==================== ps2_rx
### src/rtl/ps2_rx_pkg.sv
// Shared types and constants for the PS/2 keyboard receiver.
package ps2_rx_pkg;

    typedef enum logic [1:0] {
        ST_IDLE   = 2'd0,
        ST_DATA   = 2'd1,
        ST_PARITY = 2'd2,
        ST_STOP   = 2'd3
    } state_e;

    localparam logic [7:0] KEYCODE_BREAK = 8'hF0;
    localparam logic [7:0] KEYCODE_EXT   = 8'hE0;

    // Idle level of both PS/2 lines; synchroniser and filter reset to this.
    localparam logic LINE_IDLE = 1'b1;

    // Odd parity holds when data plus parity contain an odd number of ones.
    function automatic logic parity_ok(input logic [7:0] data, input logic par);
        return ^{data, par};
    endfunction

endpackage

### src/rtl/ps2_rx_filter.sv
// Synchroniser, glitch filter and falling-edge detector for the PS/2 clock line.
module ps2_filter
    import ps2_rx_pkg::*;
#(
    parameter int unsigned FILT_LEN = 4
) (
    input  logic clk_50,
    input  logic areset,
    input  logic line_i,
    output logic fall_o
);

    localparam int unsigned CNT_W = (FILT_LEN > 1) ? $clog2(FILT_LEN) : 1;
    localparam logic [CNT_W-1:0] CNT_LAST = CNT_W'(FILT_LEN - 1);

    logic             meta_q;
    logic             sync_q;
    logic             level_q;
    logic [CNT_W-1:0] cnt_q;
    logic             fall_q;

    // Two-flop synchroniser for the asynchronous line.
    always_ff @(posedge clk_50 or posedge areset) begin
        if (areset) begin
            meta_q <= LINE_IDLE;
            sync_q <= LINE_IDLE;
        end else begin
            meta_q <= line_i;
            sync_q <= meta_q;
        end
    end

    // Accept a new level only after FILT_LEN consecutive differing samples; flag 1->0.
    always_ff @(posedge clk_50 or posedge areset) begin
        if (areset) begin
            level_q <= LINE_IDLE;
            cnt_q   <= '0;
            fall_q  <= 1'b0;
        end else begin
            fall_q <= 1'b0;
            if (sync_q == level_q) begin
                cnt_q <= '0;
            end else if (cnt_q == CNT_LAST) begin
                level_q <= sync_q;
                cnt_q   <= '0;
                fall_q  <= ~sync_q;
            end else begin
                cnt_q <= cnt_q + CNT_W'(1);
            end
        end
    end

    assign fall_o = fall_q;

endmodule

### src/rtl/ps2_rx.sv
// PS/2 keyboard receiver: frames bytes, folds E0/F0 prefixes into ext/brk flags.
module ps2_rx
    import ps2_rx_pkg::*;
#(
    parameter int unsigned FILT_LEN    = 4,
    parameter int unsigned TIMEOUT_CYC = 50000
) (
    input  logic       clk_50,
    input  logic       areset,
    input  logic       ps2_clk,
    input  logic       ps2_dat,
    output logic [7:0] keycode,
    output logic       valid,
    output logic       brk,
    output logic       ext,
    output logic       err
);

    localparam int unsigned TMO_W = $clog2(TIMEOUT_CYC + 1);
    localparam logic [TMO_W-1:0] TMO_LAST = TMO_W'(TIMEOUT_CYC - 1);

    logic             clk_fall;
    logic             dat_meta_q;
    logic             dat_sync_q;

    state_e           state_q;
    logic [2:0]       bitcnt_q;
    logic [7:0]       shift_q;
    logic             par_q;
    logic [TMO_W-1:0] tmo_q;
    logic             brk_pend_q;
    logic             ext_pend_q;
    logic [7:0]       keycode_q;
    logic             valid_q;
    logic             brk_q;
    logic             ext_q;
    logic             err_q;

    ps2_filter #(
        .FILT_LEN (FILT_LEN)
    ) u_clk_filt (
        .clk_50 (clk_50),
        .areset (areset),
        .line_i (ps2_clk),
        .fall_o (clk_fall)
    );

    // Data line only needs synchronising; it is sampled long after it settles.
    always_ff @(posedge clk_50 or posedge areset) begin
        if (areset) begin
            dat_meta_q <= LINE_IDLE;
            dat_sync_q <= LINE_IDLE;
        end else begin
            dat_meta_q <= ps2_dat;
            dat_sync_q <= dat_meta_q;
        end
    end

    // Frame FSM with inactivity timeout and prefix tracking.
    always_ff @(posedge clk_50 or posedge areset) begin
        if (areset) begin
            state_q    <= ST_IDLE;
            bitcnt_q   <= '0;
            shift_q    <= '0;
            par_q      <= 1'b0;
            tmo_q      <= '0;
            brk_pend_q <= 1'b0;
            ext_pend_q <= 1'b0;
            keycode_q  <= 8'h00;
            valid_q    <= 1'b0;
            brk_q      <= 1'b0;
            ext_q      <= 1'b0;
            err_q      <= 1'b0;
        end else begin
            valid_q <= 1'b0;
            err_q   <= 1'b0;

            if (state_q == ST_IDLE || clk_fall) begin
                tmo_q <= '0;
            end else begin
                tmo_q <= tmo_q + TMO_W'(1);
            end

            if (clk_fall) begin
                case (state_q)
                    ST_IDLE: begin
                        if (!dat_sync_q) begin
                            state_q  <= ST_DATA;
                            bitcnt_q <= '0;
                        end
                    end
                    ST_DATA: begin
                        shift_q[bitcnt_q] <= dat_sync_q;
                        bitcnt_q          <= bitcnt_q + 3'd1;
                        if (bitcnt_q == 3'd7) begin
                            state_q <= ST_PARITY;
                        end
                    end
                    ST_PARITY: begin
                        par_q   <= dat_sync_q;
                        state_q <= ST_STOP;
                    end
                    ST_STOP: begin
                        state_q <= ST_IDLE;
                        if (dat_sync_q && parity_ok(shift_q, par_q)) begin
                            if (shift_q == KEYCODE_BREAK) begin
                                brk_pend_q <= 1'b1;
                            end else if (shift_q == KEYCODE_EXT) begin
                                ext_pend_q <= 1'b1;
                            end else begin
                                valid_q    <= 1'b1;
                                keycode_q  <= shift_q;
                                brk_q      <= brk_pend_q;
                                ext_q      <= ext_pend_q;
                                brk_pend_q <= 1'b0;
                                ext_pend_q <= 1'b0;
                            end
                        end else begin
                            err_q      <= 1'b1;
                            brk_pend_q <= 1'b0;
                            ext_pend_q <= 1'b0;
                        end
                    end
                    default: state_q <= ST_IDLE;
                endcase
            end else if (state_q != ST_IDLE && tmo_q == TMO_LAST) begin
                err_q      <= 1'b1;
                state_q    <= ST_IDLE;
                brk_pend_q <= 1'b0;
                ext_pend_q <= 1'b0;
            end
        end
    end

    assign keycode = keycode_q;
    assign valid   = valid_q;
    assign brk     = brk_q;
    assign ext     = ext_q;
    assign err     = err_q;

endmodule

### config.mk
export PLATFORM = sky130hd
export DESIGN_NAME = ps2_rx
export DESIGN_NICKNAME = d
export VERILOG_FILES = /design/src/rtl/ps2_rx_pkg.sv /design/src/rtl/ps2_rx_filter.sv /design/src/rtl/ps2_rx.sv
export SDC_FILE = /design/constraint.sdc
export NUM_CORES = 1
export LEC_CHECK = 0
export CORE_UTILIZATION = 59
export CTS_CLUSTER_SIZE = 30
export DETAILED_ROUTE_END_ITERATION = 10
export PLACE_DENSITY = 0.89
export REMOVE_ABC_BUFFERS = 1
export SYNTH_ARGS = -nofsm -noshare
export SYNTH_HDL_FRONTEND = slang
export SYNTH_HIERARCHICAL = 1
export SYNTH_SLANG_ARGS = --single-unit
### constraint.sdc
create_clock -name clk_50 -period 2.5 [get_ports clk_50]
set_input_delay 0.25 -clock clk_50 [delete_from_list [all_inputs] [get_ports clk_50]]
set_output_delay 0.25 -clock clk_50 [all_outputs]
set_load 0.1 [all_outputs]
==================== collision_drive_ctrl_flat
## src/rtl/drive_pkg.sv

```systemverilog
// Shared encodings for the collision-aware drive controller: FSM states,
// command opcodes, drive directions and the state-to-output decode helpers.
package drive_pkg;

  typedef enum logic [2:0] {
    ST_IDLE    = 3'd0,
    ST_FWD     = 3'd1,
    ST_REV     = 3'd2,
    ST_BRAKE   = 3'd3,
    ST_BACKOFF = 3'd4,
    ST_HALT    = 3'd5
  } state_t;

  localparam logic [1:0] OP_STOP = 2'b00;
  localparam logic [1:0] OP_FWD  = 2'b01;
  localparam logic [1:0] OP_BWD  = 2'b10;
  localparam logic [1:0] OP_RSV  = 2'b11;

  localparam logic DIR_FWD = 1'b0;
  localparam logic DIR_BWD = 1'b1;

  // Reserved opcode behaves exactly like stop.
  function automatic logic is_stop(input logic [1:0] op);
    return (op == OP_STOP) || (op == OP_RSV);
  endfunction

  function automatic logic ready_of(input state_t s);
    return (s == ST_IDLE) || (s == ST_FWD) || (s == ST_REV);
  endfunction

  function automatic logic en_of(input state_t s);
    return (s == ST_FWD) || (s == ST_REV) || (s == ST_BACKOFF);
  endfunction

  // Direction is only meaningful while the motor is enabled; park it at forward otherwise.
  function automatic logic dir_of(input state_t s, input logic bdir);
    case (s)
      ST_REV:     return DIR_BWD;
      ST_BACKOFF: return bdir;
      default:    return DIR_FWD;
    endcase
  endfunction

endpackage

```

## src/rtl/collision_drive_ctrl_if.sv

```systemverilog
// Drive command handshake: the commander offers an opcode, the controller
// signals when it is willing to take it.
interface collision_drive_ctrl_if;
  import drive_pkg::*;

  logic       cmd_valid;
  logic [1:0] cmd_op;
  logic       cmd_ready;

  modport master (output cmd_valid, output cmd_op, input cmd_ready);
  modport slave  (input cmd_valid, input cmd_op, output cmd_ready);
endinterface

```

## src/rtl/sensor_debounce.sv

```systemverilog
// Brings one raw asynchronous contact sensor into the clock domain and only
// accepts a new level after DEB_CYCLES consecutive agreeing samples.
module sensor_debounce
  import drive_pkg::*;
#(
  parameter int DEB_CYCLES = 16
) (
  input  logic clk,
  input  logic rst,
  input  logic raw,
  output logic deb
);

  localparam int CW = $clog2(DEB_CYCLES) + 1;
  localparam logic [CW-1:0] DEB_LAST = CW'(DEB_CYCLES - 1);

  logic          sync_p0;
  logic          sync_p1;
  logic [CW-1:0] cnt;

  // Two-flop synchronizer against metastability on the raw contact.
  always_ff @(posedge clk or posedge rst) begin
    if (rst) begin
      sync_p0 <= 1'b0;
      sync_p1 <= 1'b0;
    end else begin
      sync_p0 <= raw;
      sync_p1 <= sync_p0;
    end
  end

  // --- stage boundary: synchronized sample -> debounced level ---
  // Count consecutive samples disagreeing with the accepted level; any agreeing sample restarts the run.
  always_ff @(posedge clk or posedge rst) begin
    if (rst) begin
      cnt <= '0;
      deb <= 1'b0;
    end else if (sync_p1 == deb) begin
      cnt <= '0;
    end else if (cnt == DEB_LAST) begin
      cnt <= '0;
      deb <= sync_p1;
    end else begin
      cnt <= cnt + CW'(1);
    end
  end

endmodule

```

## src/rtl/collision_drive_ctrl.sv

```systemverilog
// Motor drive controller with front/rear collision sensing: brakes on impact,
// backs away from the obstacle, and halts with a sticky fault when boxed in.
module collision_drive_ctrl
  import drive_pkg::*;
#(
  parameter int DEB_CYCLES     = 16,
  parameter int BRAKE_CYCLES   = 1024,
  parameter int BACKOFF_CYCLES = 4096
) (
  input  logic                   clk,
  input  logic                   rst,
  input  logic                   sens1,
  input  logic                   sens2,
  collision_drive_ctrl_if.slave  cmd,
  output logic                   motor_en,
  output logic                   motor_dir,
  output logic [2:0]             state_o,
  output logic                   fault
);

  localparam int MAX_CYC = (BRAKE_CYCLES > BACKOFF_CYCLES) ? BRAKE_CYCLES : BACKOFF_CYCLES;
  localparam int CNT_W   = $clog2(MAX_CYC) + 1;
  localparam logic [CNT_W-1:0] BRAKE_LAST   = CNT_W'(BRAKE_CYCLES - 1);
  localparam logic [CNT_W-1:0] BACKOFF_LAST = CNT_W'(BACKOFF_CYCLES - 1);

  state_t            state;
  state_t            state_nxt;
  logic              bdir;
  logic              bdir_nxt;
  logic              halt_pend;
  logic              halt_pend_nxt;
  logic [CNT_W-1:0]  cnt;
  logic              front;
  logic              rear;
  logic              accept;
  logic              obstacle_ahead;

  sensor_debounce #(.DEB_CYCLES(DEB_CYCLES)) u_deb_front (
    .clk (clk),
    .rst (rst),
    .raw (sens1),
    .deb (front)
  );

  sensor_debounce #(.DEB_CYCLES(DEB_CYCLES)) u_deb_rear (
    .clk (clk),
    .rst (rst),
    .raw (sens2),
    .deb (rear)
  );

  assign accept         = cmd.cmd_valid & cmd.cmd_ready;
  assign obstacle_ahead = (bdir == DIR_BWD) ? rear : front;
  assign state_o        = state;

  // Next-state decision; collisions are evaluated before any accepted command.
  always_comb begin
    state_nxt     = state;
    bdir_nxt      = bdir;
    halt_pend_nxt = halt_pend;
    case (state)
      ST_IDLE, ST_FWD, ST_REV: begin
        if ((state != ST_IDLE) && front && rear) begin
          state_nxt     = ST_BRAKE;
          halt_pend_nxt = 1'b1;
        end else if ((state == ST_FWD) && front) begin
          state_nxt     = ST_BRAKE;
          bdir_nxt      = DIR_BWD;
          halt_pend_nxt = 1'b0;
        end else if ((state == ST_REV) && rear) begin
          state_nxt     = ST_BRAKE;
          bdir_nxt      = DIR_FWD;
          halt_pend_nxt = 1'b0;
        end else if (accept) begin
          if (cmd.cmd_op == OP_FWD) begin
            if (!front) state_nxt = ST_FWD;
          end else if (cmd.cmd_op == OP_BWD) begin
            if (!rear) state_nxt = ST_REV;
          end else begin
            state_nxt = ST_IDLE;
          end
        end
      end
      ST_BRAKE: begin
        if (cnt == BRAKE_LAST) begin
          state_nxt     = halt_pend ? ST_HALT : ST_BACKOFF;
          halt_pend_nxt = 1'b0;
        end
      end
      ST_BACKOFF: begin
        if (obstacle_ahead)              state_nxt = ST_HALT;
        else if (cnt == BACKOFF_LAST)    state_nxt = ST_IDLE;
      end
      ST_HALT: begin
        // A stop is honoured here even though cmd_ready is low.
        if (cmd.cmd_valid && is_stop(cmd.cmd_op) && !front && !rear) state_nxt = ST_IDLE;
      end
      default: state_nxt = ST_IDLE;
    endcase
  end

  // State, phase counter and outputs registered together so outputs track the state register.
  always_ff @(posedge clk or posedge rst) begin
    if (rst) begin
      state         <= ST_IDLE;
      bdir          <= DIR_FWD;
      halt_pend     <= 1'b0;
      cnt           <= '0;
      cmd.cmd_ready <= 1'b0;
      motor_en      <= 1'b0;
      motor_dir     <= DIR_FWD;
      fault         <= 1'b0;
    end else begin
      state         <= state_nxt;
      bdir          <= bdir_nxt;
      halt_pend     <= halt_pend_nxt;
      if (state_nxt != state)  cnt <= '0;
      else if (cnt != '1)      cnt <= cnt + CNT_W'(1);
      cmd.cmd_ready <= ready_of(state_nxt);
      motor_en      <= en_of(state_nxt);
      motor_dir     <= dir_of(state_nxt, bdir_nxt);
      fault         <= (state_nxt == ST_HALT);
    end
  end

endmodule

```

## src/flat_wrapper.sv

```systemverilog
// flat-port wrapper written by rule: the top's interface ports become plain ports
module collision_drive_ctrl_flat import drive_pkg::*;
#(
  parameter int DEB_CYCLES     = 16,
  parameter int BRAKE_CYCLES   = 1024,
  parameter int BACKOFF_CYCLES = 4096
)
  (clk, rst, sens1, sens2, motor_en, motor_dir, state_o, fault, cmd_cmd_valid, cmd_cmd_op, cmd_cmd_ready);
  collision_drive_ctrl_if cmd_i ();
  input  logic clk;
  input  logic rst;
  input  logic sens1;
  input  logic sens2;
  output logic motor_en;
  output logic motor_dir;
  output logic [2:0] state_o;
  output logic fault;
  input wire logic [$bits(cmd_i.cmd_valid)-1:0] cmd_cmd_valid;
  input wire logic [$bits(cmd_i.cmd_op)-1:0] cmd_cmd_op;
  output wire logic [$bits(cmd_i.cmd_ready)-1:0] cmd_cmd_ready;
  assign cmd_i.cmd_valid = cmd_cmd_valid;
  assign cmd_i.cmd_op = cmd_cmd_op;
  assign cmd_cmd_ready = cmd_i.cmd_ready;
  collision_drive_ctrl #(.DEB_CYCLES(DEB_CYCLES), .BRAKE_CYCLES(BRAKE_CYCLES), .BACKOFF_CYCLES(BACKOFF_CYCLES)) u_core (.clk(clk), .rst(rst), .sens1(sens1), .sens2(sens2), .cmd(cmd_i), .motor_en(motor_en), .motor_dir(motor_dir), .state_o(state_o), .fault(fault));
endmodule
```

## config.mk

```make
export PLATFORM = sky130hd
export DESIGN_NAME = collision_drive_ctrl_flat
export DESIGN_NICKNAME = d
export VERILOG_FILES = /design/src/rtl/drive_pkg.sv /design/src/rtl/collision_drive_ctrl_if.sv /design/src/rtl/sensor_debounce.sv /design/src/rtl/collision_drive_ctrl.sv /design/src/flat_wrapper.sv
export SDC_FILE = /design/constraint.sdc
export NUM_CORES = 1
export LEC_CHECK = 0
export ABC_AREA = 0
export CAP_MARGIN = 20
export CORE_UTILIZATION = 40
export CTS_CLUSTER_DIAMETER = 50
export DETAILED_ROUTE_END_ITERATION = 8
export SKIP_LAST_GASP = 1
export SYNTH_ARGS = -nofsm -noshare
export SYNTH_HDL_FRONTEND = slang
export SYNTH_SLANG_ARGS = --single-unit
```

## constraint.sdc

```tcl
create_clock -name clk -period 5.5 [get_ports clk]
set_input_delay 1.1 -clock clk [delete_from_list [all_inputs] [get_ports clk]]
set_output_delay 1.1 -clock clk [all_outputs]
set_load 0.05 [all_outputs]
```

==================== word_select_seq
===== config.mk =====
export PLATFORM = sky130hd
export DESIGN_NAME = word_select_seq
export DESIGN_NICKNAME = d
export VERILOG_FILES = /design/src/rtl/word_select_seq.sv
export SDC_FILE = /design/constraint.sdc
export NUM_CORES = 1
export LEC_CHECK = 0
export ABC_CLOCK_PERIOD_IN_PS = 4400
export CORE_MARGIN = 5
export CORE_UTILIZATION = 42
export CTS_BUF_LIST = sky130_fd_sc_hd__clkbuf_8
export CTS_CLUSTER_DIAMETER = 80
export DETAILED_ROUTE_END_ITERATION = 8
export PLACE_DENSITY_LB_ADDON = 0.25
export SLEW_MARGIN = 0
export SYNTH_ARGS = -nofsm -noshare
export SYNTH_HDL_FRONTEND = slang
export SYNTH_SLANG_ARGS = --single-unit

===== constraint.sdc =====
create_clock -name clk -period 4.4 [get_ports clk]
set_clock_uncertainty 0.2 [all_clocks]
set_input_delay 1.32 -clock clk [delete_from_list [all_inputs] [get_ports clk]]
set_output_delay 1.32 -clock clk [all_outputs]
set_load 0.05 [all_outputs]

===== src/rtl/word_select_seq.sv =====
// Word selector with synchronized switches, manual/auto-scan/hold modes and a registered output.
// Optional select debounce filter: define WORD_SELECT_DEBOUNCE_EN.
module word_select_seq #(
    parameter int WIDTH    = 32,
    parameter int CHANNELS = 8,
    parameter int SCAN_DIV = 50000000,
    parameter int DEBOUNCE = 4,
    localparam int SEL_W   = $clog2(CHANNELS)
) (
    input  logic                      clk,
    input  logic                      reset_n,
    input  logic [CHANNELS*WIDTH-1:0] words,
    input  logic [SEL_W-1:0]          sel,
    input  logic                      scan_mode,
    input  logic                      freeze,
    output logic [WIDTH-1:0]          mux_out,
    output logic [SEL_W-1:0]          cur_sel,
    output logic                      changed
);

    localparam int                STEP_W    = $clog2(SCAN_DIV);
    localparam logic [SEL_W:0]    CH_LIMIT  = (SEL_W+1)'(CHANNELS);
    localparam logic [SEL_W-1:0]  LAST_SEL  = SEL_W'(CHANNELS - 1);
    localparam logic [STEP_W-1:0] LAST_STEP = STEP_W'(SCAN_DIV - 1);

    typedef enum logic [1:0] {MANUAL, SCAN, HOLD} state_t;

    state_t            state_reg, state_next;
    logic [SEL_W-1:0]  sel_s1_reg, sel_s2_reg;
    logic              scan_s1_reg, scan_s2_reg;
    logic              freeze_s1_reg, freeze_s2_reg;
    logic [SEL_W-1:0]  cur_sel_reg, cur_sel_next;
    logic [STEP_W-1:0] step_reg, step_next;
    logic [WIDTH-1:0]  mux_out_reg, mux_out_next;
    logic              changed_reg;
    logic              sel_accept;
    logic [WIDTH-1:0]  sel_word;

    logic [WIDTH-1:0] word_arr [CHANNELS];

    generate
        for (genvar gi = 0; gi < CHANNELS; gi++) begin : g_unpack
            assign word_arr[gi] = words[gi*WIDTH +: WIDTH];
        end
    endgenerate

`ifdef WORD_SELECT_DEBOUNCE_EN
    localparam int DCNT_W = $clog2(DEBOUNCE + 1);

    logic [SEL_W-1:0]  cand_reg;
    logic [DCNT_W-1:0] dcnt_reg, dcnt_next, run_len;

    // run_len counts consecutive manual edges on which the synced select held its value
    always_comb begin
        run_len = DCNT_W'(1);
        if (sel_s2_reg == cand_reg) begin
            run_len = (dcnt_reg == DCNT_W'(DEBOUNCE)) ? dcnt_reg : dcnt_reg + 1'b1;
        end
        sel_accept = (sel_s2_reg != cur_sel_reg) && (run_len == DCNT_W'(DEBOUNCE));
        dcnt_next  = (state_next == MANUAL) ? run_len : '0;
    end

    always_ff @(posedge clk or negedge reset_n) begin
        if (!reset_n) begin
            cand_reg <= '0;
            dcnt_reg <= '0;
        end else begin
            cand_reg <= sel_s2_reg;
            dcnt_reg <= dcnt_next;
        end
    end
`else
    // DEBOUNCE only shapes timing when the filter is built; it is always >= 1
    always_comb begin
        sel_accept = (sel_s2_reg != cur_sel_reg) && (DEBOUNCE > 0);
    end
`endif

    always_comb begin
        state_next   = freeze_s2_reg ? HOLD : (scan_s2_reg ? SCAN : MANUAL);
        cur_sel_next = cur_sel_reg;
        step_next    = step_reg;
        mux_out_next = mux_out_reg;
        sel_word     = '0;

        case (state_next)
            MANUAL: begin
                if (sel_accept) begin
                    cur_sel_next = sel_s2_reg;
                end
            end
            SCAN: begin
                if (state_reg != SCAN) begin
                    step_next = '0;
                end else if (step_reg == LAST_STEP) begin
                    step_next    = '0;
                    cur_sel_next = (cur_sel_reg >= LAST_SEL) ? '0 : cur_sel_reg + 1'b1;
                end else begin
                    step_next = step_reg + 1'b1;
                end
            end
            default: ;
        endcase

        // Out-of-range manual selects read as zero
        if ({1'b0, cur_sel_next} < CH_LIMIT) begin
            sel_word = word_arr[cur_sel_next];
        end
        if (state_next != HOLD) begin
            mux_out_next = sel_word;
        end
    end

    always_ff @(posedge clk or negedge reset_n) begin
        if (!reset_n) begin
            sel_s1_reg    <= '0;
            sel_s2_reg    <= '0;
            scan_s1_reg   <= 1'b0;
            scan_s2_reg   <= 1'b0;
            freeze_s1_reg <= 1'b0;
            freeze_s2_reg <= 1'b0;
            state_reg     <= MANUAL;
            cur_sel_reg   <= '0;
            step_reg      <= '0;
            mux_out_reg   <= '0;
            changed_reg   <= 1'b0;
        end else begin
            sel_s1_reg    <= sel;
            sel_s2_reg    <= sel_s1_reg;
            scan_s1_reg   <= scan_mode;
            scan_s2_reg   <= scan_s1_reg;
            freeze_s1_reg <= freeze;
            freeze_s2_reg <= freeze_s1_reg;
            state_reg     <= state_next;
            cur_sel_reg   <= cur_sel_next;
            step_reg      <= step_next;
            mux_out_reg   <= mux_out_next;
            changed_reg   <= (cur_sel_next != cur_sel_reg);
        end
    end

    assign mux_out = mux_out_reg;
    assign cur_sel = cur_sel_reg;
    assign changed = changed_reg;

endmodule


### Metal 2, collision_drive_ctrl_flat

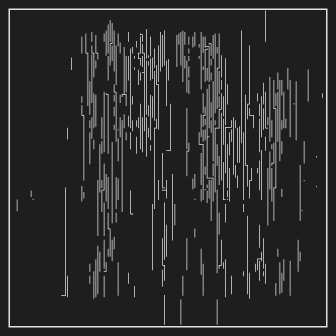
longest straight run = 25.5 um
wire length on this layer = 1880 um
GRT met2 Usage: 25.7%
vias: 1470
WL final: 3.81 mm

==> metrics.yaml, collision_drive_ctrl_flat <==
grt_antenna_before_repair: 0
ys_sh_xor_pct: 7.62
ys.flops: 38
irDropWorstVdd_uv: 151
regToRegStartpoint: "u_core.cnt[0]$_DFFE_PP0P_"
hold_end: "u_core.u_deb_front.sync_p1$_DFF_PP0_"
r2r_slack_ns: 3.13
synth_nets: 206
tns_ns: 0
dr.max_layer_used: "met4"
largest_registers: "u_core.cnt x13, u_core.u_deb_front.cnt x5, u_core.u_deb_rear.cnt x5"
fin_cells: 275
end_kind: "register"
drc: 0
drtPass1Iterations: 4
layout_top_cells: "dfrtp_1 (38), nor2_1 (21), nor3_1 (14)"
diodes: 0
startpoint: "cmd_cmd_op[0]"
setup_viol: 0
post-cts-setup-buffers: 0
status: "completed"
setup_ws_ns: 2.28
topCellsByArea: "dfrtp_1 (49%), xor2_1 (5.8%), nor2_1 (4.0%), nor3_1 (3.6%), ha_1 (3.2%)"
wl_met1_mm: 1.69
==> collision_drive_ctrl_flat: critical path, stage by stage <==
cell and delay, ns:
clkdlybuf4s50_1 0.48, inv_1 0.05, ha_1 0.26, and4bb_2 0.25
a2bb2oi_1 0.24, a32oi_1 0.13, nor2_1 0.70, nor3_1 0.13
==> collision_drive_ctrl_flat: area by class of cell <==
type	count	area (um2)
clock buffer	5	68.8
clock inverter	3	45.0
multi-input combinational	142	941
sequential	38	951
fill	428	2470
inverter	6	22.5
tap	67	83.8
timing repair buffer	14	138
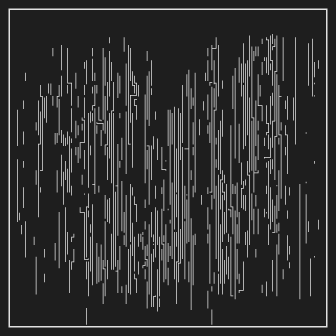
*Metal 2, ps2_rx*
longest straight run = 37.7 um
main direction = vertical
wire length on this layer = 2610 um
share of all routed wire = 52%
vias: 1932
WL final: 4.98 mm
GRT met2 Usage: 41.0%

==> metrics.yaml, ps2_rx <==
status: "completed"
synthDistinctLibCells: 50
wl_met1_mm: 2.17
inverters_excl_clock: 8
avgSynthCellArea_um2: 10.2
areaGrowthSynthToFinish_pct: 10.4
powerDensity_nw_per_um2: 629
chip_area_um2: 4820
fin_crit_sh_pct: 95.7
post-cts-setup-buffers: 0
drc: 0
use_met3_pct: 3.63
reg2reg_depth: 6
ff_count: 52
ys.flop_type: "dfrtp_1"
htree_levels: 2
pg_clk_uw: 509
synth-async-reset-ratio_pct: 100
slew_headroom_pct: 61.3
place_inst: 325
first_iter_violations: 118
yosys_cells: 262
cts_tree: "yes"
comb_area_um2: 1310
[ps2_rx: through the flow]
step	worst slack (ns)	power, uW	util [%]	instance area (um2)
after global placement	0.188	1340	65.8	2870
after detailed placement	0.102	1370	65.8	2870
after global routing	0.0187	1960	68.1	2960
after CTS	0.0878	1870	68.1	2960
final	0.107	1860	68.1	2960
after floorplan	0.251	1270	-	2640
[ps2_rx: worst max-delay path: stages (launching register included)]
cell and delay, ns:
dfrtp_1 0.45, xnor2_1 0.27, xnor3_1 0.48, or2_1 0.25
nor2b_1 0.16, a221o_2 0.36, a221o_1 0.31
### Congestion heat map, word_select_seq

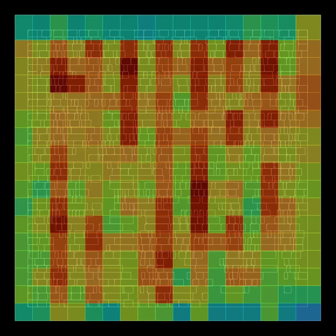
fin util: 69.5%
wire length per cell: 21.1 um
global route hottest layer: met2
met3 GRT Util: 7.45%
All-Layer GR Usage: 30.3%

==> metrics.yaml, word_select_seq <==
core-area_um2: 12000
bufAreaShareNonClock_pct: 37.2
finalPower_uw: 2660
drc: 0
status: "completed"
slew_headroom_pct: 31.7
leakage_uw: 0.00335
fin_crit_sh_pct: 80.3
cp_top_family: "buffers and inverters"
post-cts-setup-buffers: 0
edf_count: 0
nMultiInputCombCells: 507
worstHoldStart: "sel_s1_reg[0]$_DFF_PN0_"
worstSetupPathType: "reg -> reg"
startpoint_type: "register"
drtPass1Iterations: 6
portBuffers: 298
switching_share_pct: 42.0
grt_setup_unrepaired: "false"
yosysWarnings: 0
comb_cell_power_uw: 1320
cp_cell_sequence: "ha_1 > ha_1 > a31oi_1 > nand3_1 > nor4_1 > nor3_4 > inv_4 > buf_4 > mux2i_1 > a32oi_1 > a32o_1"
period_needed_ns: 3.53
insertion_delay_ns: 0.36
ys_seq_share_pct: 36.3
postCtsHoldBufs: 0
tap_cells: 147
fp-row-count: 40
hold_violations: 0
whs_path_depth: 0
crit_end: "mux_out[21]$_DFFE_PN0P_"
place_congestion: 0.912
yosys_cells: 634
synthDistinctLibCells: 49
vias: 6114
avgSynthCellArea_um2: 8.04
fin_cells: 1062
cts_resized: 0
synth-async-reset-ratio_pct: 100
cts_inserted_buffers: 9
overflow: 0
startpoint: "cur_sel[1]$_DFF_PN0_"
ys.flops: 74
flop_area_um2: 1850
crit_top_cell: "ha_1"
r2r_slack_ns: 0.87
achievable-frequency_ghz: 0.283
final_cell_area_um2: 8310
synth.top_cell.area_share_pct: 36.3
grt_max_degree: 97
word_select_seq: per-layer routing:
layer / vias to the layer above / routed length, um / global-route usage (%) / part of all wire (%)
met5: - / 0 / 0 / 0
met4: 0 / 796 / 12.0 / 3.6
met3: 44 / 1820 / 7.45 / 8.1
met2: 312 / 11200 / 51.5 / 50
met1: 2900 / 8570 / 36.9 / 38
li1: 2858 / - / - / -
word_select_seq: cell families after synthesis:
family          after synthesis  share of synthesized area, %
simple gates                323                          27.8
compound gates              131                          20.3
flops                        74                          36.3
buf+inv                      53                          5.45
fa+ha+maj                     3                         0.736
mux                          34                          6.68
xor+xnor                     16                          2.75

==================== alu_seq
===== config.mk =====
export PLATFORM = sky130hd
export DESIGN_NAME = alu_seq
export DESIGN_NICKNAME = d
export VERILOG_FILES = /design/src/rtl/alu_seq.sv
export SDC_FILE = /design/constraint.sdc
export NUM_CORES = 1
export LEC_CHECK = 0
export CAP_MARGIN = 40
export CORE_UTILIZATION = 38
export CTS_CLUSTER_SIZE = 25
export DETAILED_ROUTE_END_ITERATION = 16
export PLACE_DENSITY = 0.64
export SKIP_CTS_REPAIR_TIMING = 1
export SYNTH_ARGS = -nofsm -noshare
export SYNTH_HDL_FRONTEND = slang
export SYNTH_SLANG_ARGS = --single-unit

===== constraint.sdc =====
create_clock -name clk -period 3.75 [get_ports clk]
set_clock_uncertainty 0.15 [all_clocks]
set_input_delay 0.75 -clock clk [delete_from_list [all_inputs] [get_ports clk]]
set_output_delay 0.75 -clock clk [all_outputs]
set_load 0.03 [all_outputs]

===== src/rtl/alu_seq.sv =====
// Sequential ALU with valid/ready handshake: single-cycle logic/shift/compare ops
// plus an iterative shift-add multiplier and restoring divider producing HI/LO.
module alu_seq #(
  parameter int WIDTH = 32
) (
  input  logic             clk,
  input  logic             rst_n,
  input  logic             in_valid,
  output logic             in_ready,
  input  logic [3:0]       ctrl,
  input  logic [WIDTH-1:0] arg1,
  input  logic [WIDTH-1:0] arg2,
  output logic             out_valid,
  input  logic             out_ready,
  output logic [WIDTH-1:0] result,
  output logic [WIDTH-1:0] result_hi,
  output logic             zero,
  output logic             ovf,
  output logic             dbz,
  output logic             err
);
  localparam int CNT_W = $clog2(WIDTH) + 1;
  localparam int SH_W  = $clog2(WIDTH);

  typedef enum logic [1:0] {IDLE, EXEC, FIX, DONE} state_t;

  state_t             state_q, state_d;
  logic [CNT_W-1:0]   cnt_q, cnt_d;
  logic [2*WIDTH-1:0] acc_q, acc_d;
  logic [WIDTH-1:0]   opnd_q, opnd_d;
  logic [WIDTH-1:0]   dvd_q, dvd_d;
  logic               is_div_q, is_div_d;
  logic               neg_res_q, neg_res_d;
  logic               neg_rem_q, neg_rem_d;
  logic               in_ready_q, in_ready_d;
  logic               out_valid_q, out_valid_d;
  logic [WIDTH-1:0]   result_q, result_d;
  logic [WIDTH-1:0]   result_hi_q, result_hi_d;
  logic               zero_q, zero_d;
  logic               ovf_q, ovf_d;
  logic               dbz_q, dbz_d;
  logic               err_q, err_d;

  logic [WIDTH-1:0]   alu_res;
  logic               alu_ovf;
  logic [SH_W-1:0]    shamt;
  logic               is_muldiv, is_signed;
  logic [WIDTH-1:0]   mag1, mag2;
  logic [WIDTH:0]     mul_sum, div_shift, div_diff;
  logic [2*WIDTH-1:0] mul_next, div_next, prod_fix;
  logic [WIDTH-1:0]   quo_fix, rem_fix;

  always_comb begin
    shamt   = arg2[SH_W-1:0];
    alu_res = '0;
    alu_ovf = 1'b0;
    case (ctrl)
      4'd0: begin
        alu_res = arg1 + arg2;
        alu_ovf = (arg1[WIDTH-1] == arg2[WIDTH-1]) && (alu_res[WIDTH-1] != arg1[WIDTH-1]);
      end
      4'd1: begin
        alu_res = arg1 - arg2;
        alu_ovf = (arg1[WIDTH-1] != arg2[WIDTH-1]) && (alu_res[WIDTH-1] != arg1[WIDTH-1]);
      end
      4'd2:    alu_res = arg1 & arg2;
      4'd3:    alu_res = arg1 | arg2;
      4'd4:    alu_res = arg1 ^ arg2;
      4'd5:    alu_res = ~(arg1 | arg2);
      4'd6:    alu_res = {{(WIDTH-1){1'b0}}, ($signed(arg1) < $signed(arg2))};
      4'd7:    alu_res = {{(WIDTH-1){1'b0}}, (arg1 < arg2)};
      4'd8:    alu_res = arg1 << shamt;
      4'd9:    alu_res = arg1 >> shamt;
      4'd10:   alu_res = $signed(arg1) >>> shamt;
      default: alu_res = '0;
    endcase
  end

  // acc holds {upper product, multiplier} for MUL and {remainder, quotient} for DIV
  always_comb begin
    is_muldiv = (ctrl >= 4'd11) && (ctrl <= 4'd14);
    is_signed = (ctrl == 4'd12) || (ctrl == 4'd14);
    mag1      = (is_signed && arg1[WIDTH-1]) ? -arg1 : arg1;
    mag2      = (is_signed && arg2[WIDTH-1]) ? -arg2 : arg2;
    mul_sum   = {1'b0, acc_q[2*WIDTH-1:WIDTH]} + (acc_q[0] ? {1'b0, opnd_q} : '0);
    mul_next  = {mul_sum, acc_q[WIDTH-1:1]};
    div_shift = {acc_q[2*WIDTH-1:WIDTH], acc_q[WIDTH-1]};
    div_diff  = div_shift - {1'b0, opnd_q};
    div_next  = div_diff[WIDTH] ? {div_shift[WIDTH-1:0], acc_q[WIDTH-2:0], 1'b0}
                                : {div_diff[WIDTH-1:0], acc_q[WIDTH-2:0], 1'b1};
    prod_fix  = neg_res_q ? -acc_q : acc_q;
    quo_fix   = neg_res_q ? -acc_q[WIDTH-1:0] : acc_q[WIDTH-1:0];
    rem_fix   = neg_rem_q ? -acc_q[2*WIDTH-1:WIDTH] : acc_q[2*WIDTH-1:WIDTH];
  end

  always_comb begin
    state_d     = state_q;
    cnt_d       = cnt_q;
    acc_d       = acc_q;
    opnd_d      = opnd_q;
    dvd_d       = dvd_q;
    is_div_d    = is_div_q;
    neg_res_d   = neg_res_q;
    neg_rem_d   = neg_rem_q;
    in_ready_d  = in_ready_q;
    out_valid_d = out_valid_q;
    result_d    = result_q;
    result_hi_d = result_hi_q;
    zero_d      = zero_q;
    ovf_d       = ovf_q;
    dbz_d       = dbz_q;
    err_d       = err_q;
    case (state_q)
      IDLE: begin
        if (in_valid) begin
          in_ready_d  = 1'b0;
          zero_d      = (arg1 == arg2);
          ovf_d       = 1'b0;
          dbz_d       = 1'b0;
          err_d       = 1'b0;
          result_hi_d = '0;
          if (is_muldiv) begin
            is_div_d  = (ctrl >= 4'd13);
            acc_d     = {{WIDTH{1'b0}}, (is_div_d ? mag1 : mag2)};
            opnd_d    = is_div_d ? mag2 : mag1;
            neg_res_d = is_signed && (arg1[WIDTH-1] ^ arg2[WIDTH-1]);
            neg_rem_d = is_signed && arg1[WIDTH-1];
            dbz_d     = is_div_d && (arg2 == '0);
            dvd_d     = arg1;
            cnt_d     = CNT_W'(WIDTH);
            state_d   = EXEC;
          end else begin
            result_d    = alu_res;
            ovf_d       = alu_ovf;
            err_d       = (ctrl == 4'hF);
            out_valid_d = 1'b1;
            state_d     = DONE;
          end
        end
      end
      EXEC: begin
        cnt_d = cnt_q - CNT_W'(1);
        acc_d = is_div_q ? div_next : mul_next;
        if (cnt_q == CNT_W'(1)) state_d = FIX;
      end
      FIX: begin
        // a zero divisor still runs the loop; its fixed result overrides the quotient
        if (is_div_q) begin
          result_d    = dbz_q ? '1 : quo_fix;
          result_hi_d = dbz_q ? dvd_q : rem_fix;
        end else begin
          result_d    = prod_fix[WIDTH-1:0];
          result_hi_d = prod_fix[2*WIDTH-1:WIDTH];
        end
        out_valid_d = 1'b1;
        state_d     = DONE;
      end
      DONE: begin
        if (out_ready) begin
          out_valid_d = 1'b0;
          in_ready_d  = 1'b1;
          state_d     = IDLE;
        end
      end
      default: state_d = IDLE;
    endcase
  end

  always_ff @(posedge clk or negedge rst_n) begin
    if (!rst_n) begin
      state_q     <= IDLE;
      cnt_q       <= '0;
      acc_q       <= '0;
      opnd_q      <= '0;
      dvd_q       <= '0;
      is_div_q    <= 1'b0;
      neg_res_q   <= 1'b0;
      neg_rem_q   <= 1'b0;
      in_ready_q  <= 1'b1;
      out_valid_q <= 1'b0;
      result_q    <= '0;
      result_hi_q <= '0;
      zero_q      <= 1'b0;
      ovf_q       <= 1'b0;
      dbz_q       <= 1'b0;
      err_q       <= 1'b0;
    end else begin
      state_q     <= state_d;
      cnt_q       <= cnt_d;
      acc_q       <= acc_d;
      opnd_q      <= opnd_d;
      dvd_q       <= dvd_d;
      is_div_q    <= is_div_d;
      neg_res_q   <= neg_res_d;
      neg_rem_q   <= neg_rem_d;
      in_ready_q  <= in_ready_d;
      out_valid_q <= out_valid_d;
      result_q    <= result_d;
      result_hi_q <= result_hi_d;
      zero_q      <= zero_d;
      ovf_q       <= ovf_d;
      dbz_q       <= dbz_d;
      err_q       <= err_d;
    end
  end

  assign in_ready  = in_ready_q;
  assign out_valid = out_valid_q;
  assign result    = result_q;
  assign result_hi = result_hi_q;
  assign zero      = zero_q;
  assign ovf       = ovf_q;
  assign dbz       = dbz_q;
  assign err       = err_q;

endmodule


==================== multicycle_control_fsm
===== src/rtl/multicycle_control_fsm.sv =====
// rtl/multicycle_control_fsm.sv - main sequencing FSM of the multi-cycle RV32I core
// Walks each instruction through fetch/decode/execute/mem/writeback and drives all enables.
module multicycle_control_fsm (
  input  logic       clk,
  input  logic       rst,
  input  logic [6:0] opcode,
  input  logic       branch_taken,
  input  logic       mem_ready,
  output logic       mem_req,
  output logic       mem_we,
  output logic       mem_addr_sel,
  output logic       ir_write,
  output logic       reg_write,
  output logic       wb_sel,
  output logic       pc_write,
  output logic       pc_sel,
  output logic [2:0] alu_op,
  output logic       retired,
  output logic       illegal
);

  typedef enum logic [2:0] {
    S_FETCH, S_DECODE, S_EXECUTE, S_MEM, S_WRITEBACK, S_HALT
  } state_e;

  typedef enum logic [2:0] {
    C_R, C_I, C_LUI, C_LOAD, C_STORE, C_BRANCH, C_AUIPC, C_JUMP
  } cls_e;

  localparam logic [2:0] ALU_IDLE = 3'd7;
  localparam logic [2:0] ALU_MEM  = 3'd3;

  state_e state_q, state_d;
  cls_e   cls_q;
  cls_e   dec_cls;
  logic   dec_legal;
  logic [2:0] cls_alu;

  always_comb begin
    dec_cls   = C_R;
    dec_legal = 1'b1;
    case (opcode)
      7'b0110011: dec_cls = C_R;
      7'b0010011: dec_cls = C_I;
      7'b0110111: dec_cls = C_LUI;
      7'b0000011: dec_cls = C_LOAD;
      7'b0100011: dec_cls = C_STORE;
      7'b1100011: dec_cls = C_BRANCH;
      7'b0010111: dec_cls = C_AUIPC;
      7'b1101111,
      7'b1100111: dec_cls = C_JUMP;
      default:    dec_legal = 1'b0;
    endcase
  end

  // Loads and stores share the address-add ALU class.
  always_comb begin
    cls_alu = ALU_IDLE;
    case (cls_q)
      C_R:      cls_alu = 3'd0;
      C_I:      cls_alu = 3'd1;
      C_LUI:    cls_alu = 3'd2;
      C_LOAD:   cls_alu = 3'd3;
      C_STORE:  cls_alu = 3'd3;
      C_BRANCH: cls_alu = 3'd4;
      C_AUIPC:  cls_alu = 3'd5;
      C_JUMP:   cls_alu = 3'd6;
      default:  cls_alu = ALU_IDLE;
    endcase
  end

  always_ff @(posedge clk) begin
    if (rst) begin
      state_q <= S_FETCH;
      cls_q   <= C_R;
    end else begin
      state_q <= state_d;
      if (state_q == S_DECODE && dec_legal) begin
        cls_q <= dec_cls;
      end
    end
  end

  always_comb begin
    state_d      = state_q;
    mem_req      = 1'b0;
    mem_we       = 1'b0;
    mem_addr_sel = 1'b0;
    ir_write     = 1'b0;
    reg_write    = 1'b0;
    wb_sel       = 1'b0;
    pc_write     = 1'b0;
    pc_sel       = 1'b0;
    alu_op       = ALU_IDLE;
    illegal      = 1'b0;
    case (state_q)
      S_FETCH: begin
        mem_req = 1'b1;
        if (mem_ready) begin
          ir_write = 1'b1;
          state_d  = S_DECODE;
        end
      end
      S_DECODE: begin
        state_d = dec_legal ? S_EXECUTE : S_HALT;
      end
      S_EXECUTE: begin
        alu_op = cls_alu;
        if (cls_q == C_BRANCH) begin
          pc_write = 1'b1;
          pc_sel   = branch_taken;
          state_d  = S_FETCH;
        end else if (cls_q == C_LOAD || cls_q == C_STORE) begin
          state_d = S_MEM;
        end else begin
          state_d = S_WRITEBACK;
        end
      end
      S_MEM: begin
        alu_op       = ALU_MEM;
        mem_req      = 1'b1;
        mem_addr_sel = 1'b1;
        mem_we       = (cls_q == C_STORE);
        if (mem_ready) begin
          if (cls_q == C_STORE) begin
            pc_write = 1'b1;
            state_d  = S_FETCH;
          end else begin
            state_d = S_WRITEBACK;
          end
        end
      end
      S_WRITEBACK: begin
        alu_op    = cls_alu;
        reg_write = 1'b1;
        pc_write  = 1'b1;
        wb_sel    = (cls_q == C_LOAD);
        pc_sel    = (cls_q == C_JUMP);
        state_d   = S_FETCH;
      end
      S_HALT: begin
        illegal = 1'b1;
      end
      default: begin
        state_d = S_FETCH;
      end
    endcase
    // Reset masks every output in the cycle it is asserted, aborting any instruction.
    if (rst) begin
      mem_req      = 1'b0;
      mem_we       = 1'b0;
      mem_addr_sel = 1'b0;
      ir_write     = 1'b0;
      reg_write    = 1'b0;
      wb_sel       = 1'b0;
      pc_write     = 1'b0;
      pc_sel       = 1'b0;
      alu_op       = ALU_IDLE;
      illegal      = 1'b0;
    end
  end

  assign retired = pc_write;

endmodule

===== config.mk =====
export PLATFORM = sky130hd
export DESIGN_NAME = multicycle_control_fsm
export DESIGN_NICKNAME = d
export VERILOG_FILES = /design/src/rtl/multicycle_control_fsm.sv
export SDC_FILE = /design/constraint.sdc
export NUM_CORES = 1
export LEC_CHECK = 0
export CELL_PAD_IN_SITES_DETAIL_PLACEMENT = 1
export CELL_PAD_IN_SITES_GLOBAL_PLACEMENT = 1
export CORE_MARGIN = 2
export CORE_UTILIZATION = 32
export DETAILED_ROUTE_END_ITERATION = 16
export GPL_TIMING_DRIVEN = 0
export PLACE_DENSITY_LB_ADDON = 0.1
export SETUP_SLACK_MARGIN = 0.15
export SLEW_MARGIN = 20
export SYNTH_ARGS = -nofsm -noshare
export SYNTH_HDL_FRONTEND = slang
export SYNTH_SLANG_ARGS = --single-unit

===== constraint.sdc =====
create_clock -name clk -period 2.95 [get_ports clk]
set_clock_uncertainty 0.2 [all_clocks]
set_input_delay 0.59 -clock clk [delete_from_list [all_inputs] [get_ports clk]]
set_output_delay 0.59 -clock clk [all_outputs]
set_load 0.02 [all_outputs]

### Metal 2, multicycle_control_fsm

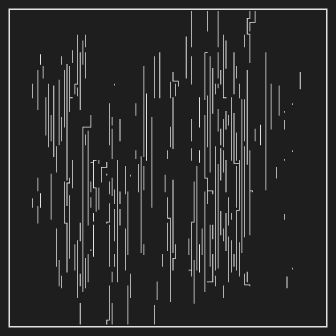
longest straight run = 28.6 um
main direction = vertical
GRT met2 Usage: 31.3%
vias: 925
WL final: 2.42 mm

==> metrics.yaml, multicycle_control_fsm <==
slowest_delay_ns: 0.45
avgRoutedWirePerCell_um: 14.2
insertion_delay_ns: 0.26
ys.flop_type: "dfxtp_1"
drc: 0
yosysWarnings: 0
edf_count: 0
nClkBuffers: 4
synthDistinctLibCells: 38
dpl_cell_area_um2: 1070
final_nets: 153
ys_chip_area_um2: 827
fin_crit_sh_pct: 90.9
hpwl_mm: 1.85
tns_ns: 0
end_kind: "register"
flop_area_um2: 183
portBuffers: 21
grt_util_met1_pct: 22.9
clkSlewWorstSetupHoldPaths_ns: 0.06
r2r_slack_ns: 0.43
overflow: 0
layout_top_cells: "nor2_1 (13), clkdlybuf4s50_1 (12), a21oi_1 (8)"
boundaryPins: 24
warnings: 27
rr_endpoint: "cls_alu[1]$_DFF_P_"
cts_tree: "yes"
hold_ws_ns: 0.376
grt_setup_unrepaired: "false"
worstHoldStart: "state_q[1]$_SDFFE_PP0P_"
max_cap_violations: 0
ff_count: 9
die_y_um: 54.8
grt-busiest-layer: "met2"
clock_path_buffers: 2
regToRegStartpoint: "state_q[0]$_SDFFE_PP0P_"
fin_cells: 170
cts_inserted_buffers: 3
clock-sinks: 9
grt_antenna_before_repair: 0
period_needed_ns: 2.68
critPathMaxFanout: 4
status: "completed"
grt_use_total_pct: 18.5
tightest_slew_ns: 0.436
largest_cell_class: "logic gates"
finalPower_uw: 333
fp_util_pct: 33.7
synthAdderAreaFrac_pct: 1.51
post-cts-setup-buffers: 0
yosysTopAreaCell: "dfxtp_1"
areaGrowthSynthToFinish_pct: 37.1
startpoint_type: "input port"
place_inst: 165
drv_slew: 0
nMultiInputCombCells: 93
met2_length_mm: 1.14
hold_violations: 0
wl_met1_mm: 1.12
htree_levels: 1
topCellsByArea: "dfxtp_1 (22%), nand2b_1 (6.1%), nor2_1 (5.9%), a21oi_1 (4.8%), a211oi_1 (4.5%)"
tap_cells: 30
postCtsHoldBufs: 0
cp_cell_sequence: "clkdlybuf4s50_1 > nand3b_1 > a2111oi_4 > or2_2 > a21oi_1 > or2_1 > ha_1 > o211ai_2"
achievable-frequency_ghz: 0.373
cp_top_family: "AND-OR/OR-AND gates"
netlist_area_um2: 827
irDropWorstVdd_uv: 186
[multicycle_control_fsm: how the worst max path moves through the flow]
stage | start | to
after floorplan | rst | pc_sel
after global placement | mem_ready | retired
after detailed placement | mem_ready | retired
after CTS | mem_ready | retired
after global routing | opcode[3] | cls_alu[1]$_DFF_P_
final | opcode[3] | cls_alu[1]$_DFF_P_
[multicycle_control_fsm: power by group]
group	switching, uW	internal (uW)	leakage (uW)
registers	2.65	126	0.0000741
logic	60.0	48.0	0.000342
clock network	44.8	52.3	0.0000150
total	107	226	0.000431
### Metal 2, alu_seq

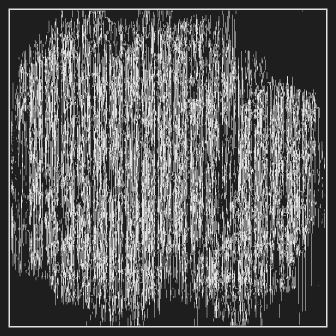
nets with wire on the layer = 3643
longest straight run = 79.7 um
share of all routed wire = 44%
main direction = vertical
wire length on this layer = 59.6 mm
GRT met2 Usage: 59.0%
WL final: 136 mm

### Congestion heat map, alu_seq

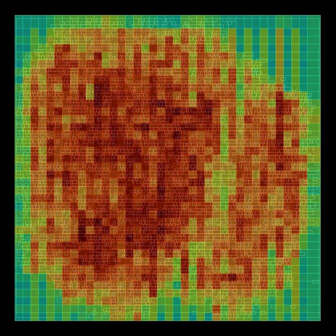
global route hottest layer: met2
M1 GR Usage: 46.4%
met3 GRT Util: 5.25%

==> metrics.yaml, alu_seq <==
status: "completed"
setup_viol: 0
p_sw_uw: 11600
final_cell_area_um2: 35800
finalPower_uw: 22600
yosys_cells: 3529
ys.flop_type: "dfrtp_1"
slowest_delay_ns: 0.45
diodes: 1
drtPass1Iterations: 6
first_iter_violations: 3943
place_inst: 5135
hpwl_mm: 109
clkSlewWorstSetupHoldPaths_ns: 0.07
dpl_cell_area_um2: 34700
ys_sh_xor_pct: 6.12
die_y_um: 267
htree_levels: 1
tightest_slew_ns: 0.784
startpoint: "acc_q[0]$_DFFE_PN0P_"
dr.max_layer_used: "met4"
power_frac_comb_pct: 69.5
irDropWorstVdd_uv: 442
top_power_group: "combinational logic"
grt_max_degree: 111
p_seq_share_pct: 19.4
top_register: "acc_q"
fp.dieW_um: 267
buffers: 955
startpoint_type: "register"
fin_crit_sh_pct: 99.3
regToRegStartpoint: "acc_q[0]$_DFFE_PN0P_"
synthAdderAreaFrac_pct: 8.67
drc: 0
nClkBuffers: 36
tns_ns: 0
internal_power_uw: 11100
critPathMaxFanout: 3
ys_seq_share_pct: 19.7
warnings: 107
largest_cell_class: "logic gates"
pg_clk_uw: 2520
grt_use_total_pct: 37.3
hold_violations: 0
slew_headroom_pct: 47.8
wl_met1_mm: 53.0
r2r_slack_ns: 0.02
bufAreaShareNonClock_pct: 22.0
portBuffers: 141
[alu_seq: cell usage after synthesis (all sizes together) (10+ instances only)]
master and number:
a211oi 63, a21o 58, a21oi 305, a221o 12, a221oi 37, a22oi 34
a31oi 64, a41oi 10, and2 20, and3 15, and4 10, buf 46
clkbuf 223, dfrtp 208, ha 178, inv 162, mux2 45, mux2i 80
mux4 59, nand2 349, nand2b 25, nand3 61, nand4 20, nor2 361
nor2b 19, nor3 82, nor4 27, o2111ai 21, o211ai 46, o21a 24
o21ai 337, o21bai 23, o221ai 28, o22ai 23, o31ai 39, o41ai 18
or2 10, or3 36, or4 21, xnor2 135, xor2 51

==> gallery <==
Wiring heat map.
shot_01.png
Bar = 100 um. The die is cut into 27 by 27 equal tiles; black is low, pale yellow is high, scaled to the fullest tile. Values are wire area over tile area, all layers added.
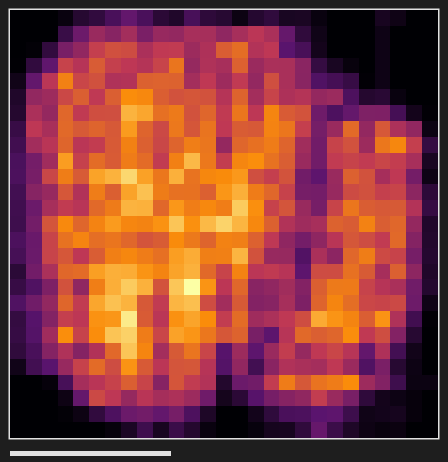
shot_02.png
Bar = 20 um. The die is cut into 11 by 11 equal tiles; black is low, pale yellow is high, scaled to the fullest tile. Values are wire area over tile area, all layers added.
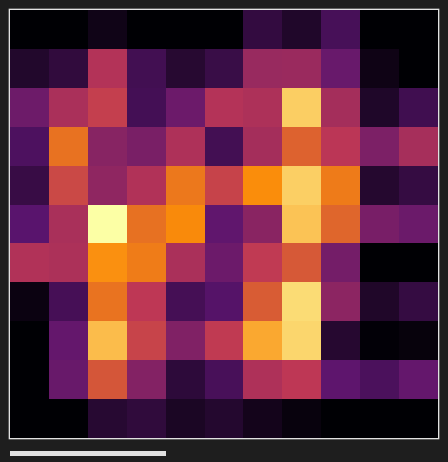
multicycle_control_fsm -> shot_02.png
alu_seq -> shot_01.png
The one with the largest die is shot_01.png.

Key to shot_02.png:
fullest tile = 0.39
tiles over half the peak = 24%
mean over tiles = 0.13
emptiest ninth of the die = lower right
nearly empty tiles = 16%


==================== mcu_playlist
### Wiring heat map, mcu_playlist

Bar = 20 um. The die is cut into 13 by 13 equal tiles; black is low, pale yellow is high, scaled to the fullest tile. Values are wire area over tile area, all layers added.
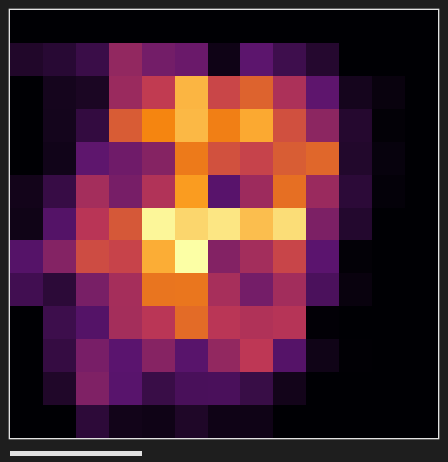

<file path="config.mk">
export PLATFORM = sky130hd
export DESIGN_NAME = mcu_playlist
export DESIGN_NICKNAME = d
export VERILOG_FILES = /design/src/rtl/mcu_playlist.sv
export SDC_FILE = /design/constraint.sdc
export NUM_CORES = 1
export LEC_CHECK = 0
export CORE_MARGIN = 5
export CORE_UTILIZATION = 60
export DETAILED_ROUTE_END_ITERATION = 10
export MAX_ROUTING_LAYER = met4
export PLACE_DENSITY = 0.92
export SYNTH_ARGS = -nofsm -noshare
export SYNTH_HDL_FRONTEND = slang
export SYNTH_SLANG_ARGS = --single-unit
</file>
<file path="constraint.sdc">
create_clock -name clk -period 4.3 [get_ports clk]
set_clock_uncertainty 0.2 [all_clocks]
set_input_delay 0.86 -clock clk [delete_from_list [all_inputs] [get_ports clk]]
set_output_delay 0.86 -clock clk [all_outputs]
set_load 0.01 [all_outputs]
</file>
<file path="src/rtl/mcu_playlist.sv">
// Playlist controller: turns button and song-completion pulses into play/pause,
// song index, playback mode and a one-cycle registered reset pulse for the player.
module mcu_playlist #(
    parameter int NUM_SONGS   = 4,
    parameter int SONG_W      = 2,
    parameter int PREV_WINDOW = 1000000,
    parameter int AUTO_PLAY   = 1
) (
    input  logic              clk,
    input  logic              reset,
    input  logic [1:0]        master_state,
    input  logic              play_button,
    input  logic              next_button,
    input  logic              prev_button,
    input  logic              mode_button,
    input  logic              song_done,
    output logic              play,
    output logic              reset_player,
    output logic [SONG_W-1:0] song,
    output logic [1:0]        mode
);

    localparam int EL_W = $clog2(PREV_WINDOW + 1);
    localparam logic [SONG_W-1:0] LAST_SONG = SONG_W'(NUM_SONGS - 1);
    localparam logic [EL_W-1:0]   WINDOW    = EL_W'(PREV_WINDOW);

    typedef enum logic [1:0] {
        S_AWAIT   = 2'd0,
        S_PLAY    = 2'd1,
        S_PAUSED  = 2'd2,
        S_ILLEGAL = 2'd3
    } state_e;

    typedef enum logic [1:0] {
        M_NORMAL     = 2'd0,
        M_LOOP_ALL   = 2'd1,
        M_REPEAT_ONE = 2'd2,
        M_RSVD       = 2'd3
    } mode_e;

    localparam state_e AFTER_DONE = (AUTO_PLAY != 0) ? S_PLAY : S_AWAIT;

    state_e            state_q, state_d;
    mode_e             mode_q, mode_d;
    logic [SONG_W-1:0] song_q, song_d;
    logic              rp_q, rp_d;
    logic [EL_W-1:0]   elapsed_q, elapsed_d;

    logic              active;
    logic              running;
    logic [SONG_W-1:0] song_inc;
    logic [SONG_W-1:0] song_dec;

    // Explicit compare-to-bound so non-power-of-two song counts wrap correctly.
    assign active   = (master_state == 2'b10);
    assign running  = (state_q == S_PLAY) || (state_q == S_PAUSED);
    assign song_inc = (song_q == LAST_SONG) ? '0 : song_q + 1'b1;
    assign song_dec = (song_q == '0) ? LAST_SONG : song_q - 1'b1;

    always_ff @(posedge clk) begin
        if (reset) begin
            state_q   <= S_AWAIT;
            mode_q    <= M_NORMAL;
            song_q    <= '0;
            rp_q      <= 1'b0;
            elapsed_q <= '0;
        end else begin
            state_q   <= state_d;
            mode_q    <= mode_d;
            song_q    <= song_d;
            rp_q      <= rp_d;
            elapsed_q <= elapsed_d;
        end
    end

    always_comb begin
        state_d   = state_q;
        mode_d    = mode_q;
        song_d    = song_q;
        rp_d      = 1'b0;
        elapsed_d = elapsed_q;
        if (active) begin
            if (mode_button) begin
                case (mode_q)
                    M_NORMAL:   mode_d = M_LOOP_ALL;
                    M_LOOP_ALL: mode_d = M_REPEAT_ONE;
                    default:    mode_d = M_NORMAL;
                endcase
            end
            // Only the highest-priority event acts: song_done > next > prev > play.
            if (state_q == S_ILLEGAL) begin
                state_d = S_AWAIT;
                song_d  = '0;
                rp_d    = 1'b1;
            end else if (song_done && running) begin
                rp_d = 1'b1;
                case (mode_q)
                    M_LOOP_ALL: begin
                        song_d  = song_inc;
                        state_d = AFTER_DONE;
                    end
                    M_REPEAT_ONE: state_d = AFTER_DONE;
                    default: begin
                        if (song_q == LAST_SONG) begin
                            song_d  = '0;
                            state_d = S_AWAIT;
                        end else begin
                            song_d  = song_inc;
                            state_d = AFTER_DONE;
                        end
                    end
                endcase
            end else if (next_button) begin
                song_d  = song_inc;
                state_d = S_AWAIT;
                rp_d    = running;
            end else if (prev_button) begin
                state_d = S_AWAIT;
                rp_d    = running;
                if (!(running && (elapsed_q >= WINDOW))) song_d = song_dec;
            end else if (play_button) begin
                case (state_q)
                    S_PLAY:  state_d = S_PAUSED;
                    default: state_d = S_PLAY;
                endcase
            end
            if ((song_d != song_q) || rp_d || (state_d == S_AWAIT)) begin
                elapsed_d = '0;
            end else if ((state_q == S_PLAY) && !rp_q && (elapsed_q != WINDOW)) begin
                elapsed_d = elapsed_q + 1'b1;
            end
        end
    end

    assign play         = active && (state_q == S_PLAY) && !rp_q;
    assign reset_player = active && rp_q;
    assign song         = song_q;
    assign mode         = mode_q;

endmodule
</file>
==================== bit_mem_ctrl
<file path="config.mk">
export PLATFORM = sky130hd
export DESIGN_NAME = bit_mem_ctrl
export DESIGN_NICKNAME = d
export VERILOG_FILES = /design/src/rtl/bit_mem_ctrl.sv
export SDC_FILE = /design/constraint.sdc
export NUM_CORES = 1
export LEC_CHECK = 0
export CAP_MARGIN = 10
export CORE_MARGIN = 4
export CORE_UTILIZATION = 46
export DETAILED_ROUTE_END_ITERATION = 8
export PLACE_DENSITY = 0.93
export SETUP_SLACK_MARGIN = 0.2
export SLEW_MARGIN = 20
export SYNTH_ARGS = -nofsm -noshare
export SYNTH_HDL_FRONTEND = slang
export SYNTH_SLANG_ARGS = --single-unit
</file>
<file path="constraint.sdc">
create_clock -name clk -period 2.93 [get_ports clk]
set_input_delay 0.586 -clock clk [delete_from_list [all_inputs] [get_ports clk]]
set_output_delay 0.586 -clock clk [all_outputs]
set_load 0.01 [all_outputs]
</file>
<file path="src/rtl/bit_mem_ctrl.sv">
// Arbiter/sequencer for a falling-edge single-bit RAM: READ, WRITE and SET/CLR/CPL read-modify-write.
// Define BIT_ARB_RR_EN for round-robin arbitration; otherwise port 0 has fixed priority.
module bit_mem_ctrl #(
    parameter int unsigned ADDRWIDTH = 3
) (
    input  logic                 clk,
    input  logic                 rst_n,
    input  logic                 req0_valid,
    input  logic [2:0]           req0_op,
    input  logic [ADDRWIDTH-1:0] req0_addr,
    input  logic                 req0_wbit,
    output logic                 req0_ack,
    input  logic                 req1_valid,
    input  logic [2:0]           req1_op,
    input  logic [ADDRWIDTH-1:0] req1_addr,
    input  logic                 req1_wbit,
    output logic                 req1_ack,
    output logic                 rsp_valid,
    output logic                 rsp_id,
    output logic                 rsp_bit,
    output logic                 busy,
    output logic                 mem_cs,
    output logic                 mem_rw,
    output logic [ADDRWIDTH-1:0] mem_addr,
    output logic                 mem_din,
    input  logic                 mem_dout
);

    localparam logic [2:0] OP_WRITE = 3'd1;
    localparam logic [2:0] OP_SET   = 3'd2;
    localparam logic [2:0] OP_CLR   = 3'd3;
    localparam logic [2:0] OP_CPL   = 3'd4;

    typedef enum logic [1:0] {
        ST_IDLE,
        ST_ACCESS,
        ST_RMW_WR
    } state_t;

    state_t                 r_state;
    state_t                 w_next;
    logic [2:0]             r_op;
    logic [ADDRWIDTH-1:0]   r_addr;
    logic                   r_wbit;
    logic                   r_id;
    logic                   r_old;
    logic                   r_ack0;
    logic                   r_ack1;
    logic                   r_rsp_valid;
    logic                   r_rsp_id;
    logic                   r_rsp_bit;

    logic                   w_any;
    logic                   w_gnt;
    logic                   w_is_rmw;
    logic [2:0]             w_sel_op;
    logic [ADDRWIDTH-1:0]   w_sel_addr;
    logic                   w_sel_wbit;

    assign w_any    = req0_valid | req1_valid;
    assign w_is_rmw = (r_op == OP_SET) | (r_op == OP_CLR) | (r_op == OP_CPL);

`ifdef BIT_ARB_RR_EN
    // r_ptr holds the winner of the last contention; lone requests leave it alone
    logic w_contend;
    logic r_ptr;

    assign w_contend = req0_valid & req1_valid;
    assign w_gnt     = w_contend ? ~r_ptr : ~req0_valid;

    always_ff @(posedge clk or negedge rst_n) begin
        if (!rst_n) begin
            r_ptr <= 1'b1;
        end else if (r_state == ST_IDLE && w_contend) begin
            r_ptr <= w_gnt;
        end
    end
`else
    assign w_gnt = ~req0_valid;
`endif

    assign w_sel_op   = w_gnt ? req1_op   : req0_op;
    assign w_sel_addr = w_gnt ? req1_addr : req0_addr;
    assign w_sel_wbit = w_gnt ? req1_wbit : req0_wbit;

    always_ff @(posedge clk or negedge rst_n) begin
        if (!rst_n) begin
            r_state <= ST_IDLE;
        end else begin
            r_state <= w_next;
        end
    end

    always_comb begin
        w_next = r_state;
        case (r_state)
            ST_IDLE:   if (w_any) w_next = ST_ACCESS;
            ST_ACCESS: w_next = w_is_rmw ? ST_RMW_WR : ST_IDLE;
            ST_RMW_WR: w_next = ST_IDLE;
            default:   w_next = ST_IDLE;
        endcase
    end

    always_ff @(posedge clk or negedge rst_n) begin
        if (!rst_n) begin
            r_op        <= '0;
            r_addr      <= '0;
            r_wbit      <= 1'b0;
            r_id        <= 1'b0;
            r_old       <= 1'b0;
            r_ack0      <= 1'b0;
            r_ack1      <= 1'b0;
            r_rsp_valid <= 1'b0;
            r_rsp_id    <= 1'b0;
            r_rsp_bit   <= 1'b0;
        end else begin
            r_ack0      <= 1'b0;
            r_ack1      <= 1'b0;
            r_rsp_valid <= 1'b0;
            case (r_state)
                ST_IDLE: begin
                    if (w_any) begin
                        r_op   <= w_sel_op;
                        r_addr <= w_sel_addr;
                        r_wbit <= w_sel_wbit;
                        r_id   <= w_gnt;
                        r_ack0 <= ~w_gnt;
                        r_ack1 <= w_gnt;
                    end
                end
                ST_ACCESS: begin
                    if (w_is_rmw) begin
                        r_old <= mem_dout;
                    end else begin
                        r_rsp_valid <= 1'b1;
                        r_rsp_id    <= r_id;
                        r_rsp_bit   <= (r_op == OP_WRITE) ? r_wbit : mem_dout;
                    end
                end
                ST_RMW_WR: begin
                    r_rsp_valid <= 1'b1;
                    r_rsp_id    <= r_id;
                    r_rsp_bit   <= r_old;
                end
                default: ;
            endcase
        end
    end

    // RAM strobes decode from state only, so reset deselects the RAM before the next falling edge
    always_comb begin
        mem_cs  = 1'b1;
        mem_rw  = 1'b1;
        mem_din = 1'b0;
        case (r_state)
            ST_ACCESS: begin
                mem_cs = 1'b0;
                if (r_op == OP_WRITE) begin
                    mem_rw  = 1'b0;
                    mem_din = r_wbit;
                end
            end
            ST_RMW_WR: begin
                mem_cs = 1'b0;
                mem_rw = 1'b0;
                case (r_op)
                    OP_SET:  mem_din = 1'b1;
                    OP_CLR:  mem_din = 1'b0;
                    default: mem_din = ~r_old;
                endcase
            end
            default: ;
        endcase
    end

    assign mem_addr  = r_addr;
    assign busy      = (r_state != ST_IDLE);
    assign req0_ack  = r_ack0;
    assign req1_ack  = r_ack1;
    assign rsp_valid = r_rsp_valid;
    assign rsp_id    = r_rsp_id;
    assign rsp_bit   = r_rsp_bit;

endmodule

</file>
==================== instr_loader
### src/rtl/instr_loader.sv
// Instruction loader: receives a framed byte stream, assembles 15-bit
// instruction words, writes them into the instruction memory and verifies
// the trailing XOR checksum before flagging the image as ready to fetch.
//
// Frame: count byte N, then N {lo, hi} byte pairs (hi bit 7 must be 0),
// then one checksum byte = XOR of the count byte and all data bytes.
//
// state | meaning
// ------+---------------------------------------------------------------
// IDLE  | waiting for load_start after reset
// HDR   | waiting for the word-count byte
// LO    | waiting for the low byte of the next word
// HI    | waiting for the high byte; a legal one triggers the memory write
// CHK   | waiting for the checksum byte
// DONE  | frame written and checksum matched; holds until load_start
// ERR   | frame rejected (bad count, bad hi byte or bad checksum)

module instr_loader #(
  parameter int ADDR_W    = 6,
  parameter int BASE_ADDR = 1,
  parameter int MAX_WORDS = 16
) (
  input  logic              clk,
  input  logic              reset,
  input  logic              load_start,
  input  logic              byte_valid,
  input  logic [7:0]        byte_in,
  output logic              byte_ready,
  output logic              WE,
  output logic [14:0]       WrData,
  output logic [ADDR_W-1:0] Addr,
  output logic              busy,
  output logic              done,
  output logic              err
);

  // Word counter must hold MAX_WORDS itself, since the count byte is latched.
  localparam int CNT_W = $clog2(MAX_WORDS + 1);

  // The whole frame has to fit between BASE_ADDR and the top of memory, and
  // the word count has to be expressible in the single count byte.
  if (BASE_ADDR + MAX_WORDS > (1 << ADDR_W)) begin : gAddrRangeCheck
    $error("instr_loader: BASE_ADDR + MAX_WORDS exceeds the address space");
  end
  if (MAX_WORDS > 255 || MAX_WORDS < 1) begin : gCountRangeCheck
    $error("instr_loader: MAX_WORDS must be in 1..255");
  end

  typedef enum logic [2:0] {
    IDLE = 3'd0,
    HDR  = 3'd1,
    LO   = 3'd2,
    HI   = 3'd3,
    CHK  = 3'd4,
    DONE = 3'd5,
    ERR  = 3'd6
  } loaderState_t;

  loaderState_t state;
  loaderState_t stateNext;

  logic [CNT_W-1:0]  nWords;
  logic [CNT_W-1:0]  wordCnt;
  logic [ADDR_W-1:0] ptr;
  logic [7:0]        loByte;
  logic [7:0]        xorAcc;

  logic accept;
  logic hdrBad;
  logic hiBad;
  logic lastWord;
  logic startFrame;
  logic inFrame;

  // Handshake and frame-validity decodes, all derived from the current state
  // and the byte on the bus.
  assign inFrame    = (state == HDR) || (state == LO) || (state == HI) || (state == CHK);
  assign byte_ready = inFrame;
  assign accept     = byte_valid && byte_ready;
  assign hdrBad     = (byte_in == 8'd0) || (int'(byte_in) > MAX_WORDS);
  assign hiBad      = byte_in[7];
  assign lastWord   = ((wordCnt + CNT_W'(1)) == nWords);
  // A new frame can only be opened from the resting states; load_start is
  // deliberately ignored while a frame is in flight.
  assign startFrame = load_start &&
                      ((state == IDLE) || (state == DONE) || (state == ERR));

  // Status flags follow the state directly so they drop on the same edge
  // that leaves DONE/ERR.
  assign busy = inFrame;
  assign done = (state == DONE);
  assign err  = (state == ERR);

  // State register.
  always_ff @(posedge clk) begin
    if (reset) begin
      state <= IDLE;
    end else begin
      state <= stateNext;
    end
  end

  // Next-state decode; every in-frame state holds while no byte is accepted.
  always_comb begin
    stateNext = state;
    case (state)
      IDLE: begin
        if (startFrame) begin
          stateNext = HDR;
        end
      end
      HDR: begin
        if (accept) begin
          stateNext = hdrBad ? ERR : LO;
        end
      end
      LO: begin
        if (accept) begin
          stateNext = HI;
        end
      end
      HI: begin
        if (accept) begin
          if (hiBad) begin
            stateNext = ERR;
          end else if (lastWord) begin
            stateNext = CHK;
          end else begin
            stateNext = LO;
          end
        end
      end
      CHK: begin
        if (accept) begin
          stateNext = (byte_in == xorAcc) ? DONE : ERR;
        end
      end
      DONE, ERR: begin
        if (startFrame) begin
          stateNext = HDR;
        end
      end
      default: begin
        stateNext = IDLE;
      end
    endcase
  end

  // Running XOR over the count and data bytes; the checksum byte itself is
  // only compared, never folded in.
  always_ff @(posedge clk) begin
    if (reset) begin
      xorAcc <= 8'd0;
    end else if (startFrame) begin
      xorAcc <= 8'd0;
    end else if (accept && (state != CHK)) begin
      xorAcc <= xorAcc ^ byte_in;
    end
  end

  // Frame bookkeeping: word count, progress counter, address pointer and the
  // low byte waiting for its high half.
  always_ff @(posedge clk) begin
    if (reset) begin
      nWords  <= '0;
      wordCnt <= '0;
      ptr     <= '0;
      loByte  <= 8'd0;
    end else if (accept) begin
      case (state)
        HDR: begin
          if (!hdrBad) begin
            nWords  <= byte_in[CNT_W-1:0];
            wordCnt <= '0;
            ptr     <= ADDR_W'(BASE_ADDR);
          end
        end
        LO: begin
          loByte <= byte_in;
        end
        HI: begin
          if (!hiBad) begin
            wordCnt <= wordCnt + CNT_W'(1);
            ptr     <= ptr + ADDR_W'(1);
          end
        end
        default: begin
        end
      endcase
    end
  end

  // Memory write port: a one-cycle WE pulse with registered address and
  // data. Reset has priority, so a write being accepted on a reset edge is
  // dropped. Address and data hold between writes.
  always_ff @(posedge clk) begin
    if (reset) begin
      WE     <= 1'b0;
      WrData <= 15'd0;
      Addr   <= '0;
    end else begin
      WE <= 1'b0;
      if (accept && (state == HI) && !hiBad) begin
        WE     <= 1'b1;
        WrData <= {byte_in[6:0], loByte};
        Addr   <= ptr;
      end
    end
  end

endmodule

### config.mk
export PLATFORM = sky130hd
export DESIGN_NAME = instr_loader
export DESIGN_NICKNAME = d
export VERILOG_FILES = /design/src/rtl/instr_loader.sv
export SDC_FILE = /design/constraint.sdc
export NUM_CORES = 1
export LEC_CHECK = 0
export ABC_CLOCK_PERIOD_IN_PS = 2400
export CORE_MARGIN = 1
export CORE_UTILIZATION = 53
export DETAILED_ROUTE_END_ITERATION = 6
export PLACE_DENSITY = 0.78
export SLEW_MARGIN = 20
export SYNTH_ARGS = -nofsm -noshare
export SYNTH_HDL_FRONTEND = slang
export SYNTH_SLANG_ARGS = --single-unit
### constraint.sdc
create_clock -name clk -period 2.4 [get_ports clk]
set_clock_uncertainty 0.05 [all_clocks]
set_input_delay 0.6 -clock clk [delete_from_list [all_inputs] [get_ports clk]]
set_output_delay 0.6 -clock clk [all_outputs]
set_load 0.01 [all_outputs]
==================== lcd_reader
File: config.mk
export PLATFORM = sky130hd
export DESIGN_NAME = lcd_reader
export DESIGN_NICKNAME = d
export VERILOG_FILES = /design/src/rtl/lcd_reader.sv
export SDC_FILE = /design/constraint.sdc
export NUM_CORES = 1
export LEC_CHECK = 0
export CAP_MARGIN = 20
export CORE_MARGIN = 3
export CORE_UTILIZATION = 30
export DETAILED_ROUTE_END_ITERATION = 10
export PLACE_DENSITY_LB_ADDON = 0.1
export SKIP_CTS_REPAIR_TIMING = 1
export SYNTH_ARGS = -nofsm -noshare
export SYNTH_HDL_FRONTEND = slang
export SYNTH_SLANG_ARGS = --single-unit
export TNS_END_PERCENT = 20
File: constraint.sdc
create_clock -name i_clk -period 3.8 [get_ports i_clk]
set_input_delay 0.38 -clock i_clk [delete_from_list [all_inputs] [get_ports i_clk]]
set_output_delay 0.38 -clock i_clk [all_outputs]
set_load 0.02 [all_outputs]
File: src/rtl/lcd_reader.sv
// HD44780 read-cycle engine: drives RS/RW/EN for one bus read (or a busy-flag
// poll loop) and reports the sampled byte, busy flag and address counter.
module lcd_reader #(
  parameter int T_AS     = 3,
  parameter int T_EN     = 25,
  parameter int T_EN_LOW = 25,
  parameter int POLL_MAX = 255
) (
  input  logic       i_clk,
  input  logic       i_rst_n,
  input  logic       i_start,
  input  logic       i_rs,
  input  logic       i_poll,
  output logic       o_busy,
  output logic       o_valid,
  output logic [7:0] o_data,
  output logic       o_bf,
  output logic [6:0] o_addr,
  output logic       o_timeout,
  output logic       o_LCD_EN,
  output logic       o_LCD_RS,
  output logic       o_LCD_RW,
  input  logic [7:0] i_LCD_data
);

  typedef enum logic [2:0] {
    S_IDLE,
    S_SETUP,
    S_EN_HIGH,
    S_EN_LOW,
    S_DONE
  } state_t;

  localparam int CNT_MAX = (T_AS > T_EN) ? ((T_AS > T_EN_LOW) ? T_AS : T_EN_LOW)
                                         : ((T_EN > T_EN_LOW) ? T_EN : T_EN_LOW);
  localparam int CNT_W   = (CNT_MAX < 2) ? 1 : $clog2(CNT_MAX);

  state_t           state_q;
  logic [CNT_W-1:0] cnt_q;
  logic             rs_q;
  logic             poll_q;
  logic [7:0]       sample_q;
  logic [7:0]       poll_cnt_q;

  logic last_as;
  logic last_en;
  logic last_low;
  logic poll_again;

  assign last_as  = (cnt_q == CNT_W'(T_AS - 1));
  assign last_en  = (cnt_q == CNT_W'(T_EN - 1));
  assign last_low = (cnt_q == CNT_W'(T_EN_LOW - 1));
  // Widened to 9 bits so poll_cnt+1 cannot wrap against POLL_MAX=255.
  assign poll_again = poll_q & sample_q[7] &
                      (({1'b0, poll_cnt_q} + 9'd1) < 9'(POLL_MAX));

  always_ff @(posedge i_clk or negedge i_rst_n) begin
    if (!i_rst_n) begin
      state_q    <= S_IDLE;
      cnt_q      <= '0;
      rs_q       <= 1'b0;
      poll_q     <= 1'b0;
      sample_q   <= '0;
      poll_cnt_q <= '0;
      o_busy     <= 1'b0;
      o_valid    <= 1'b0;
      o_data     <= '0;
      o_bf       <= 1'b0;
      o_addr     <= '0;
      o_timeout  <= 1'b0;
      o_LCD_EN   <= 1'b0;
      o_LCD_RS   <= 1'b0;
      o_LCD_RW   <= 1'b0;
    end else begin
      o_valid <= 1'b0;
      case (state_q)
        S_IDLE: begin
          if (i_start) begin
            rs_q       <= i_rs;
            poll_q     <= i_poll & ~i_rs;
            poll_cnt_q <= '0;
            cnt_q      <= '0;
            o_timeout  <= 1'b0;
            o_busy     <= 1'b1;
            o_LCD_RS   <= i_rs;
            o_LCD_RW   <= 1'b1;
            state_q    <= S_SETUP;
          end
        end
        S_SETUP: begin
          if (last_as) begin
            cnt_q    <= '0;
            o_LCD_EN <= 1'b1;
            state_q  <= S_EN_HIGH;
          end else begin
            cnt_q <= cnt_q + 1'b1;
          end
        end
        S_EN_HIGH: begin
          if (last_en) begin
            sample_q <= i_LCD_data;
            cnt_q    <= '0;
            o_LCD_EN <= 1'b0;
            state_q  <= S_EN_LOW;
          end else begin
            cnt_q <= cnt_q + 1'b1;
          end
        end
        S_EN_LOW: begin
          if (last_low) begin
            cnt_q <= '0;
            if (poll_again) begin
              poll_cnt_q <= poll_cnt_q + 8'd1;
              state_q    <= S_SETUP;
            end else begin
              o_valid   <= 1'b1;
              o_data    <= sample_q;
              o_timeout <= poll_q & sample_q[7];
              if (!rs_q) begin
                o_bf   <= sample_q[7];
                o_addr <= sample_q[6:0];
              end
              o_LCD_RW <= 1'b0;
              o_LCD_RS <= 1'b0;
              state_q  <= S_DONE;
            end
          end else begin
            cnt_q <= cnt_q + 1'b1;
          end
        end
        S_DONE: begin
          o_busy  <= 1'b0;
          state_q <= S_IDLE;
        end
        default: state_q <= S_IDLE;
      endcase
    end
  end

endmodule

### Metal 1, lcd_reader

Bar = 20 um.
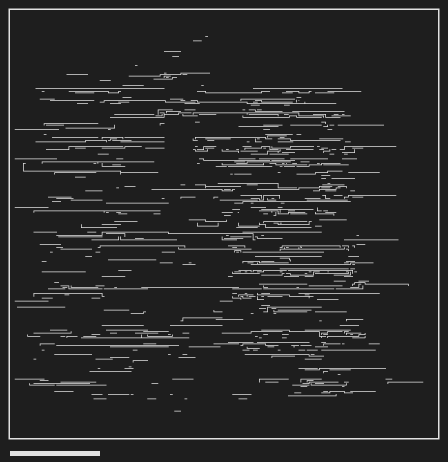
longest straight run = 28.5 um
share of all routed wire = 51%

==> metrics.yaml, lcd_reader <==
synth-async-reset-ratio_pct: 100
tap_cells: 99
status: "completed"
reg2reg_depth: 7
clock_area_share_pct: 2.80
hold_path_class: "in -> async"
synth_nets: 220
ys.flops: 48
wl_met3_um: 244
wl_mm: 5.13
end_kind: "register"
comb_cell_power_uw: 346
dpl_cell_area_um2: 2810
hpwl_mm: 3.66
top_power_group: "registers"
ant_nets: 0
avgRoutedWirePerCell_um: 15.2
yosysWarnings: 0
dr.max_layer_used: "met4"
pg_seq_uw: 655
p_seq_share_pct: 50.6
vias: 1677
grt_pass1_vias: 1738
ff_count: 48
grt_antenna_before_repair: 0
setup_ws_ns: 1.12
## lcd_reader: worst max-delay path: stages (launching register included)
cell and delay (ns):
dfrtp_1 0.49, ha_1 0.35, and3_1 0.21, nand3_1 0.15
nor2_2 0.17, o31a_1 0.54, nand3b_4 0.30, mux2_4 0.36
## lcd_reader: cell families (layout without fill, tap and decap cells)
kind of cell    after synthesis  after routing  share of synthesized area, %
simple gates                 63             63                          16.5
compound gates               44             44                          13.7
xor+xnor                      3              3                          1.10
buf+inv                      16             52                          3.10
fa+ha+maj                     4              4                          2.10
flops                        48             48                          50.4
mux                          25             25                          13.0
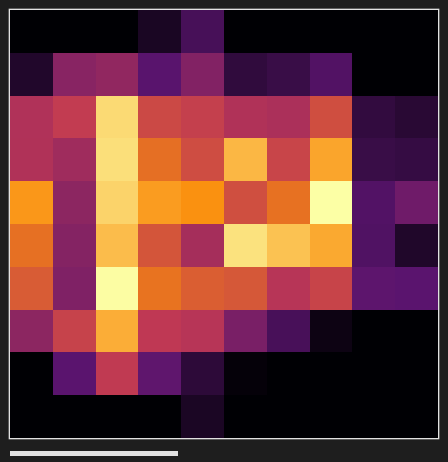
*Wiring heat map, bit_mem_ctrl*
Bar = 20 um. The die is cut into 10 by 10 equal tiles; black is low, pale yellow is high, scaled to the fullest tile. Values are wire area over tile area, all layers added.
emptiest ninth of the die = lower right
tiles over half the peak = 34%
fullest tile = 0.35

==> metrics.yaml, bit_mem_ctrl <==
finalPower_uw: 1110
setup_viol: 0
status: "completed"
ys.flop_type: "dfrtp_1"
avgSynthCellArea_um2: 9.94
drc: 0
vias_per_cell: 5.34
synthCells: 85
bufAreaShareNonClock_pct: 24.9
synth_nets: 107
htree_levels: 1
critPathMaxFanout: 7
synth.top_cell.area_share_pct: 47.4
tap_cells: 25
wl_met3_um: 148
worstSetupPathType: "reg -> out"
whs_path_depth: 1
ys_seq_share_pct: 47.4
place_ws_ns: 0.645
clkPwrFrac_pct: 12.9
arrival_ns: 2.00
worstHoldStart: "r_id$_DFFE_PN0P_"
tightest_slew_ns: 0.727
drtPass1Iterations: 4
clock_area_share_pct: 3.01
place_congestion: 0.876
nClkBuffers: 4
ys_sh_xor_pct: 0
setup_ws_ns: 0.340
use_met3_pct: 5.25
first_iter_violations: 7
overflow: 0
crit_slowest_cell: "clkdlybuf4s50_1"
cts-root-buf: "clkbuf_4"
hold_end: "rsp_id$_DFFE_PN0P_"
top_power_group: "combinational logic"
switching_share_pct: 37.5
grt_pass1_vias: 777
seq_share_pct: 33.2
final_nets: 140
yosys_cells: 85
p_seq_share_pct: 35.5
layout_top_cells: "clkdlybuf4s50_1 (30), dfrtp_1 (16), inv_1 (7), a21oi_1 (7), nand2_1 (7)"
-- bit_mem_ctrl: registers in the layout, indices dropped and copies added (netlist names) --
signal,cells
r_state,2
r_op,3
mem_addr,3
r_old,1
rsp_valid,1
req1_ack,1
rsp_id,1
r_wbit,1
rsp_bit,1
r_id,1
req0_ack,1
-- bit_mem_ctrl: per-stage QoR --
step / hold slack (ns) / utilization, % / instances
2_1_floorplan: 0.290 / - / 85
3_3_place_gp: 0.473 / 67.7 / 138
3_5_place_dp: 0.481 / 67.7 / 138
4_1_cts: 0.507 / 69.8 / 142
5_1_grt: 0.542 / 69.8 / 142
6_report: 0.498 / 69.8 / 142
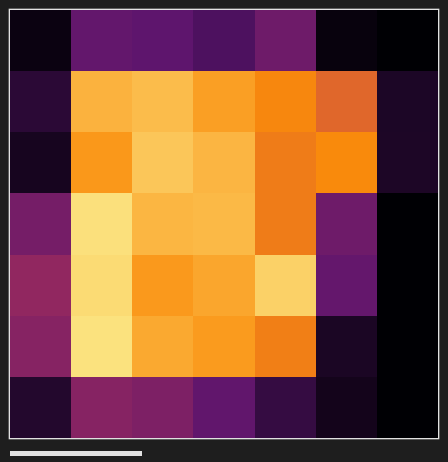
*Local utilization, mcu_playlist*
Bar = 20 um. The die is cut into 7 by 7 equal tiles; black is low, pale yellow is high, 0 to 100% covered.
fullest tile = 94%
emptiest ninth of the die = lower right
nearly empty tiles = 10%
tiles over 75% full = 33%

## Picture notes: 'Wiring heat map' of mcu_playlist
emptiest ninth of the die = lower right
nearly empty tiles = 31%
densest ninth of the die = centre
mean over tiles = 0.16
fullest tile = 0.62

==> metrics.yaml, mcu_playlist <==
status: "completed"
clkSlewWorstSetupHoldPaths_ns: 0.14
tightest_slew_ns: 0.573
ff_count: 27
setup_ws_ns: 0.752
use_met3_pct: 2.77
r2r_slack_ns: 1.47
period_needed_ns: 3.55
ys.flop_type: "dfxtp_1"
cts_resized: 0
max_cap_violations: 0
synth.logic.top_family: "simple AND/OR/NAND/NOR gates"
nMultiInputCombCells: 180
simple_gate_share_pct: 31.0
worstSetupPathType: "in -> out"
hold_path_class: "reg -> reg"
mux_area_share_pct: 0
wl_met1_mm: 1.82
fin_cells: 274
fp_util_pct: 61.1
cp.depth: 5
clock_area_share_pct: 1.41
-- mcu_playlist: stage by stage --
step	instance area [um2]	total power, uW	hold slack (ns)
final	1960	418	0.289
after global routing	1960	438	0.311
after detailed placement	1930	311	0.268
after CTS	1960	421	0.292
after global placement	1930	310	0.260
after floorplan	1820	290	0.239
-- mcu_playlist: power breakdown --
group	total [uW]	switching [uW]	leakage [uW]	internal (uW)
Sequential	256	3.31	0.000218	252
Clock	111	76.3	0.0000177	35.0
Combinational	50.9	27.5	0.000408	23.4
### Local utilization, instr_loader

Bar = 20 um. The die is cut into 7 by 7 equal tiles; black is low, pale yellow is high, 0 to 100% covered.
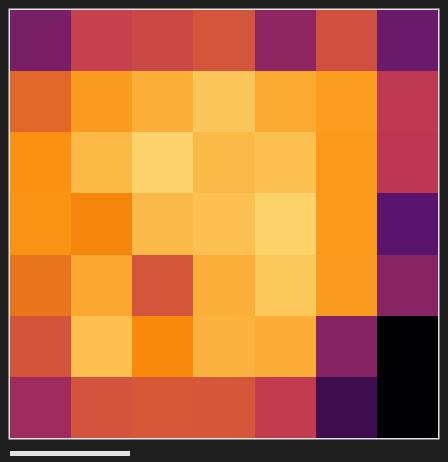
fullest tile = 91%
densest ninth of the die = centre
tiles over 75% full = 47%
nearly empty tiles = 4.1%

==> metrics.yaml, instr_loader <==
achievable-frequency_ghz: 0.435
grt_util_met1_pct: 31.7
clock-sinks: 57
hpwl_mm: 4.02
place_inst: 401
clock_path_buffers: 2
whs_path_depth: 2
crit_buf_inv: 1
p_seq_share_pct: 41.2
yosysWarnings: 0
fp_util_pct: 57.0
grt_max_degree: 47
startpoint_type: "register"
use_met3_pct: 7.88
status: "completed"
switching_share_pct: 29.7
layout_top_cell: "nand2_1"
tightest_slew_ns: 0.534
critPathMaxFanout: 8
nClkBuffers: 10
cts_inserted_buffers: 9
top_power_group: "registers"
wl_met1_mm: 2.57
ys.flops: 57
utilization_pct: 73.9
drc: 0
flop_area_um2: 1140
pg_clk_uw: 897
edf_count: 0
period_needed_ns: 2.30
dpl_cell_area_um2: 3110
fp.dieW_um: 71.6
met2_length_mm: 2.92
grt_pass1_wl_mm: 9.62
seq_share_pct: 34.4
ant_nets: 0
grt_use_total_pct: 24.6
chip_area_um2: 5130
postCtsHoldBufs: 0
synthDistinctLibCells: 39
ys.flop_type: "dfxtp_1"
topCellsByArea: "dfxtp_1 (44%), nand2_1 (8.8%), a21oi_1 (6.0%), mux2i_1 (5.1%), xor2_1 (4.8%)"
pg_seq_uw: 1070
fp-row-count: 24
warnings: 26
tap_cells: 52
power_frac_comb_pct: 24.4
wl_met3_um: 298
largest_registers: "WrData x15, loByte x8, xorAcc x8"
p_sw_uw: 775
comb-cell-share_pct: 40.3
synth-async-reset-ratio_pct: 0
vias: 2249
avgSynthCellArea_um2: 8.37
layout_top_cells: "nand2_1 (60), dfxtp_1 (54), clkdlybuf4s50_1 (37)"
slowest_delay_ns: 0.57
htree_levels: 3
first_iter_violations: 108
simple_gate_share_pct: 23.1
wl_mm: 5.83
drv_slew: 0
grt-busiest-layer: "met2"
nMultiInputCombCells: 229
[instr_loader: worst max-delay path by stage]
stage | startpoint | end | slack [ns] | depth (start not counted)
detailed placement | byte_in[0] | nWords[0]$_SDFFE_PP0P_ | -0.05 | 7
global route | state[2]$_SDFFE_PP0P_ | err | 0.02 | 3
finish | state[1]$_SDFFE_PP0P_ | busy | 0.10 | 3
global placement | byte_in[3] | nWords[3]$_SDFFE_PP0P_ | 0.04 | 7
CTS | state[1]$_SDFFE_PP0P_ | busy | 0.02 | 3
floorplan | byte_in[7] | ptr[5]$_SDFFE_PP0P_ | 0.50 | 5

==> layout pictures side by side <==
Metal 2.
image #1
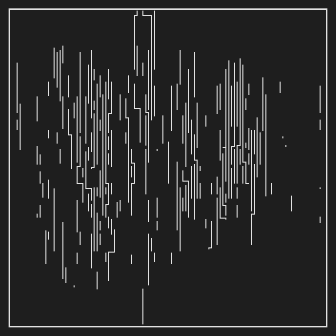
image #2
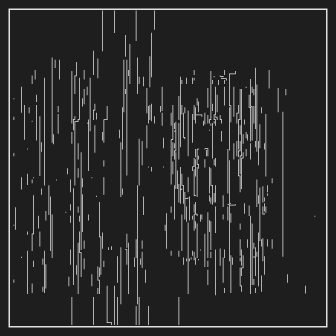
image #3
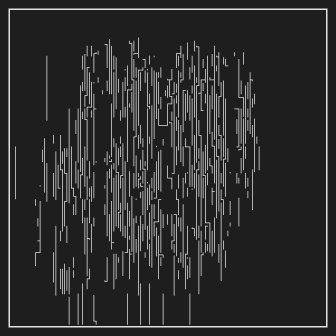
image #4
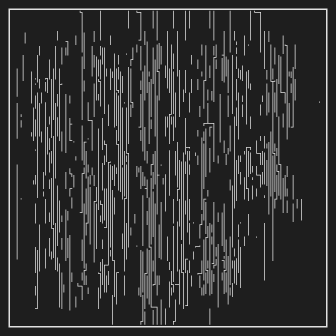
| picture | from |
|---|---|
| image #4 | instr_loader |
| image #2 | lcd_reader |
| image #1 | bit_mem_ctrl |
| image #3 | mcu_playlist |

Key to image #4:
nets with wire on the layer = 305
share of all routed wire = 50%
main direction = vertical
wire length on this layer = 2920 um
longest straight run = 27.2 um


==================== sap1_controller_sequencer_flat
`src/rtl/sap1_controller_sequencer_pkg.sv`:
```
// Shared definitions for the SAP-1 controller-sequencer: opcodes, control-word
// bit positions, named control words, one-hot ring states and the control
// word decode.
package sap1_controller_sequencer_pkg;

  localparam int unsigned CON_W = 12;
  localparam int unsigned T_W   = 6;
  localparam int unsigned OP_W  = 4;

  typedef enum logic [OP_W-1:0] {
    OP_LDA = 4'h0,
    OP_ADD = 4'h1,
    OP_SUB = 4'h2,
    OP_OUT = 4'hE,
    OP_HLT = 4'hF
  } opcode_e;

  // Control word bit positions (N suffix = active-low)
  localparam int unsigned CON_CP   = 11;
  localparam int unsigned CON_EP   = 10;
  localparam int unsigned CON_LM_N = 9;
  localparam int unsigned CON_CE_N = 8;
  localparam int unsigned CON_LI_N = 7;
  localparam int unsigned CON_EI_N = 6;
  localparam int unsigned CON_LA_N = 5;
  localparam int unsigned CON_EA   = 4;
  localparam int unsigned CON_SU   = 3;
  localparam int unsigned CON_EU   = 2;
  localparam int unsigned CON_LB_N = 1;
  localparam int unsigned CON_LO_N = 0;

  localparam logic [CON_W-1:0] ONE = CON_W'(1);

  // Every named word is the idle word with the asserted controls flipped.
  localparam logic [CON_W-1:0] CON_IDLE     = 12'h3E3;
  localparam logic [CON_W-1:0] CON_FETCH_T1 = CON_IDLE ^ ((ONE << CON_EP) | (ONE << CON_LM_N));
  localparam logic [CON_W-1:0] CON_FETCH_T2 = CON_IDLE ^ (ONE << CON_CP);
  localparam logic [CON_W-1:0] CON_FETCH_T3 = CON_IDLE ^ ((ONE << CON_CE_N) | (ONE << CON_LI_N));
  localparam logic [CON_W-1:0] CON_IR_MAR   = CON_IDLE ^ ((ONE << CON_LM_N) | (ONE << CON_EI_N));
  localparam logic [CON_W-1:0] CON_LDA_T5   = CON_IDLE ^ ((ONE << CON_CE_N) | (ONE << CON_LA_N));
  localparam logic [CON_W-1:0] CON_LOAD_B   = CON_IDLE ^ ((ONE << CON_CE_N) | (ONE << CON_LB_N));
  localparam logic [CON_W-1:0] CON_ADD_T6   = CON_IDLE ^ ((ONE << CON_LA_N) | (ONE << CON_EU));
  localparam logic [CON_W-1:0] CON_SUB_T6   = CON_ADD_T6 ^ (ONE << CON_SU);
  localparam logic [CON_W-1:0] CON_OUT_T4   = CON_IDLE ^ ((ONE << CON_EA) | (ONE << CON_LO_N));

  localparam logic [T_W-1:0] T_T1 = 6'b000001;
  localparam logic [T_W-1:0] T_T2 = 6'b000010;
  localparam logic [T_W-1:0] T_T3 = 6'b000100;
  localparam logic [T_W-1:0] T_T4 = 6'b001000;
  localparam logic [T_W-1:0] T_T5 = 6'b010000;
  localparam logic [T_W-1:0] T_T6 = 6'b100000;

  // Control word from ring state, opcode and halt flag; halt forces idle.
  function automatic logic [CON_W-1:0] con_decode(input logic [T_W-1:0]  t,
                                                  input logic [OP_W-1:0] op,
                                                  input logic            hlt);
    logic [CON_W-1:0] con;
    con = CON_IDLE;
    if (!hlt) begin
      case (t)
        T_T1: con = CON_FETCH_T1;
        T_T2: con = CON_FETCH_T2;
        T_T3: con = CON_FETCH_T3;
        T_T4: begin
          case (op)
            OP_LDA, OP_ADD, OP_SUB: con = CON_IR_MAR;
            OP_OUT:                 con = CON_OUT_T4;
            default:                con = CON_IDLE;
          endcase
        end
        T_T5: begin
          case (op)
            OP_LDA:         con = CON_LDA_T5;
            OP_ADD, OP_SUB: con = CON_LOAD_B;
            default:        con = CON_IDLE;
          endcase
        end
        T_T6: begin
          case (op)
            OP_ADD:  con = CON_ADD_T6;
            OP_SUB:  con = CON_SUB_T6;
            default: con = CON_IDLE;
          endcase
        end
        default: con = CON_IDLE;
      endcase
    end
    return con;
  endfunction

endpackage

```
`src/rtl/sap1_controller_sequencer_if.sv`:
```
// Sequencer <-> datapath bundle.
//   Opcode : IR upper nibble (datapath -> sequencer)
//   T      : one-hot ring state, T[0]=T1 .. T[5]=T6
//   Con    : 12-bit control word Cp Ep LmN CEN LiN EiN LaN Ea Su Eu LbN LoN
//   Hlt    : halt flag, gates the system clock externally
interface sap1_controller_sequencer_if;
  import sap1_controller_sequencer_pkg::*;

  logic [OP_W-1:0]  Opcode;
  logic [T_W-1:0]   T;
  logic [CON_W-1:0] Con;
  logic             Hlt;

  modport master (input Opcode, output T, output Con, output Hlt);
  modport slave  (output Opcode, input T, input Con, input Hlt);
endinterface

```
`src/rtl/sap1_controller_sequencer_ring_counter.sv`:
```
// Six-state one-hot ring counter, advancing on the falling clock edge.
//   clk      : clock (negedge active)
//   clr_n    : async active-low clear to T1
//   hold     : freeze the current state
//   early_t1 : return to T1 at this edge instead of advancing
//   t        : one-hot state
module sap1_controller_sequencer_ring_counter
  import sap1_controller_sequencer_pkg::*;
(
  input  logic           clk,
  input  logic           clr_n,
  input  logic           hold,
  input  logic           early_t1,
  output logic [T_W-1:0] t
);

  logic [T_W-1:0] t_q;
  logic [T_W-1:0] t_d;

  // Next state: hold wins over early return, which wins over rotation.
  always_comb begin
    t_d = t_q;
    if (hold) begin
      t_d = t_q;
    end else if (early_t1) begin
      t_d = T_T1;
    end else begin
      t_d = {t_q[T_W-2:0], t_q[T_W-1]};
    end
  end

  always_ff @(negedge clk or negedge clr_n) begin
    if (!clr_n) begin
      t_q <= T_T1;
    end else begin
      t_q <= t_d;
    end
  end

  assign t = t_q;

endmodule

```
`src/rtl/sap1_controller_sequencer.sv`:
```
// SAP-1 controller-sequencer: ring counter, control-word decode and halt latch.
//   Clk  : system clock, all state changes on negedge
//   ClrN : async active-low clear (shared with the program counter)
//   bus  : master side of sap1_controller_sequencer_if (Opcode in; T, Con, Hlt out)
// Optional: define SAP1_SEQ_EARLY_RESET_EN for a variable-length machine cycle
// (ring returns to T1 after the last non-idle state of the instruction).
module sap1_controller_sequencer
  import sap1_controller_sequencer_pkg::*;
(
  input  logic                           Clk,
  input  logic                           ClrN,
  sap1_controller_sequencer_if.master    bus
);

  logic [T_W-1:0] t;
  logic           hlt_q;
  logic           hlt_d;
  logic           halt_now;
  logic           hold;
  logic           early_t1;

  // HLT is recognised at the edge ending T4; from then on the ring is frozen.
  always_comb begin
    halt_now = t[3] && (bus.Opcode == OP_HLT);
    hlt_d    = hlt_q | halt_now;
    hold     = hlt_q | halt_now;
  end

`ifdef SAP1_SEQ_EARLY_RESET_EN
  // Early return to T1 once the instruction's remaining states would be idle.
  logic is_nop;
  always_comb begin
    is_nop   = !(bus.Opcode inside {OP_LDA, OP_ADD, OP_SUB, OP_OUT, OP_HLT});
    early_t1 = (t[2] && is_nop)
             | (t[3] && (bus.Opcode == OP_OUT))
             | (t[4] && (bus.Opcode == OP_LDA));
  end
`else
  always_comb begin
    early_t1 = 1'b0;
  end
`endif

  sap1_controller_sequencer_ring_counter u_ring (
    .clk      (Clk),
    .clr_n    (ClrN),
    .hold     (hold),
    .early_t1 (early_t1),
    .t        (t)
  );

  always_ff @(negedge Clk or negedge ClrN) begin
    if (!ClrN) begin
      hlt_q <= 1'b0;
    end else begin
      hlt_q <= hlt_d;
    end
  end

  assign bus.T   = t;
  assign bus.Hlt = hlt_q;
  assign bus.Con = con_decode(t, bus.Opcode, hlt_q);

endmodule

```
`src/flat_wrapper.sv`:
```
// flat-port wrapper written by rule: the top's interface ports become plain ports
module sap1_controller_sequencer_flat import sap1_controller_sequencer_pkg::*;
  (Clk, ClrN, bus_Opcode, bus_T, bus_Con, bus_Hlt);
  sap1_controller_sequencer_if bus_i ();
  input  logic Clk;
  input  logic ClrN;
  input wire logic [$bits(bus_i.Opcode)-1:0] bus_Opcode;
  output wire logic [$bits(bus_i.T)-1:0] bus_T;
  output wire logic [$bits(bus_i.Con)-1:0] bus_Con;
  output wire logic [$bits(bus_i.Hlt)-1:0] bus_Hlt;
  assign bus_i.Opcode = bus_Opcode;
  assign bus_T = bus_i.T;
  assign bus_Con = bus_i.Con;
  assign bus_Hlt = bus_i.Hlt;
  sap1_controller_sequencer u_core (.Clk(Clk), .ClrN(ClrN), .bus(bus_i));
endmodule
```
`config.mk`:
```
export PLATFORM = sky130hd
export DESIGN_NAME = sap1_controller_sequencer_flat
export DESIGN_NICKNAME = d
export VERILOG_FILES = /design/src/rtl/sap1_controller_sequencer_pkg.sv /design/src/rtl/sap1_controller_sequencer_if.sv /design/src/rtl/sap1_controller_sequencer_ring_counter.sv /design/src/rtl/sap1_controller_sequencer.sv /design/src/flat_wrapper.sv
export SDC_FILE = /design/constraint.sdc
export NUM_CORES = 1
export LEC_CHECK = 0
export CAP_MARGIN = 5
export CELL_PAD_IN_SITES_DETAIL_PLACEMENT = 1
export CELL_PAD_IN_SITES_GLOBAL_PLACEMENT = 2
export CORE_MARGIN = 2
export CORE_UTILIZATION = 25
export CTS_CLUSTER_DIAMETER = 80
export DETAILED_ROUTE_END_ITERATION = 10
export GPL_ROUTABILITY_DRIVEN = 0
export MAX_ROUTING_LAYER = met4
export PLACE_DENSITY = 0.8
export SLEW_MARGIN = 10
export SYNTH_ARGS = -nofsm -noshare
export SYNTH_HDL_FRONTEND = slang
export SYNTH_SLANG_ARGS = --single-unit
```
`constraint.sdc`:
```
create_clock -name Clk -period 4.9 [get_ports Clk]
set_clock_uncertainty 0.05 [all_clocks]
set_input_delay 1.47 -clock Clk [delete_from_list [all_inputs] [get_ports Clk]]
set_output_delay 1.47 -clock Clk [all_outputs]
set_load 0.05 [all_outputs]
```
==================== ra_builder
`config.mk`:
```
export PLATFORM = sky130hd
export DESIGN_NAME = ra_builder
export DESIGN_NICKNAME = d
export VERILOG_FILES = /design/src/rtl/ra_builder.sv
export SDC_FILE = /design/constraint.sdc
export NUM_CORES = 1
export LEC_CHECK = 0
export CAP_MARGIN = 20
export CORE_MARGIN = 2
export CORE_UTILIZATION = 41
export DETAILED_ROUTE_END_ITERATION = 10
export PLACE_DENSITY_LB_ADDON = 0.05
export REMOVE_ABC_BUFFERS = 1
export SLEW_MARGIN = 30
export SYNTH_ARGS = -nofsm -noshare
export SYNTH_HDL_FRONTEND = slang
export SYNTH_SLANG_ARGS = --single-unit
```
`constraint.sdc`:
```
create_clock -name clock -period 9.8 [get_ports clock]
set_input_delay 1.47 -clock clock [delete_from_list [all_inputs] [get_ports clock]]
set_output_delay 1.47 -clock clock [all_outputs]
set_load 0.005 [all_outputs]
```
`src/rtl/ra_builder.sv`:
```
// ra_builder: writes the Region Array for the tile grid.
// For each tile (row-major) it writes a control word and then one Object List
// pointer per list type (o, om, t, tm, and pt in v2).
// Ports:
//   clock, reset                   clock and async active-high reset
//   ra_build_start                 start pulse, accepted only when not busy
//   FPU_PARAM_CFG[21]              format select (1 = v2, 6-word entries)
//   REGION_BASE, OL_BASE           region array / object list pool bases
//   TA_ALLOC_CTRL                  per-list OPB size codes
//   tile_xmax, tile_ymax           last tile index (inclusive)
//   cfg_zclear, cfg_flush          control word flags
//   ra_vram_wr/addr/dout/ack       VRAM write port with ack handshake
//   ra_busy, ra_done               status
module ra_builder (
  input  logic        clock,
  input  logic        reset,
  input  logic        ra_build_start,
  input  logic [31:0] FPU_PARAM_CFG,
  input  logic [31:0] REGION_BASE,
  input  logic [31:0] OL_BASE,
  input  logic [31:0] TA_ALLOC_CTRL,
  input  logic [5:0]  tile_xmax,
  input  logic [5:0]  tile_ymax,
  input  logic        cfg_zclear,
  input  logic        cfg_flush,
  output logic        ra_vram_wr,
  output logic [23:0] ra_vram_addr,
  output logic [31:0] ra_vram_dout,
  input  logic        ra_vram_ack,
  output logic        ra_busy,
  output logic        ra_done
);

  localparam int unsigned AW = 24;
  localparam int unsigned DW = 32;
  localparam int unsigned NL = 5;
  localparam int unsigned NW = 13;

  typedef enum logic [1:0] {S_IDLE, S_SETUP, S_WRITE, S_DONE} state_t;

  state_t                 state_q, state_nxt;
  logic [2:0]             setup_cnt_q, setup_cnt_nxt;
  logic [2:0]             word_q, word_nxt;
  logic [5:0]             x_q, x_nxt, y_q, y_nxt;
  logic [5:0]             xmax_q, xmax_nxt, ymax_q, ymax_nxt;
  logic [NW-1:0]          n_q, n_nxt;
  logic [AW-1:0]          alloc_q, alloc_nxt;
  logic [AW-1:0]          region_q, region_nxt;
  logic [NL-1:0][AW-1:0]  ptr_q, ptr_nxt;
  logic [NL-1:0][1:0]     sz_q, sz_nxt;
  logic                   v2_q, v2_nxt;
  logic                   zclear_q, zclear_nxt, flush_q, flush_nxt;
  logic                   wr_nxt, busy_nxt, done_nxt;
  logic [AW-1:0]          addr_nxt;
  logic [DW-1:0]          dout_nxt;

  logic [NL-1:0]          list_en;
  logic [NL-1:0][AW-1:0]  stride;
  logic                   tile_last;
  logic [5:0]             nx, ny;
  logic [2:0]             last_word;

  logic unused_inputs;
  assign unused_inputs = ^{FPU_PARAM_CFG[31:22], FPU_PARAM_CFG[20:0],
                           REGION_BASE[31:24], OL_BASE[31:24],
                           TA_ALLOC_CTRL[31:18], TA_ALLOC_CTRL[15:14],
                           TA_ALLOC_CTRL[11:10], TA_ALLOC_CTRL[7:6],
                           TA_ALLOC_CTRL[3:2]};

  // Control word: last-tile flag, zclear, flush, tile coordinates.
  function automatic logic [DW-1:0] ctrl_word(input logic last, input logic zc,
                                              input logic fl, input logic [5:0] y,
                                              input logic [5:0] x);
    return {last, zc, 1'b0, fl, 14'd0, y, x, 2'b00};
  endfunction

  // Per-list enable and per-tile pointer stride (1 << (4+s) bytes).
  always_comb begin
    for (int k = 0; k < int'(NL); k++) begin
      list_en[k] = (sz_q[k] != 2'd0) && ((k != int'(NL) - 1) || v2_q);
      stride[k]  = AW'(1) << (3'd4 + {1'b0, sz_q[k]});
    end
  end

  assign last_word = v2_q ? 3'd5 : 3'd4;
  assign tile_last = (x_q == xmax_q) && (y_q == ymax_q);
  assign nx        = (x_q == xmax_q) ? 6'd0 : x_q + 6'd1;
  assign ny        = (x_q == xmax_q) ? y_q + 6'd1 : y_q;

  // Next-state and next-output logic.
  always_comb begin
    state_nxt     = state_q;
    setup_cnt_nxt = setup_cnt_q;
    word_nxt      = word_q;
    x_nxt         = x_q;
    y_nxt         = y_q;
    xmax_nxt      = xmax_q;
    ymax_nxt      = ymax_q;
    n_nxt         = n_q;
    alloc_nxt     = alloc_q;
    region_nxt    = region_q;
    ptr_nxt       = ptr_q;
    sz_nxt        = sz_q;
    v2_nxt        = v2_q;
    zclear_nxt    = zclear_q;
    flush_nxt     = flush_q;
    wr_nxt        = ra_vram_wr;
    addr_nxt      = ra_vram_addr;
    dout_nxt      = ra_vram_dout;
    busy_nxt      = ra_busy;
    done_nxt      = 1'b0;

    case (state_q)
      S_IDLE, S_DONE: begin
        state_nxt = S_IDLE;
        if (ra_build_start) begin
          state_nxt     = S_SETUP;
          busy_nxt      = 1'b1;
          setup_cnt_nxt = 3'd0;
          xmax_nxt      = tile_xmax;
          ymax_nxt      = tile_ymax;
          // Tile count is a small 7x7 product taken once per build.
          n_nxt         = NW'((NW'(tile_xmax) + NW'(1)) * (NW'(tile_ymax) + NW'(1)));
          alloc_nxt     = OL_BASE[AW-1:0];
          region_nxt    = REGION_BASE[AW-1:0];
          sz_nxt        = {TA_ALLOC_CTRL[17:16], TA_ALLOC_CTRL[13:12],
                           TA_ALLOC_CTRL[9:8], TA_ALLOC_CTRL[5:4],
                           TA_ALLOC_CTRL[1:0]};
          v2_nxt        = FPU_PARAM_CFG[21];
          zclear_nxt    = cfg_zclear;
          flush_nxt     = cfg_flush;
        end
      end

      // One list per cycle: take the current allocation point as that list's
      // base, then advance by N << (4+s) if the list is enabled.
      S_SETUP: begin
        ptr_nxt[setup_cnt_q] = alloc_q;
        if (list_en[setup_cnt_q]) begin
          alloc_nxt = alloc_q + (AW'(n_q) << (3'd4 + {1'b0, sz_q[setup_cnt_q]}));
        end
        if (setup_cnt_q == 3'd4) begin
          state_nxt = S_WRITE;
          wr_nxt    = 1'b1;
          addr_nxt  = region_q;
          dout_nxt  = ctrl_word(n_q == NW'(1), zclear_q, flush_q, 6'd0, 6'd0);
          word_nxt  = 3'd0;
          x_nxt     = 6'd0;
          y_nxt     = 6'd0;
        end else begin
          setup_cnt_nxt = setup_cnt_q + 3'd1;
        end
      end

      // Entries are contiguous, so the address simply steps by one word.
      S_WRITE: begin
        if (ra_vram_wr && ra_vram_ack) begin
          addr_nxt = ra_vram_addr + AW'(4);
          if (word_q == last_word) begin
            for (int k = 0; k < int'(NL); k++) begin
              ptr_nxt[k] = ptr_q[k] + stride[k];
            end
            if (tile_last) begin
              state_nxt = S_DONE;
              wr_nxt    = 1'b0;
              busy_nxt  = 1'b0;
              done_nxt  = 1'b1;
            end else begin
              word_nxt = 3'd0;
              x_nxt    = nx;
              y_nxt    = ny;
              dout_nxt = ctrl_word((nx == xmax_q) && (ny == ymax_q),
                                   zclear_q, flush_q, ny, nx);
            end
          end else begin
            // Next word is the pointer for list index word_q.
            word_nxt = word_q + 3'd1;
            dout_nxt = list_en[word_q] ? {8'h00, ptr_q[word_q]} : 32'h8000_0000;
          end
        end
      end

      default: state_nxt = S_IDLE;
    endcase
  end

  // State and output registers.
  always_ff @(posedge clock or posedge reset) begin
    if (reset) begin
      state_q      <= S_IDLE;
      setup_cnt_q  <= 3'd0;
      word_q       <= 3'd0;
      x_q          <= 6'd0;
      y_q          <= 6'd0;
      xmax_q       <= 6'd0;
      ymax_q       <= 6'd0;
      n_q          <= '0;
      alloc_q      <= '0;
      region_q     <= '0;
      ptr_q        <= '0;
      sz_q         <= '0;
      v2_q         <= 1'b0;
      zclear_q     <= 1'b0;
      flush_q      <= 1'b0;
      ra_vram_wr   <= 1'b0;
      ra_vram_addr <= '0;
      ra_vram_dout <= '0;
      ra_busy      <= 1'b0;
      ra_done      <= 1'b0;
    end else begin
      state_q      <= state_nxt;
      setup_cnt_q  <= setup_cnt_nxt;
      word_q       <= word_nxt;
      x_q          <= x_nxt;
      y_q          <= y_nxt;
      xmax_q       <= xmax_nxt;
      ymax_q       <= ymax_nxt;
      n_q          <= n_nxt;
      alloc_q      <= alloc_nxt;
      region_q     <= region_nxt;
      ptr_q        <= ptr_nxt;
      sz_q         <= sz_nxt;
      v2_q         <= v2_nxt;
      zclear_q     <= zclear_nxt;
      flush_q      <= flush_nxt;
      ra_vram_wr   <= wr_nxt;
      ra_vram_addr <= addr_nxt;
      ra_vram_dout <= dout_nxt;
      ra_busy      <= busy_nxt;
      ra_done      <= done_nxt;
    end
  end

endmodule

```
==================== nd_1ton
## config.mk

```make
export PLATFORM = sky130hd
export DESIGN_NAME = nd_1ton
export DESIGN_NICKNAME = d
export VERILOG_FILES = /design/src/rtl/nd_1ton.sv
export SDC_FILE = /design/constraint.sdc
export NUM_CORES = 1
export LEC_CHECK = 0
export CAP_MARGIN = 20
export CORE_MARGIN = 8
export CORE_UTILIZATION = 55
export DETAILED_ROUTE_END_ITERATION = 8
export GPL_TIMING_DRIVEN = 0
export PLACE_DENSITY = 0.85
export SLEW_MARGIN = 5
export SYNTH_ARGS = -nofsm -noshare
export SYNTH_HDL_FRONTEND = slang
export SYNTH_SLANG_ARGS = --single-unit
export TNS_END_PERCENT = 5
```

## constraint.sdc

```tcl
create_clock -name i_clk -period 5 [get_ports i_clk]
set_input_delay 1 -clock i_clk [delete_from_list [all_inputs] [get_ports i_clk]]
set_output_delay 1 -clock i_clk [all_outputs]
set_load 0.005 [all_outputs]
```

## src/rtl/nd_1ton.sv

```systemverilog
// rtl/nd_1ton.sv - 1-to-N comparator routing node with four-phase handshakes
// Optional per-output delivery counters: define NS_ND_1TON_STATS_EN.
`timescale 1ns/1ps
module nd_1ton #(
    parameter int ASZ = 6,
    parameter int DSZ = 4,
    parameter int NUM_OUT = 4,
    parameter logic [(NUM_OUT-1)*ASZ-1:0] REF_VALS = {6'd40, 6'd23, 6'd10},
    parameter int OPER = 0
) (
    input  logic                           i_clk,
    input  logic                           reset,
    output logic                           ready,
    input  logic                           rcv0_req,
    input  logic [ASZ+DSZ-1:0]             rcv0_data,
    output logic                           rcv0_ack,
    output logic [NUM_OUT-1:0]             snd_req,
    output logic [NUM_OUT*(ASZ+DSZ)-1:0]   snd_data,
    input  logic [NUM_OUT-1:0]             snd_ack
`ifdef NS_ND_1TON_STATS_EN
    ,
    output logic [NUM_OUT*8-1:0]           o_cnt
`endif
);

    localparam int MSZ = ASZ + DSZ;
    localparam int IW  = (NUM_OUT > 1) ? $clog2(NUM_OUT) : 1;

    typedef enum logic {R_IDLE, R_ACK} rx_state_t;
    typedef enum logic [1:0] {T_IDLE, T_REQ, T_REL} tx_state_t;

    logic [1:0]               rdy_q, rdy_d;
    logic [1:0]               req_sync_q, req_sync_d;
    logic [NUM_OUT-1:0]       ack_meta_q, ack_meta_d;
    logic [NUM_OUT-1:0]       ack_s_q, ack_s_d;
    rx_state_t                rx_q, rx_d;
    logic                     ack_q, ack_d;
    tx_state_t                tx_q [NUM_OUT];
    tx_state_t                tx_d [NUM_OUT];
    logic [NUM_OUT-1:0][MSZ-1:0] mbuf_q, mbuf_d;

    logic [ASZ-1:0]           addr;
    logic [IW-1:0]            route;
    logic [NUM_OUT-1:0]       load;

    assign addr = rcv0_data[MSZ-1:DSZ];

    // Route index = how many thresholds the address passes; works for unsorted thresholds too
    always_comb begin
        route = '0;
        for (int i = 0; i < NUM_OUT-1; i++) begin
            if ((OPER != 0) ? (addr >= REF_VALS[i*ASZ +: ASZ])
                            : (addr >  REF_VALS[i*ASZ +: ASZ]))
                route = route + IW'(1);
        end
    end

    // Synchroniser and ready shift paths
    always_comb begin
        rdy_d      = {rdy_q[0], 1'b1};
        req_sync_d = {req_sync_q[0], rcv0_req};
        ack_meta_d = snd_ack;
        ack_s_d    = ack_meta_q;
    end

    // Receive FSM: accept only when the target buffer's registered TX state is idle
    always_comb begin
        rx_d  = rx_q;
        ack_d = ack_q;
        load  = '0;
        case (rx_q)
            R_IDLE: begin
                if (rdy_q[1] && req_sync_q[1] && (tx_q[route] == T_IDLE)) begin
                    rx_d        = R_ACK;
                    ack_d       = 1'b1;
                    load[route] = 1'b1;
                end
            end
            R_ACK: begin
                if (!req_sync_q[1]) begin
                    rx_d  = R_IDLE;
                    ack_d = 1'b0;
                end
            end
            default: begin
                rx_d  = R_IDLE;
                ack_d = 1'b0;
            end
        endcase
    end

    // Per-output send FSMs; the buffer keeps its message until the next load
    always_comb begin
        for (int k = 0; k < NUM_OUT; k++) begin
            tx_d[k]   = tx_q[k];
            mbuf_d[k] = mbuf_q[k];
            case (tx_q[k])
                T_IDLE: begin
                    if (load[k]) begin
                        tx_d[k]   = T_REQ;
                        mbuf_d[k] = rcv0_data;
                    end
                end
                T_REQ:   if (ack_s_q[k])  tx_d[k] = T_REL;
                T_REL:   if (!ack_s_q[k]) tx_d[k] = T_IDLE;
                default: tx_d[k] = T_IDLE;
            endcase
        end
    end

    // State registers; reset discards any in-flight message
    always_ff @(posedge i_clk or negedge reset) begin
        if (!reset) begin
            rdy_q      <= '0;
            req_sync_q <= '0;
            ack_meta_q <= '0;
            ack_s_q    <= '0;
            rx_q       <= R_IDLE;
            ack_q      <= 1'b0;
            mbuf_q     <= '0;
            for (int k = 0; k < NUM_OUT; k++) tx_q[k] <= T_IDLE;
        end else begin
            rdy_q      <= rdy_d;
            req_sync_q <= req_sync_d;
            ack_meta_q <= ack_meta_d;
            ack_s_q    <= ack_s_d;
            rx_q       <= rx_d;
            ack_q      <= ack_d;
            mbuf_q     <= mbuf_d;
            for (int k = 0; k < NUM_OUT; k++) tx_q[k] <= tx_d[k];
        end
    end

    // Output decode
    always_comb begin
        for (int k = 0; k < NUM_OUT; k++) snd_req[k] = (tx_q[k] == T_REQ);
    end

    assign snd_data = mbuf_q;
    assign rcv0_ack = ack_q;
    assign ready    = rdy_q[1];

`ifdef NS_ND_1TON_STATS_EN
    logic [NUM_OUT-1:0][7:0] cnt_q, cnt_d;

    // Count each acknowledged delivery (T_REQ -> T_REL), wrapping at 8 bits
    always_comb begin
        for (int k = 0; k < NUM_OUT; k++)
            cnt_d[k] = cnt_q[k] + (((tx_q[k] == T_REQ) && ack_s_q[k]) ? 8'd1 : 8'd0);
    end

    // Counter registers
    always_ff @(posedge i_clk or negedge reset) begin
        if (!reset) cnt_q <= '0;
        else        cnt_q <= cnt_d;
    end

    assign o_cnt = cnt_q;
`endif

endmodule

```


==> notes/layouts.md <==
Pictures saved along the way, in no particular order.

Local utilization.
picture 1
Bar = 20 um. The die is cut into 11 by 11 equal tiles; black is low, pale yellow is high, 0 to 100% covered.
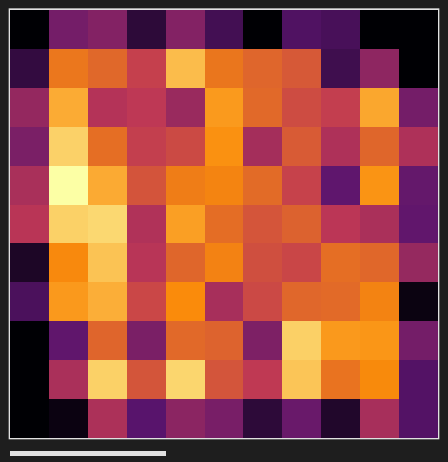
picture 2
Bar = 50 um. The die is cut into 22 by 22 equal tiles; black is low, pale yellow is high, 0 to 100% covered.
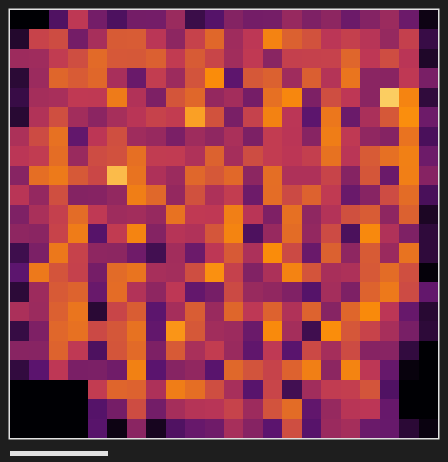
picture 3
Bar = 20 um. The die is cut into 9 by 9 equal tiles; black is low, pale yellow is high, 0 to 100% covered.
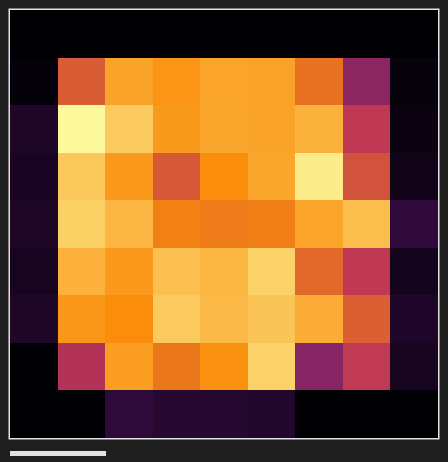
picture 3 -> nd_1ton
picture 1 -> sap1_controller_sequencer_flat
picture 2 -> ra_builder
Of these, highest utilization: picture 3
Of these, lowest utilization: picture 2

Key to picture 1:
mean over tiles = 50%
tiles over 75% full = 17%
nearly empty tiles = 6.6%
fullest tile = 100%

### Congestion heat map, ra_builder

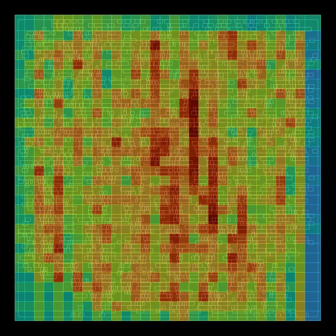
wire length per cell: 21.1 um
M1 GR Usage: 34.0%
All-Layer GR Usage: 24.5%

==> metrics.yaml, ra_builder <==
status: "completed"
regToRegStartpoint: "setup_cnt_q[1]$_DFFE_PP0P_"
setup_viol: 0
drc: 0
fp_util_pct: 41.5
critPathMaxFanout: 11
insertion_delay_ns: 0.55
layout_top_cell: "dfrtp_1"
hpwl_mm: 41.3
achievable-frequency_ghz: 0.153
areaGrowthSynthToFinish_pct: 16.4
top_register: "ptr_q"
place_inst: 2683
finalClockSkew_ns: 0.0226
cts-root-buf: "clkbuf_16"
cp_cell_sequence: "clkdlybuf4s50_1 > ha_1 > nand3_1 > xor2_1 > nor2_1 > fa_1 > inv_1 > fa_1 > inv_1 > fa_1 > inv_1 > fa_1 > inv_1 > ha_1 > a211oi_1 > o21ai_0 > a31oi_1 > xnor2_1 > o21ai_0"
core-area_um2: 45400
cts_tree: "yes"
seq_share_pct: 32.0
hold_end: "ra_vram_dout[0]$_DFFE_PP0P_"
ant_nets: 0
worstHoldStart: "ra_vram_dout[0]$_DFFE_PP0P_"
bufAreaShareNonClock_pct: 7.06
dpl_cell_area_um2: 20700
comb-cell-share_pct: 50.5
ff_count: 280
r2r_slack_ns: 4.71
chip_area_um2: 47600
clock-sinks: 280
diodes: 0
period_needed_ns: 6.53
cts_resized: 0
topCellsByArea: "dfrtp_1 (37%), ha_1 (5.1%), mux2_2 (5.0%), a21oi_1 (4.4%), mux2i_1 (4.3%)"
synthDistinctLibCells: 83
comb_area_um2: 11000
nMultiInputCombCells: 1562
crit_buf_inv: 5
largest_reg_flops: 120
clkSlewWorstSetupHoldPaths_ns: 0.06
slew_headroom_pct: 36.6
ys.flops: 280
inverters_excl_clock: 80
boundaryPins: 205
hold_violations: 0
cp.required_ns: 10.18
powerDensity_nw_per_um2: 349
place_ws_ns: 2.72
max_cap_violations: 0
-- ra_builder: power by group --
group / switching, uW / internal (uW)
Sequential: 646 / 1620
Clock: 552 / 844
Combinational: 2240 / 1740
-- ra_builder: cell families after synthesis --
| family | Yosys count | synth area share, % |
|---|---|---|
| compound gates | 574 | 19.0 |
| other cells | 1 | 0.0199 |
| simple gates | 626 | 15.9 |
| flops | 280 | 37.2 |
| mux | 190 | 12.4 |
| buf+inv | 191 | 4.30 |
| fa+ha+maj | 105 | 8.14 |
| xor+xnor | 62 | 2.93 |
### Metal 1, nd_1ton

Bar = 20 um.
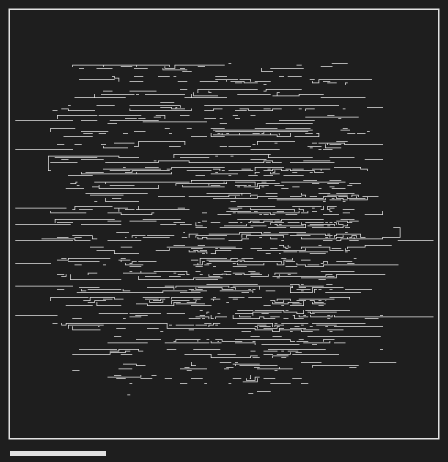
wire length on this layer = 2980 um
main direction = horizontal
M1 GR Usage: 25.1%
vias: 2279

==> metrics.yaml, nd_1ton <==
status: "completed"
warnings: 26
use_met3_pct: 6.34
cp.required_ns: 5.26
worstHoldStart: "ack_meta_q[3]$_DFF_PN0_"
p_sw_uw: 494
powerDensity_nw_per_um2: 449
regToRegStartpoint: "req_sync_q[1]$_DFF_PN0_"
met2_length_mm: 3.51
hold_ws_ns: 0.348
clock-sinks: 62
internal_power_uw: 1230
period_needed_ns: 3.58
synth-async-reset-ratio_pct: 100
boundaryPins: 63
simple_gate_share_pct: 14.0
ff_count: 62
irDropWorstVdd_uv: 296
cp.depth: 10
r2r_slack_ns: 2.96
portBuffers: 60
fin_cells: 388
end_kind: "register"
startpoint: "rcv0_data[8]"
core-area_um2: 5170
avgSynthCellArea_um2: 12.3
vias_per_cell: 5.87
pg_seq_uw: 736
dpl_cell_area_um2: 3680
tns_ns: 0
clock_path_buffers: 2
synthCells: 241
fp_util_pct: 57.5
ys_seq_share_pct: 52.1
power_frac_comb_pct: 35.4
yosysWarnings: 0
comb_cell_power_uw: 612
clock_area_share_pct: 4.36
inverters_excl_clock: 8
layout_top_cells: "dfrtp_1 (62), clkdlybuf4s50_1 (59), nor2_1 (15)"
dr.max_layer_used: "met4"
place_congestion: 0.891
fin_crit_sh_pct: 71.6
yosys_cells: 241
cts_inserted_buffers: 9
crit_buf_inv: 6
nMultiInputCombCells: 154
layout_top_cell: "dfrtp_1"
edf_count: 0
whs_path_depth: 0
first_iter_violations: 174
cp_cell_sequence: "clkdlybuf4s50_1 > buf_6 > a21o_2 > inv_2 > ha_1 > buf_2 > clkbuf_1 > clkbuf_1 > nor2_1 > a22oi_1"
setup_ws_ns: 1.42
achievable-frequency_ghz: 0.279
cp_top_family: "buffers and inverters"
grt_use_total_pct: 20.0
## nd_1ton: sequential cells by signal, summed over array words and instances (netlist names)
signal / cells
ack_s_q: 4
ack_meta_q: 4
req_sync_q: 2
rdy_q: 2
snd_data: 40
rcv0_ack: 1
tx_q: 8
rx_q: 1
## nd_1ton: synthesized netlist by cell type, drive strengths merged, types with 5 or more instances
cell and number:
a211oi 13, buf 12, clkbuf 5, dfrtp 62, inv 8, mux2 23
mux2i 6, nand2b 9, nand3 5, nand3b 6, nor2 16, o21ai 7
o22ai 6, o32a 5, or3 5, or4 5
### Metal 1, sap1_controller_sequencer_flat

Bar = 20 um.
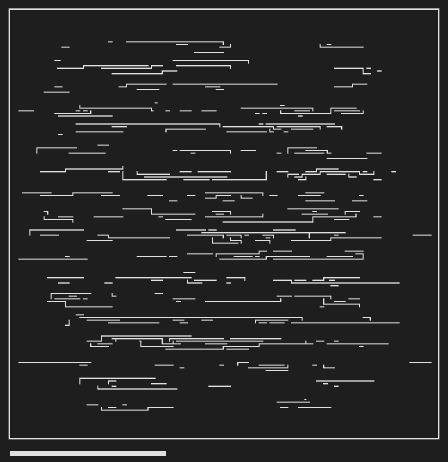
nets with wire on the layer = 115
wire length on this layer = 964 um

==> metrics.yaml, sap1_controller_sequencer_flat <==
finalPower_uw: 129
hold_ws_ns: 0.571
final_nets: 141
ys_seq_share_pct: 27.2
powerDensity_nw_per_um2: 83.6
avgSynthCellArea_um2: 8.53
reg2reg_depth: 6
max_cap_violations: 0
p_sw_uw: 31.4
post-cts-setup-buffers: 12
regToRegStartpoint: "u_core.u_ring.t[3]$_DFFE_NN0N_"
synth_nets: 82
diodes: 0
grt_pass1_vias: 865
worstHoldStart: "u_core.u_ring.t[5]$_DFFE_NN0N_"
slew_headroom_pct: 78.1
ys.flop_type: "dfrtn_1"
hold_path_class: "reg -> reg"
insertion_delay_ns: 0.31
setup_ws_ns: -1.18
ys.flops: 7
critPathMaxFanout: 6
tns_ns: -13.02
grt_util_met1_pct: 21.6
clock-sinks: 7
avgRoutedWirePerCell_um: 14.9
dpl_cell_area_um2: 1270
startpoint: "u_core.u_ring.t[4]$_DFFE_NN0N_"
worstSetupPathType: "reg -> out"
place_inst: 148
overflow: 0
internal_power_uw: 97.2
fin_cells: 164
top_power_group: "registers"
vias: 795
drtPass1Iterations: 1
areaGrowthSynthToFinish_pct: 137
cp.required_ns: 3.38
switching_share_pct: 24.5
slowest_delay_ns: 0.46
utilization_pct: 62.1
clock_path_buffers: 2
yosys_cells: 76
comb_cell_power_uw: 14.7
cp_top_family: "simple AND/OR/NAND/NOR gates"
synthTopCellsByCount: "nor2_1 (8), dfrtn_1 (6), nand2_1 (6), mux2_2 (5), o21ai_0 (5)"
pg_clk_uw: 55.7
layout_top_cell: "buf_4"
drc: 0
core-area_um2: 2480
clkPwrFrac_pct: 43.3
grt_setup_unrepaired: "true"
drv_slew: 0
cts_resized: 37
setup_viol: 19
grt_use_total_pct: 18.9
synth.top_cell.area_share_pct: 23.2
simple_gate_share_pct: 37.8
fp-row-count: 18
startpoint_type: "register"
status: "finished with violations"
violations: "negative setup slack"
netlist_area_um2: 648
yosysTopAreaCell: "dfrtn_1"
synth.logic.top_family: "simple AND/OR/NAND/NOR gates"
## sap1_controller_sequencer_flat: layer usage
metal,wire length [um],part of all wire (%)
met1,963,39
met2,1410,58
met3,52,2.1
met4,19,0.78
met5,0,0
## sap1_controller_sequencer_flat: layout make-up
type                       instances  area (um2)
fill                             267         938
timing repair buffer              60         714
multi-input combinational         59         566
sequential                         7         176
tap                               30        37.5
clock buffer                       4        26.3
inverter                           3        15.0
clock inverter                     1        3.75
## sap1_controller_sequencer_flat: sequential cells by signal, summed over array words and instances (netlist names)
register         cells
u_core.u_ring.t      6
u_core.bus.Hlt       1


==> layout pictures side by side <==
Metal 1.
(a)
Bar = 20 um.
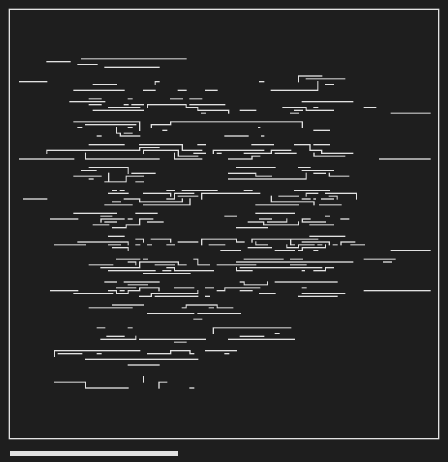
(b)
Bar = 50 um.
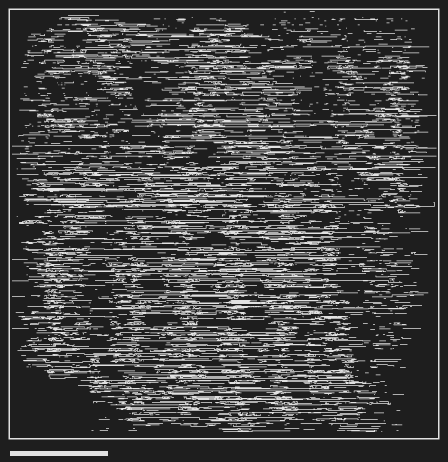
(c)
Bar = 20 um.
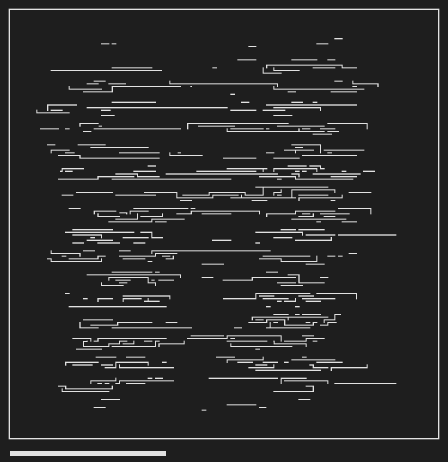
(d)
Bar = 20 um.
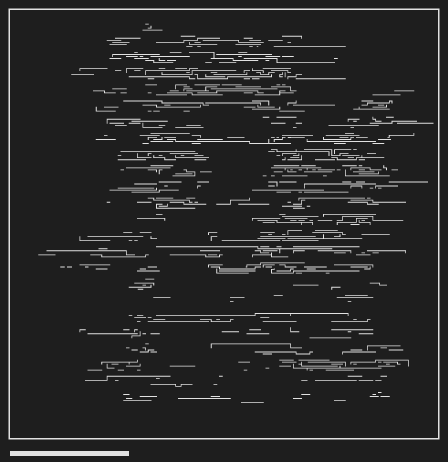
(e)
Bar = 20 um.
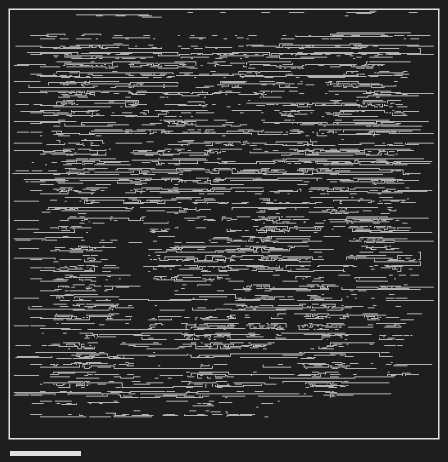
(f)
Bar = 100 um.
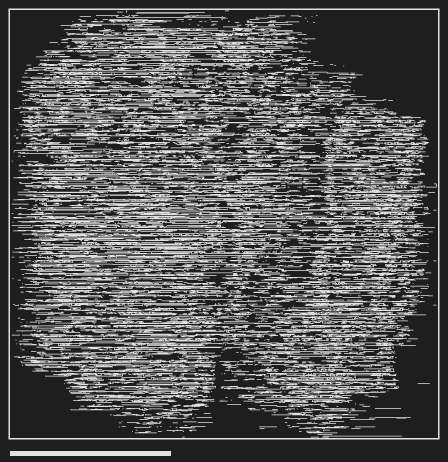
The one with the largest die is (f).
The one with the smallest die is (a).
alu_seq -> (f)
multicycle_control_fsm -> (c)
bit_mem_ctrl -> (a)
collision_drive_ctrl_flat -> (d)
word_select_seq -> (e)
ra_builder -> (b)

Key to (b):
main direction = horizontal
nets with wire on the layer = 2124
wire length on this layer = 26.4 mm
longest straight run = 62.6 um


==> screenshots <==
Metal 2.
panel A
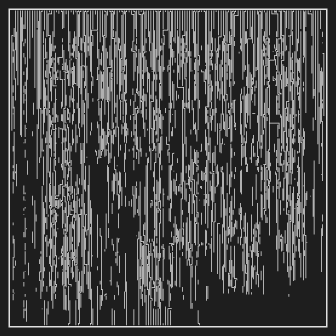
panel B
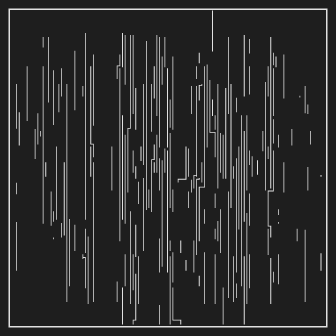
panel C
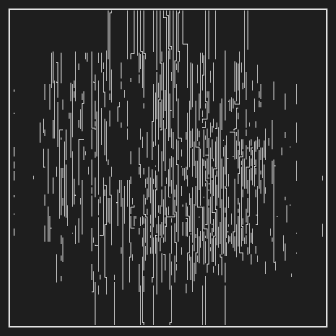
panel D
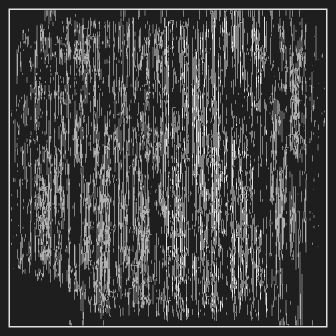
panel A: word_select_seq
panel D: ra_builder
panel B: sap1_controller_sequencer_flat
panel C: nd_1ton

Key to panel A:
longest straight run = 51.0 um
main direction = vertical

Power is estimated from default activity; no workload was simulated.
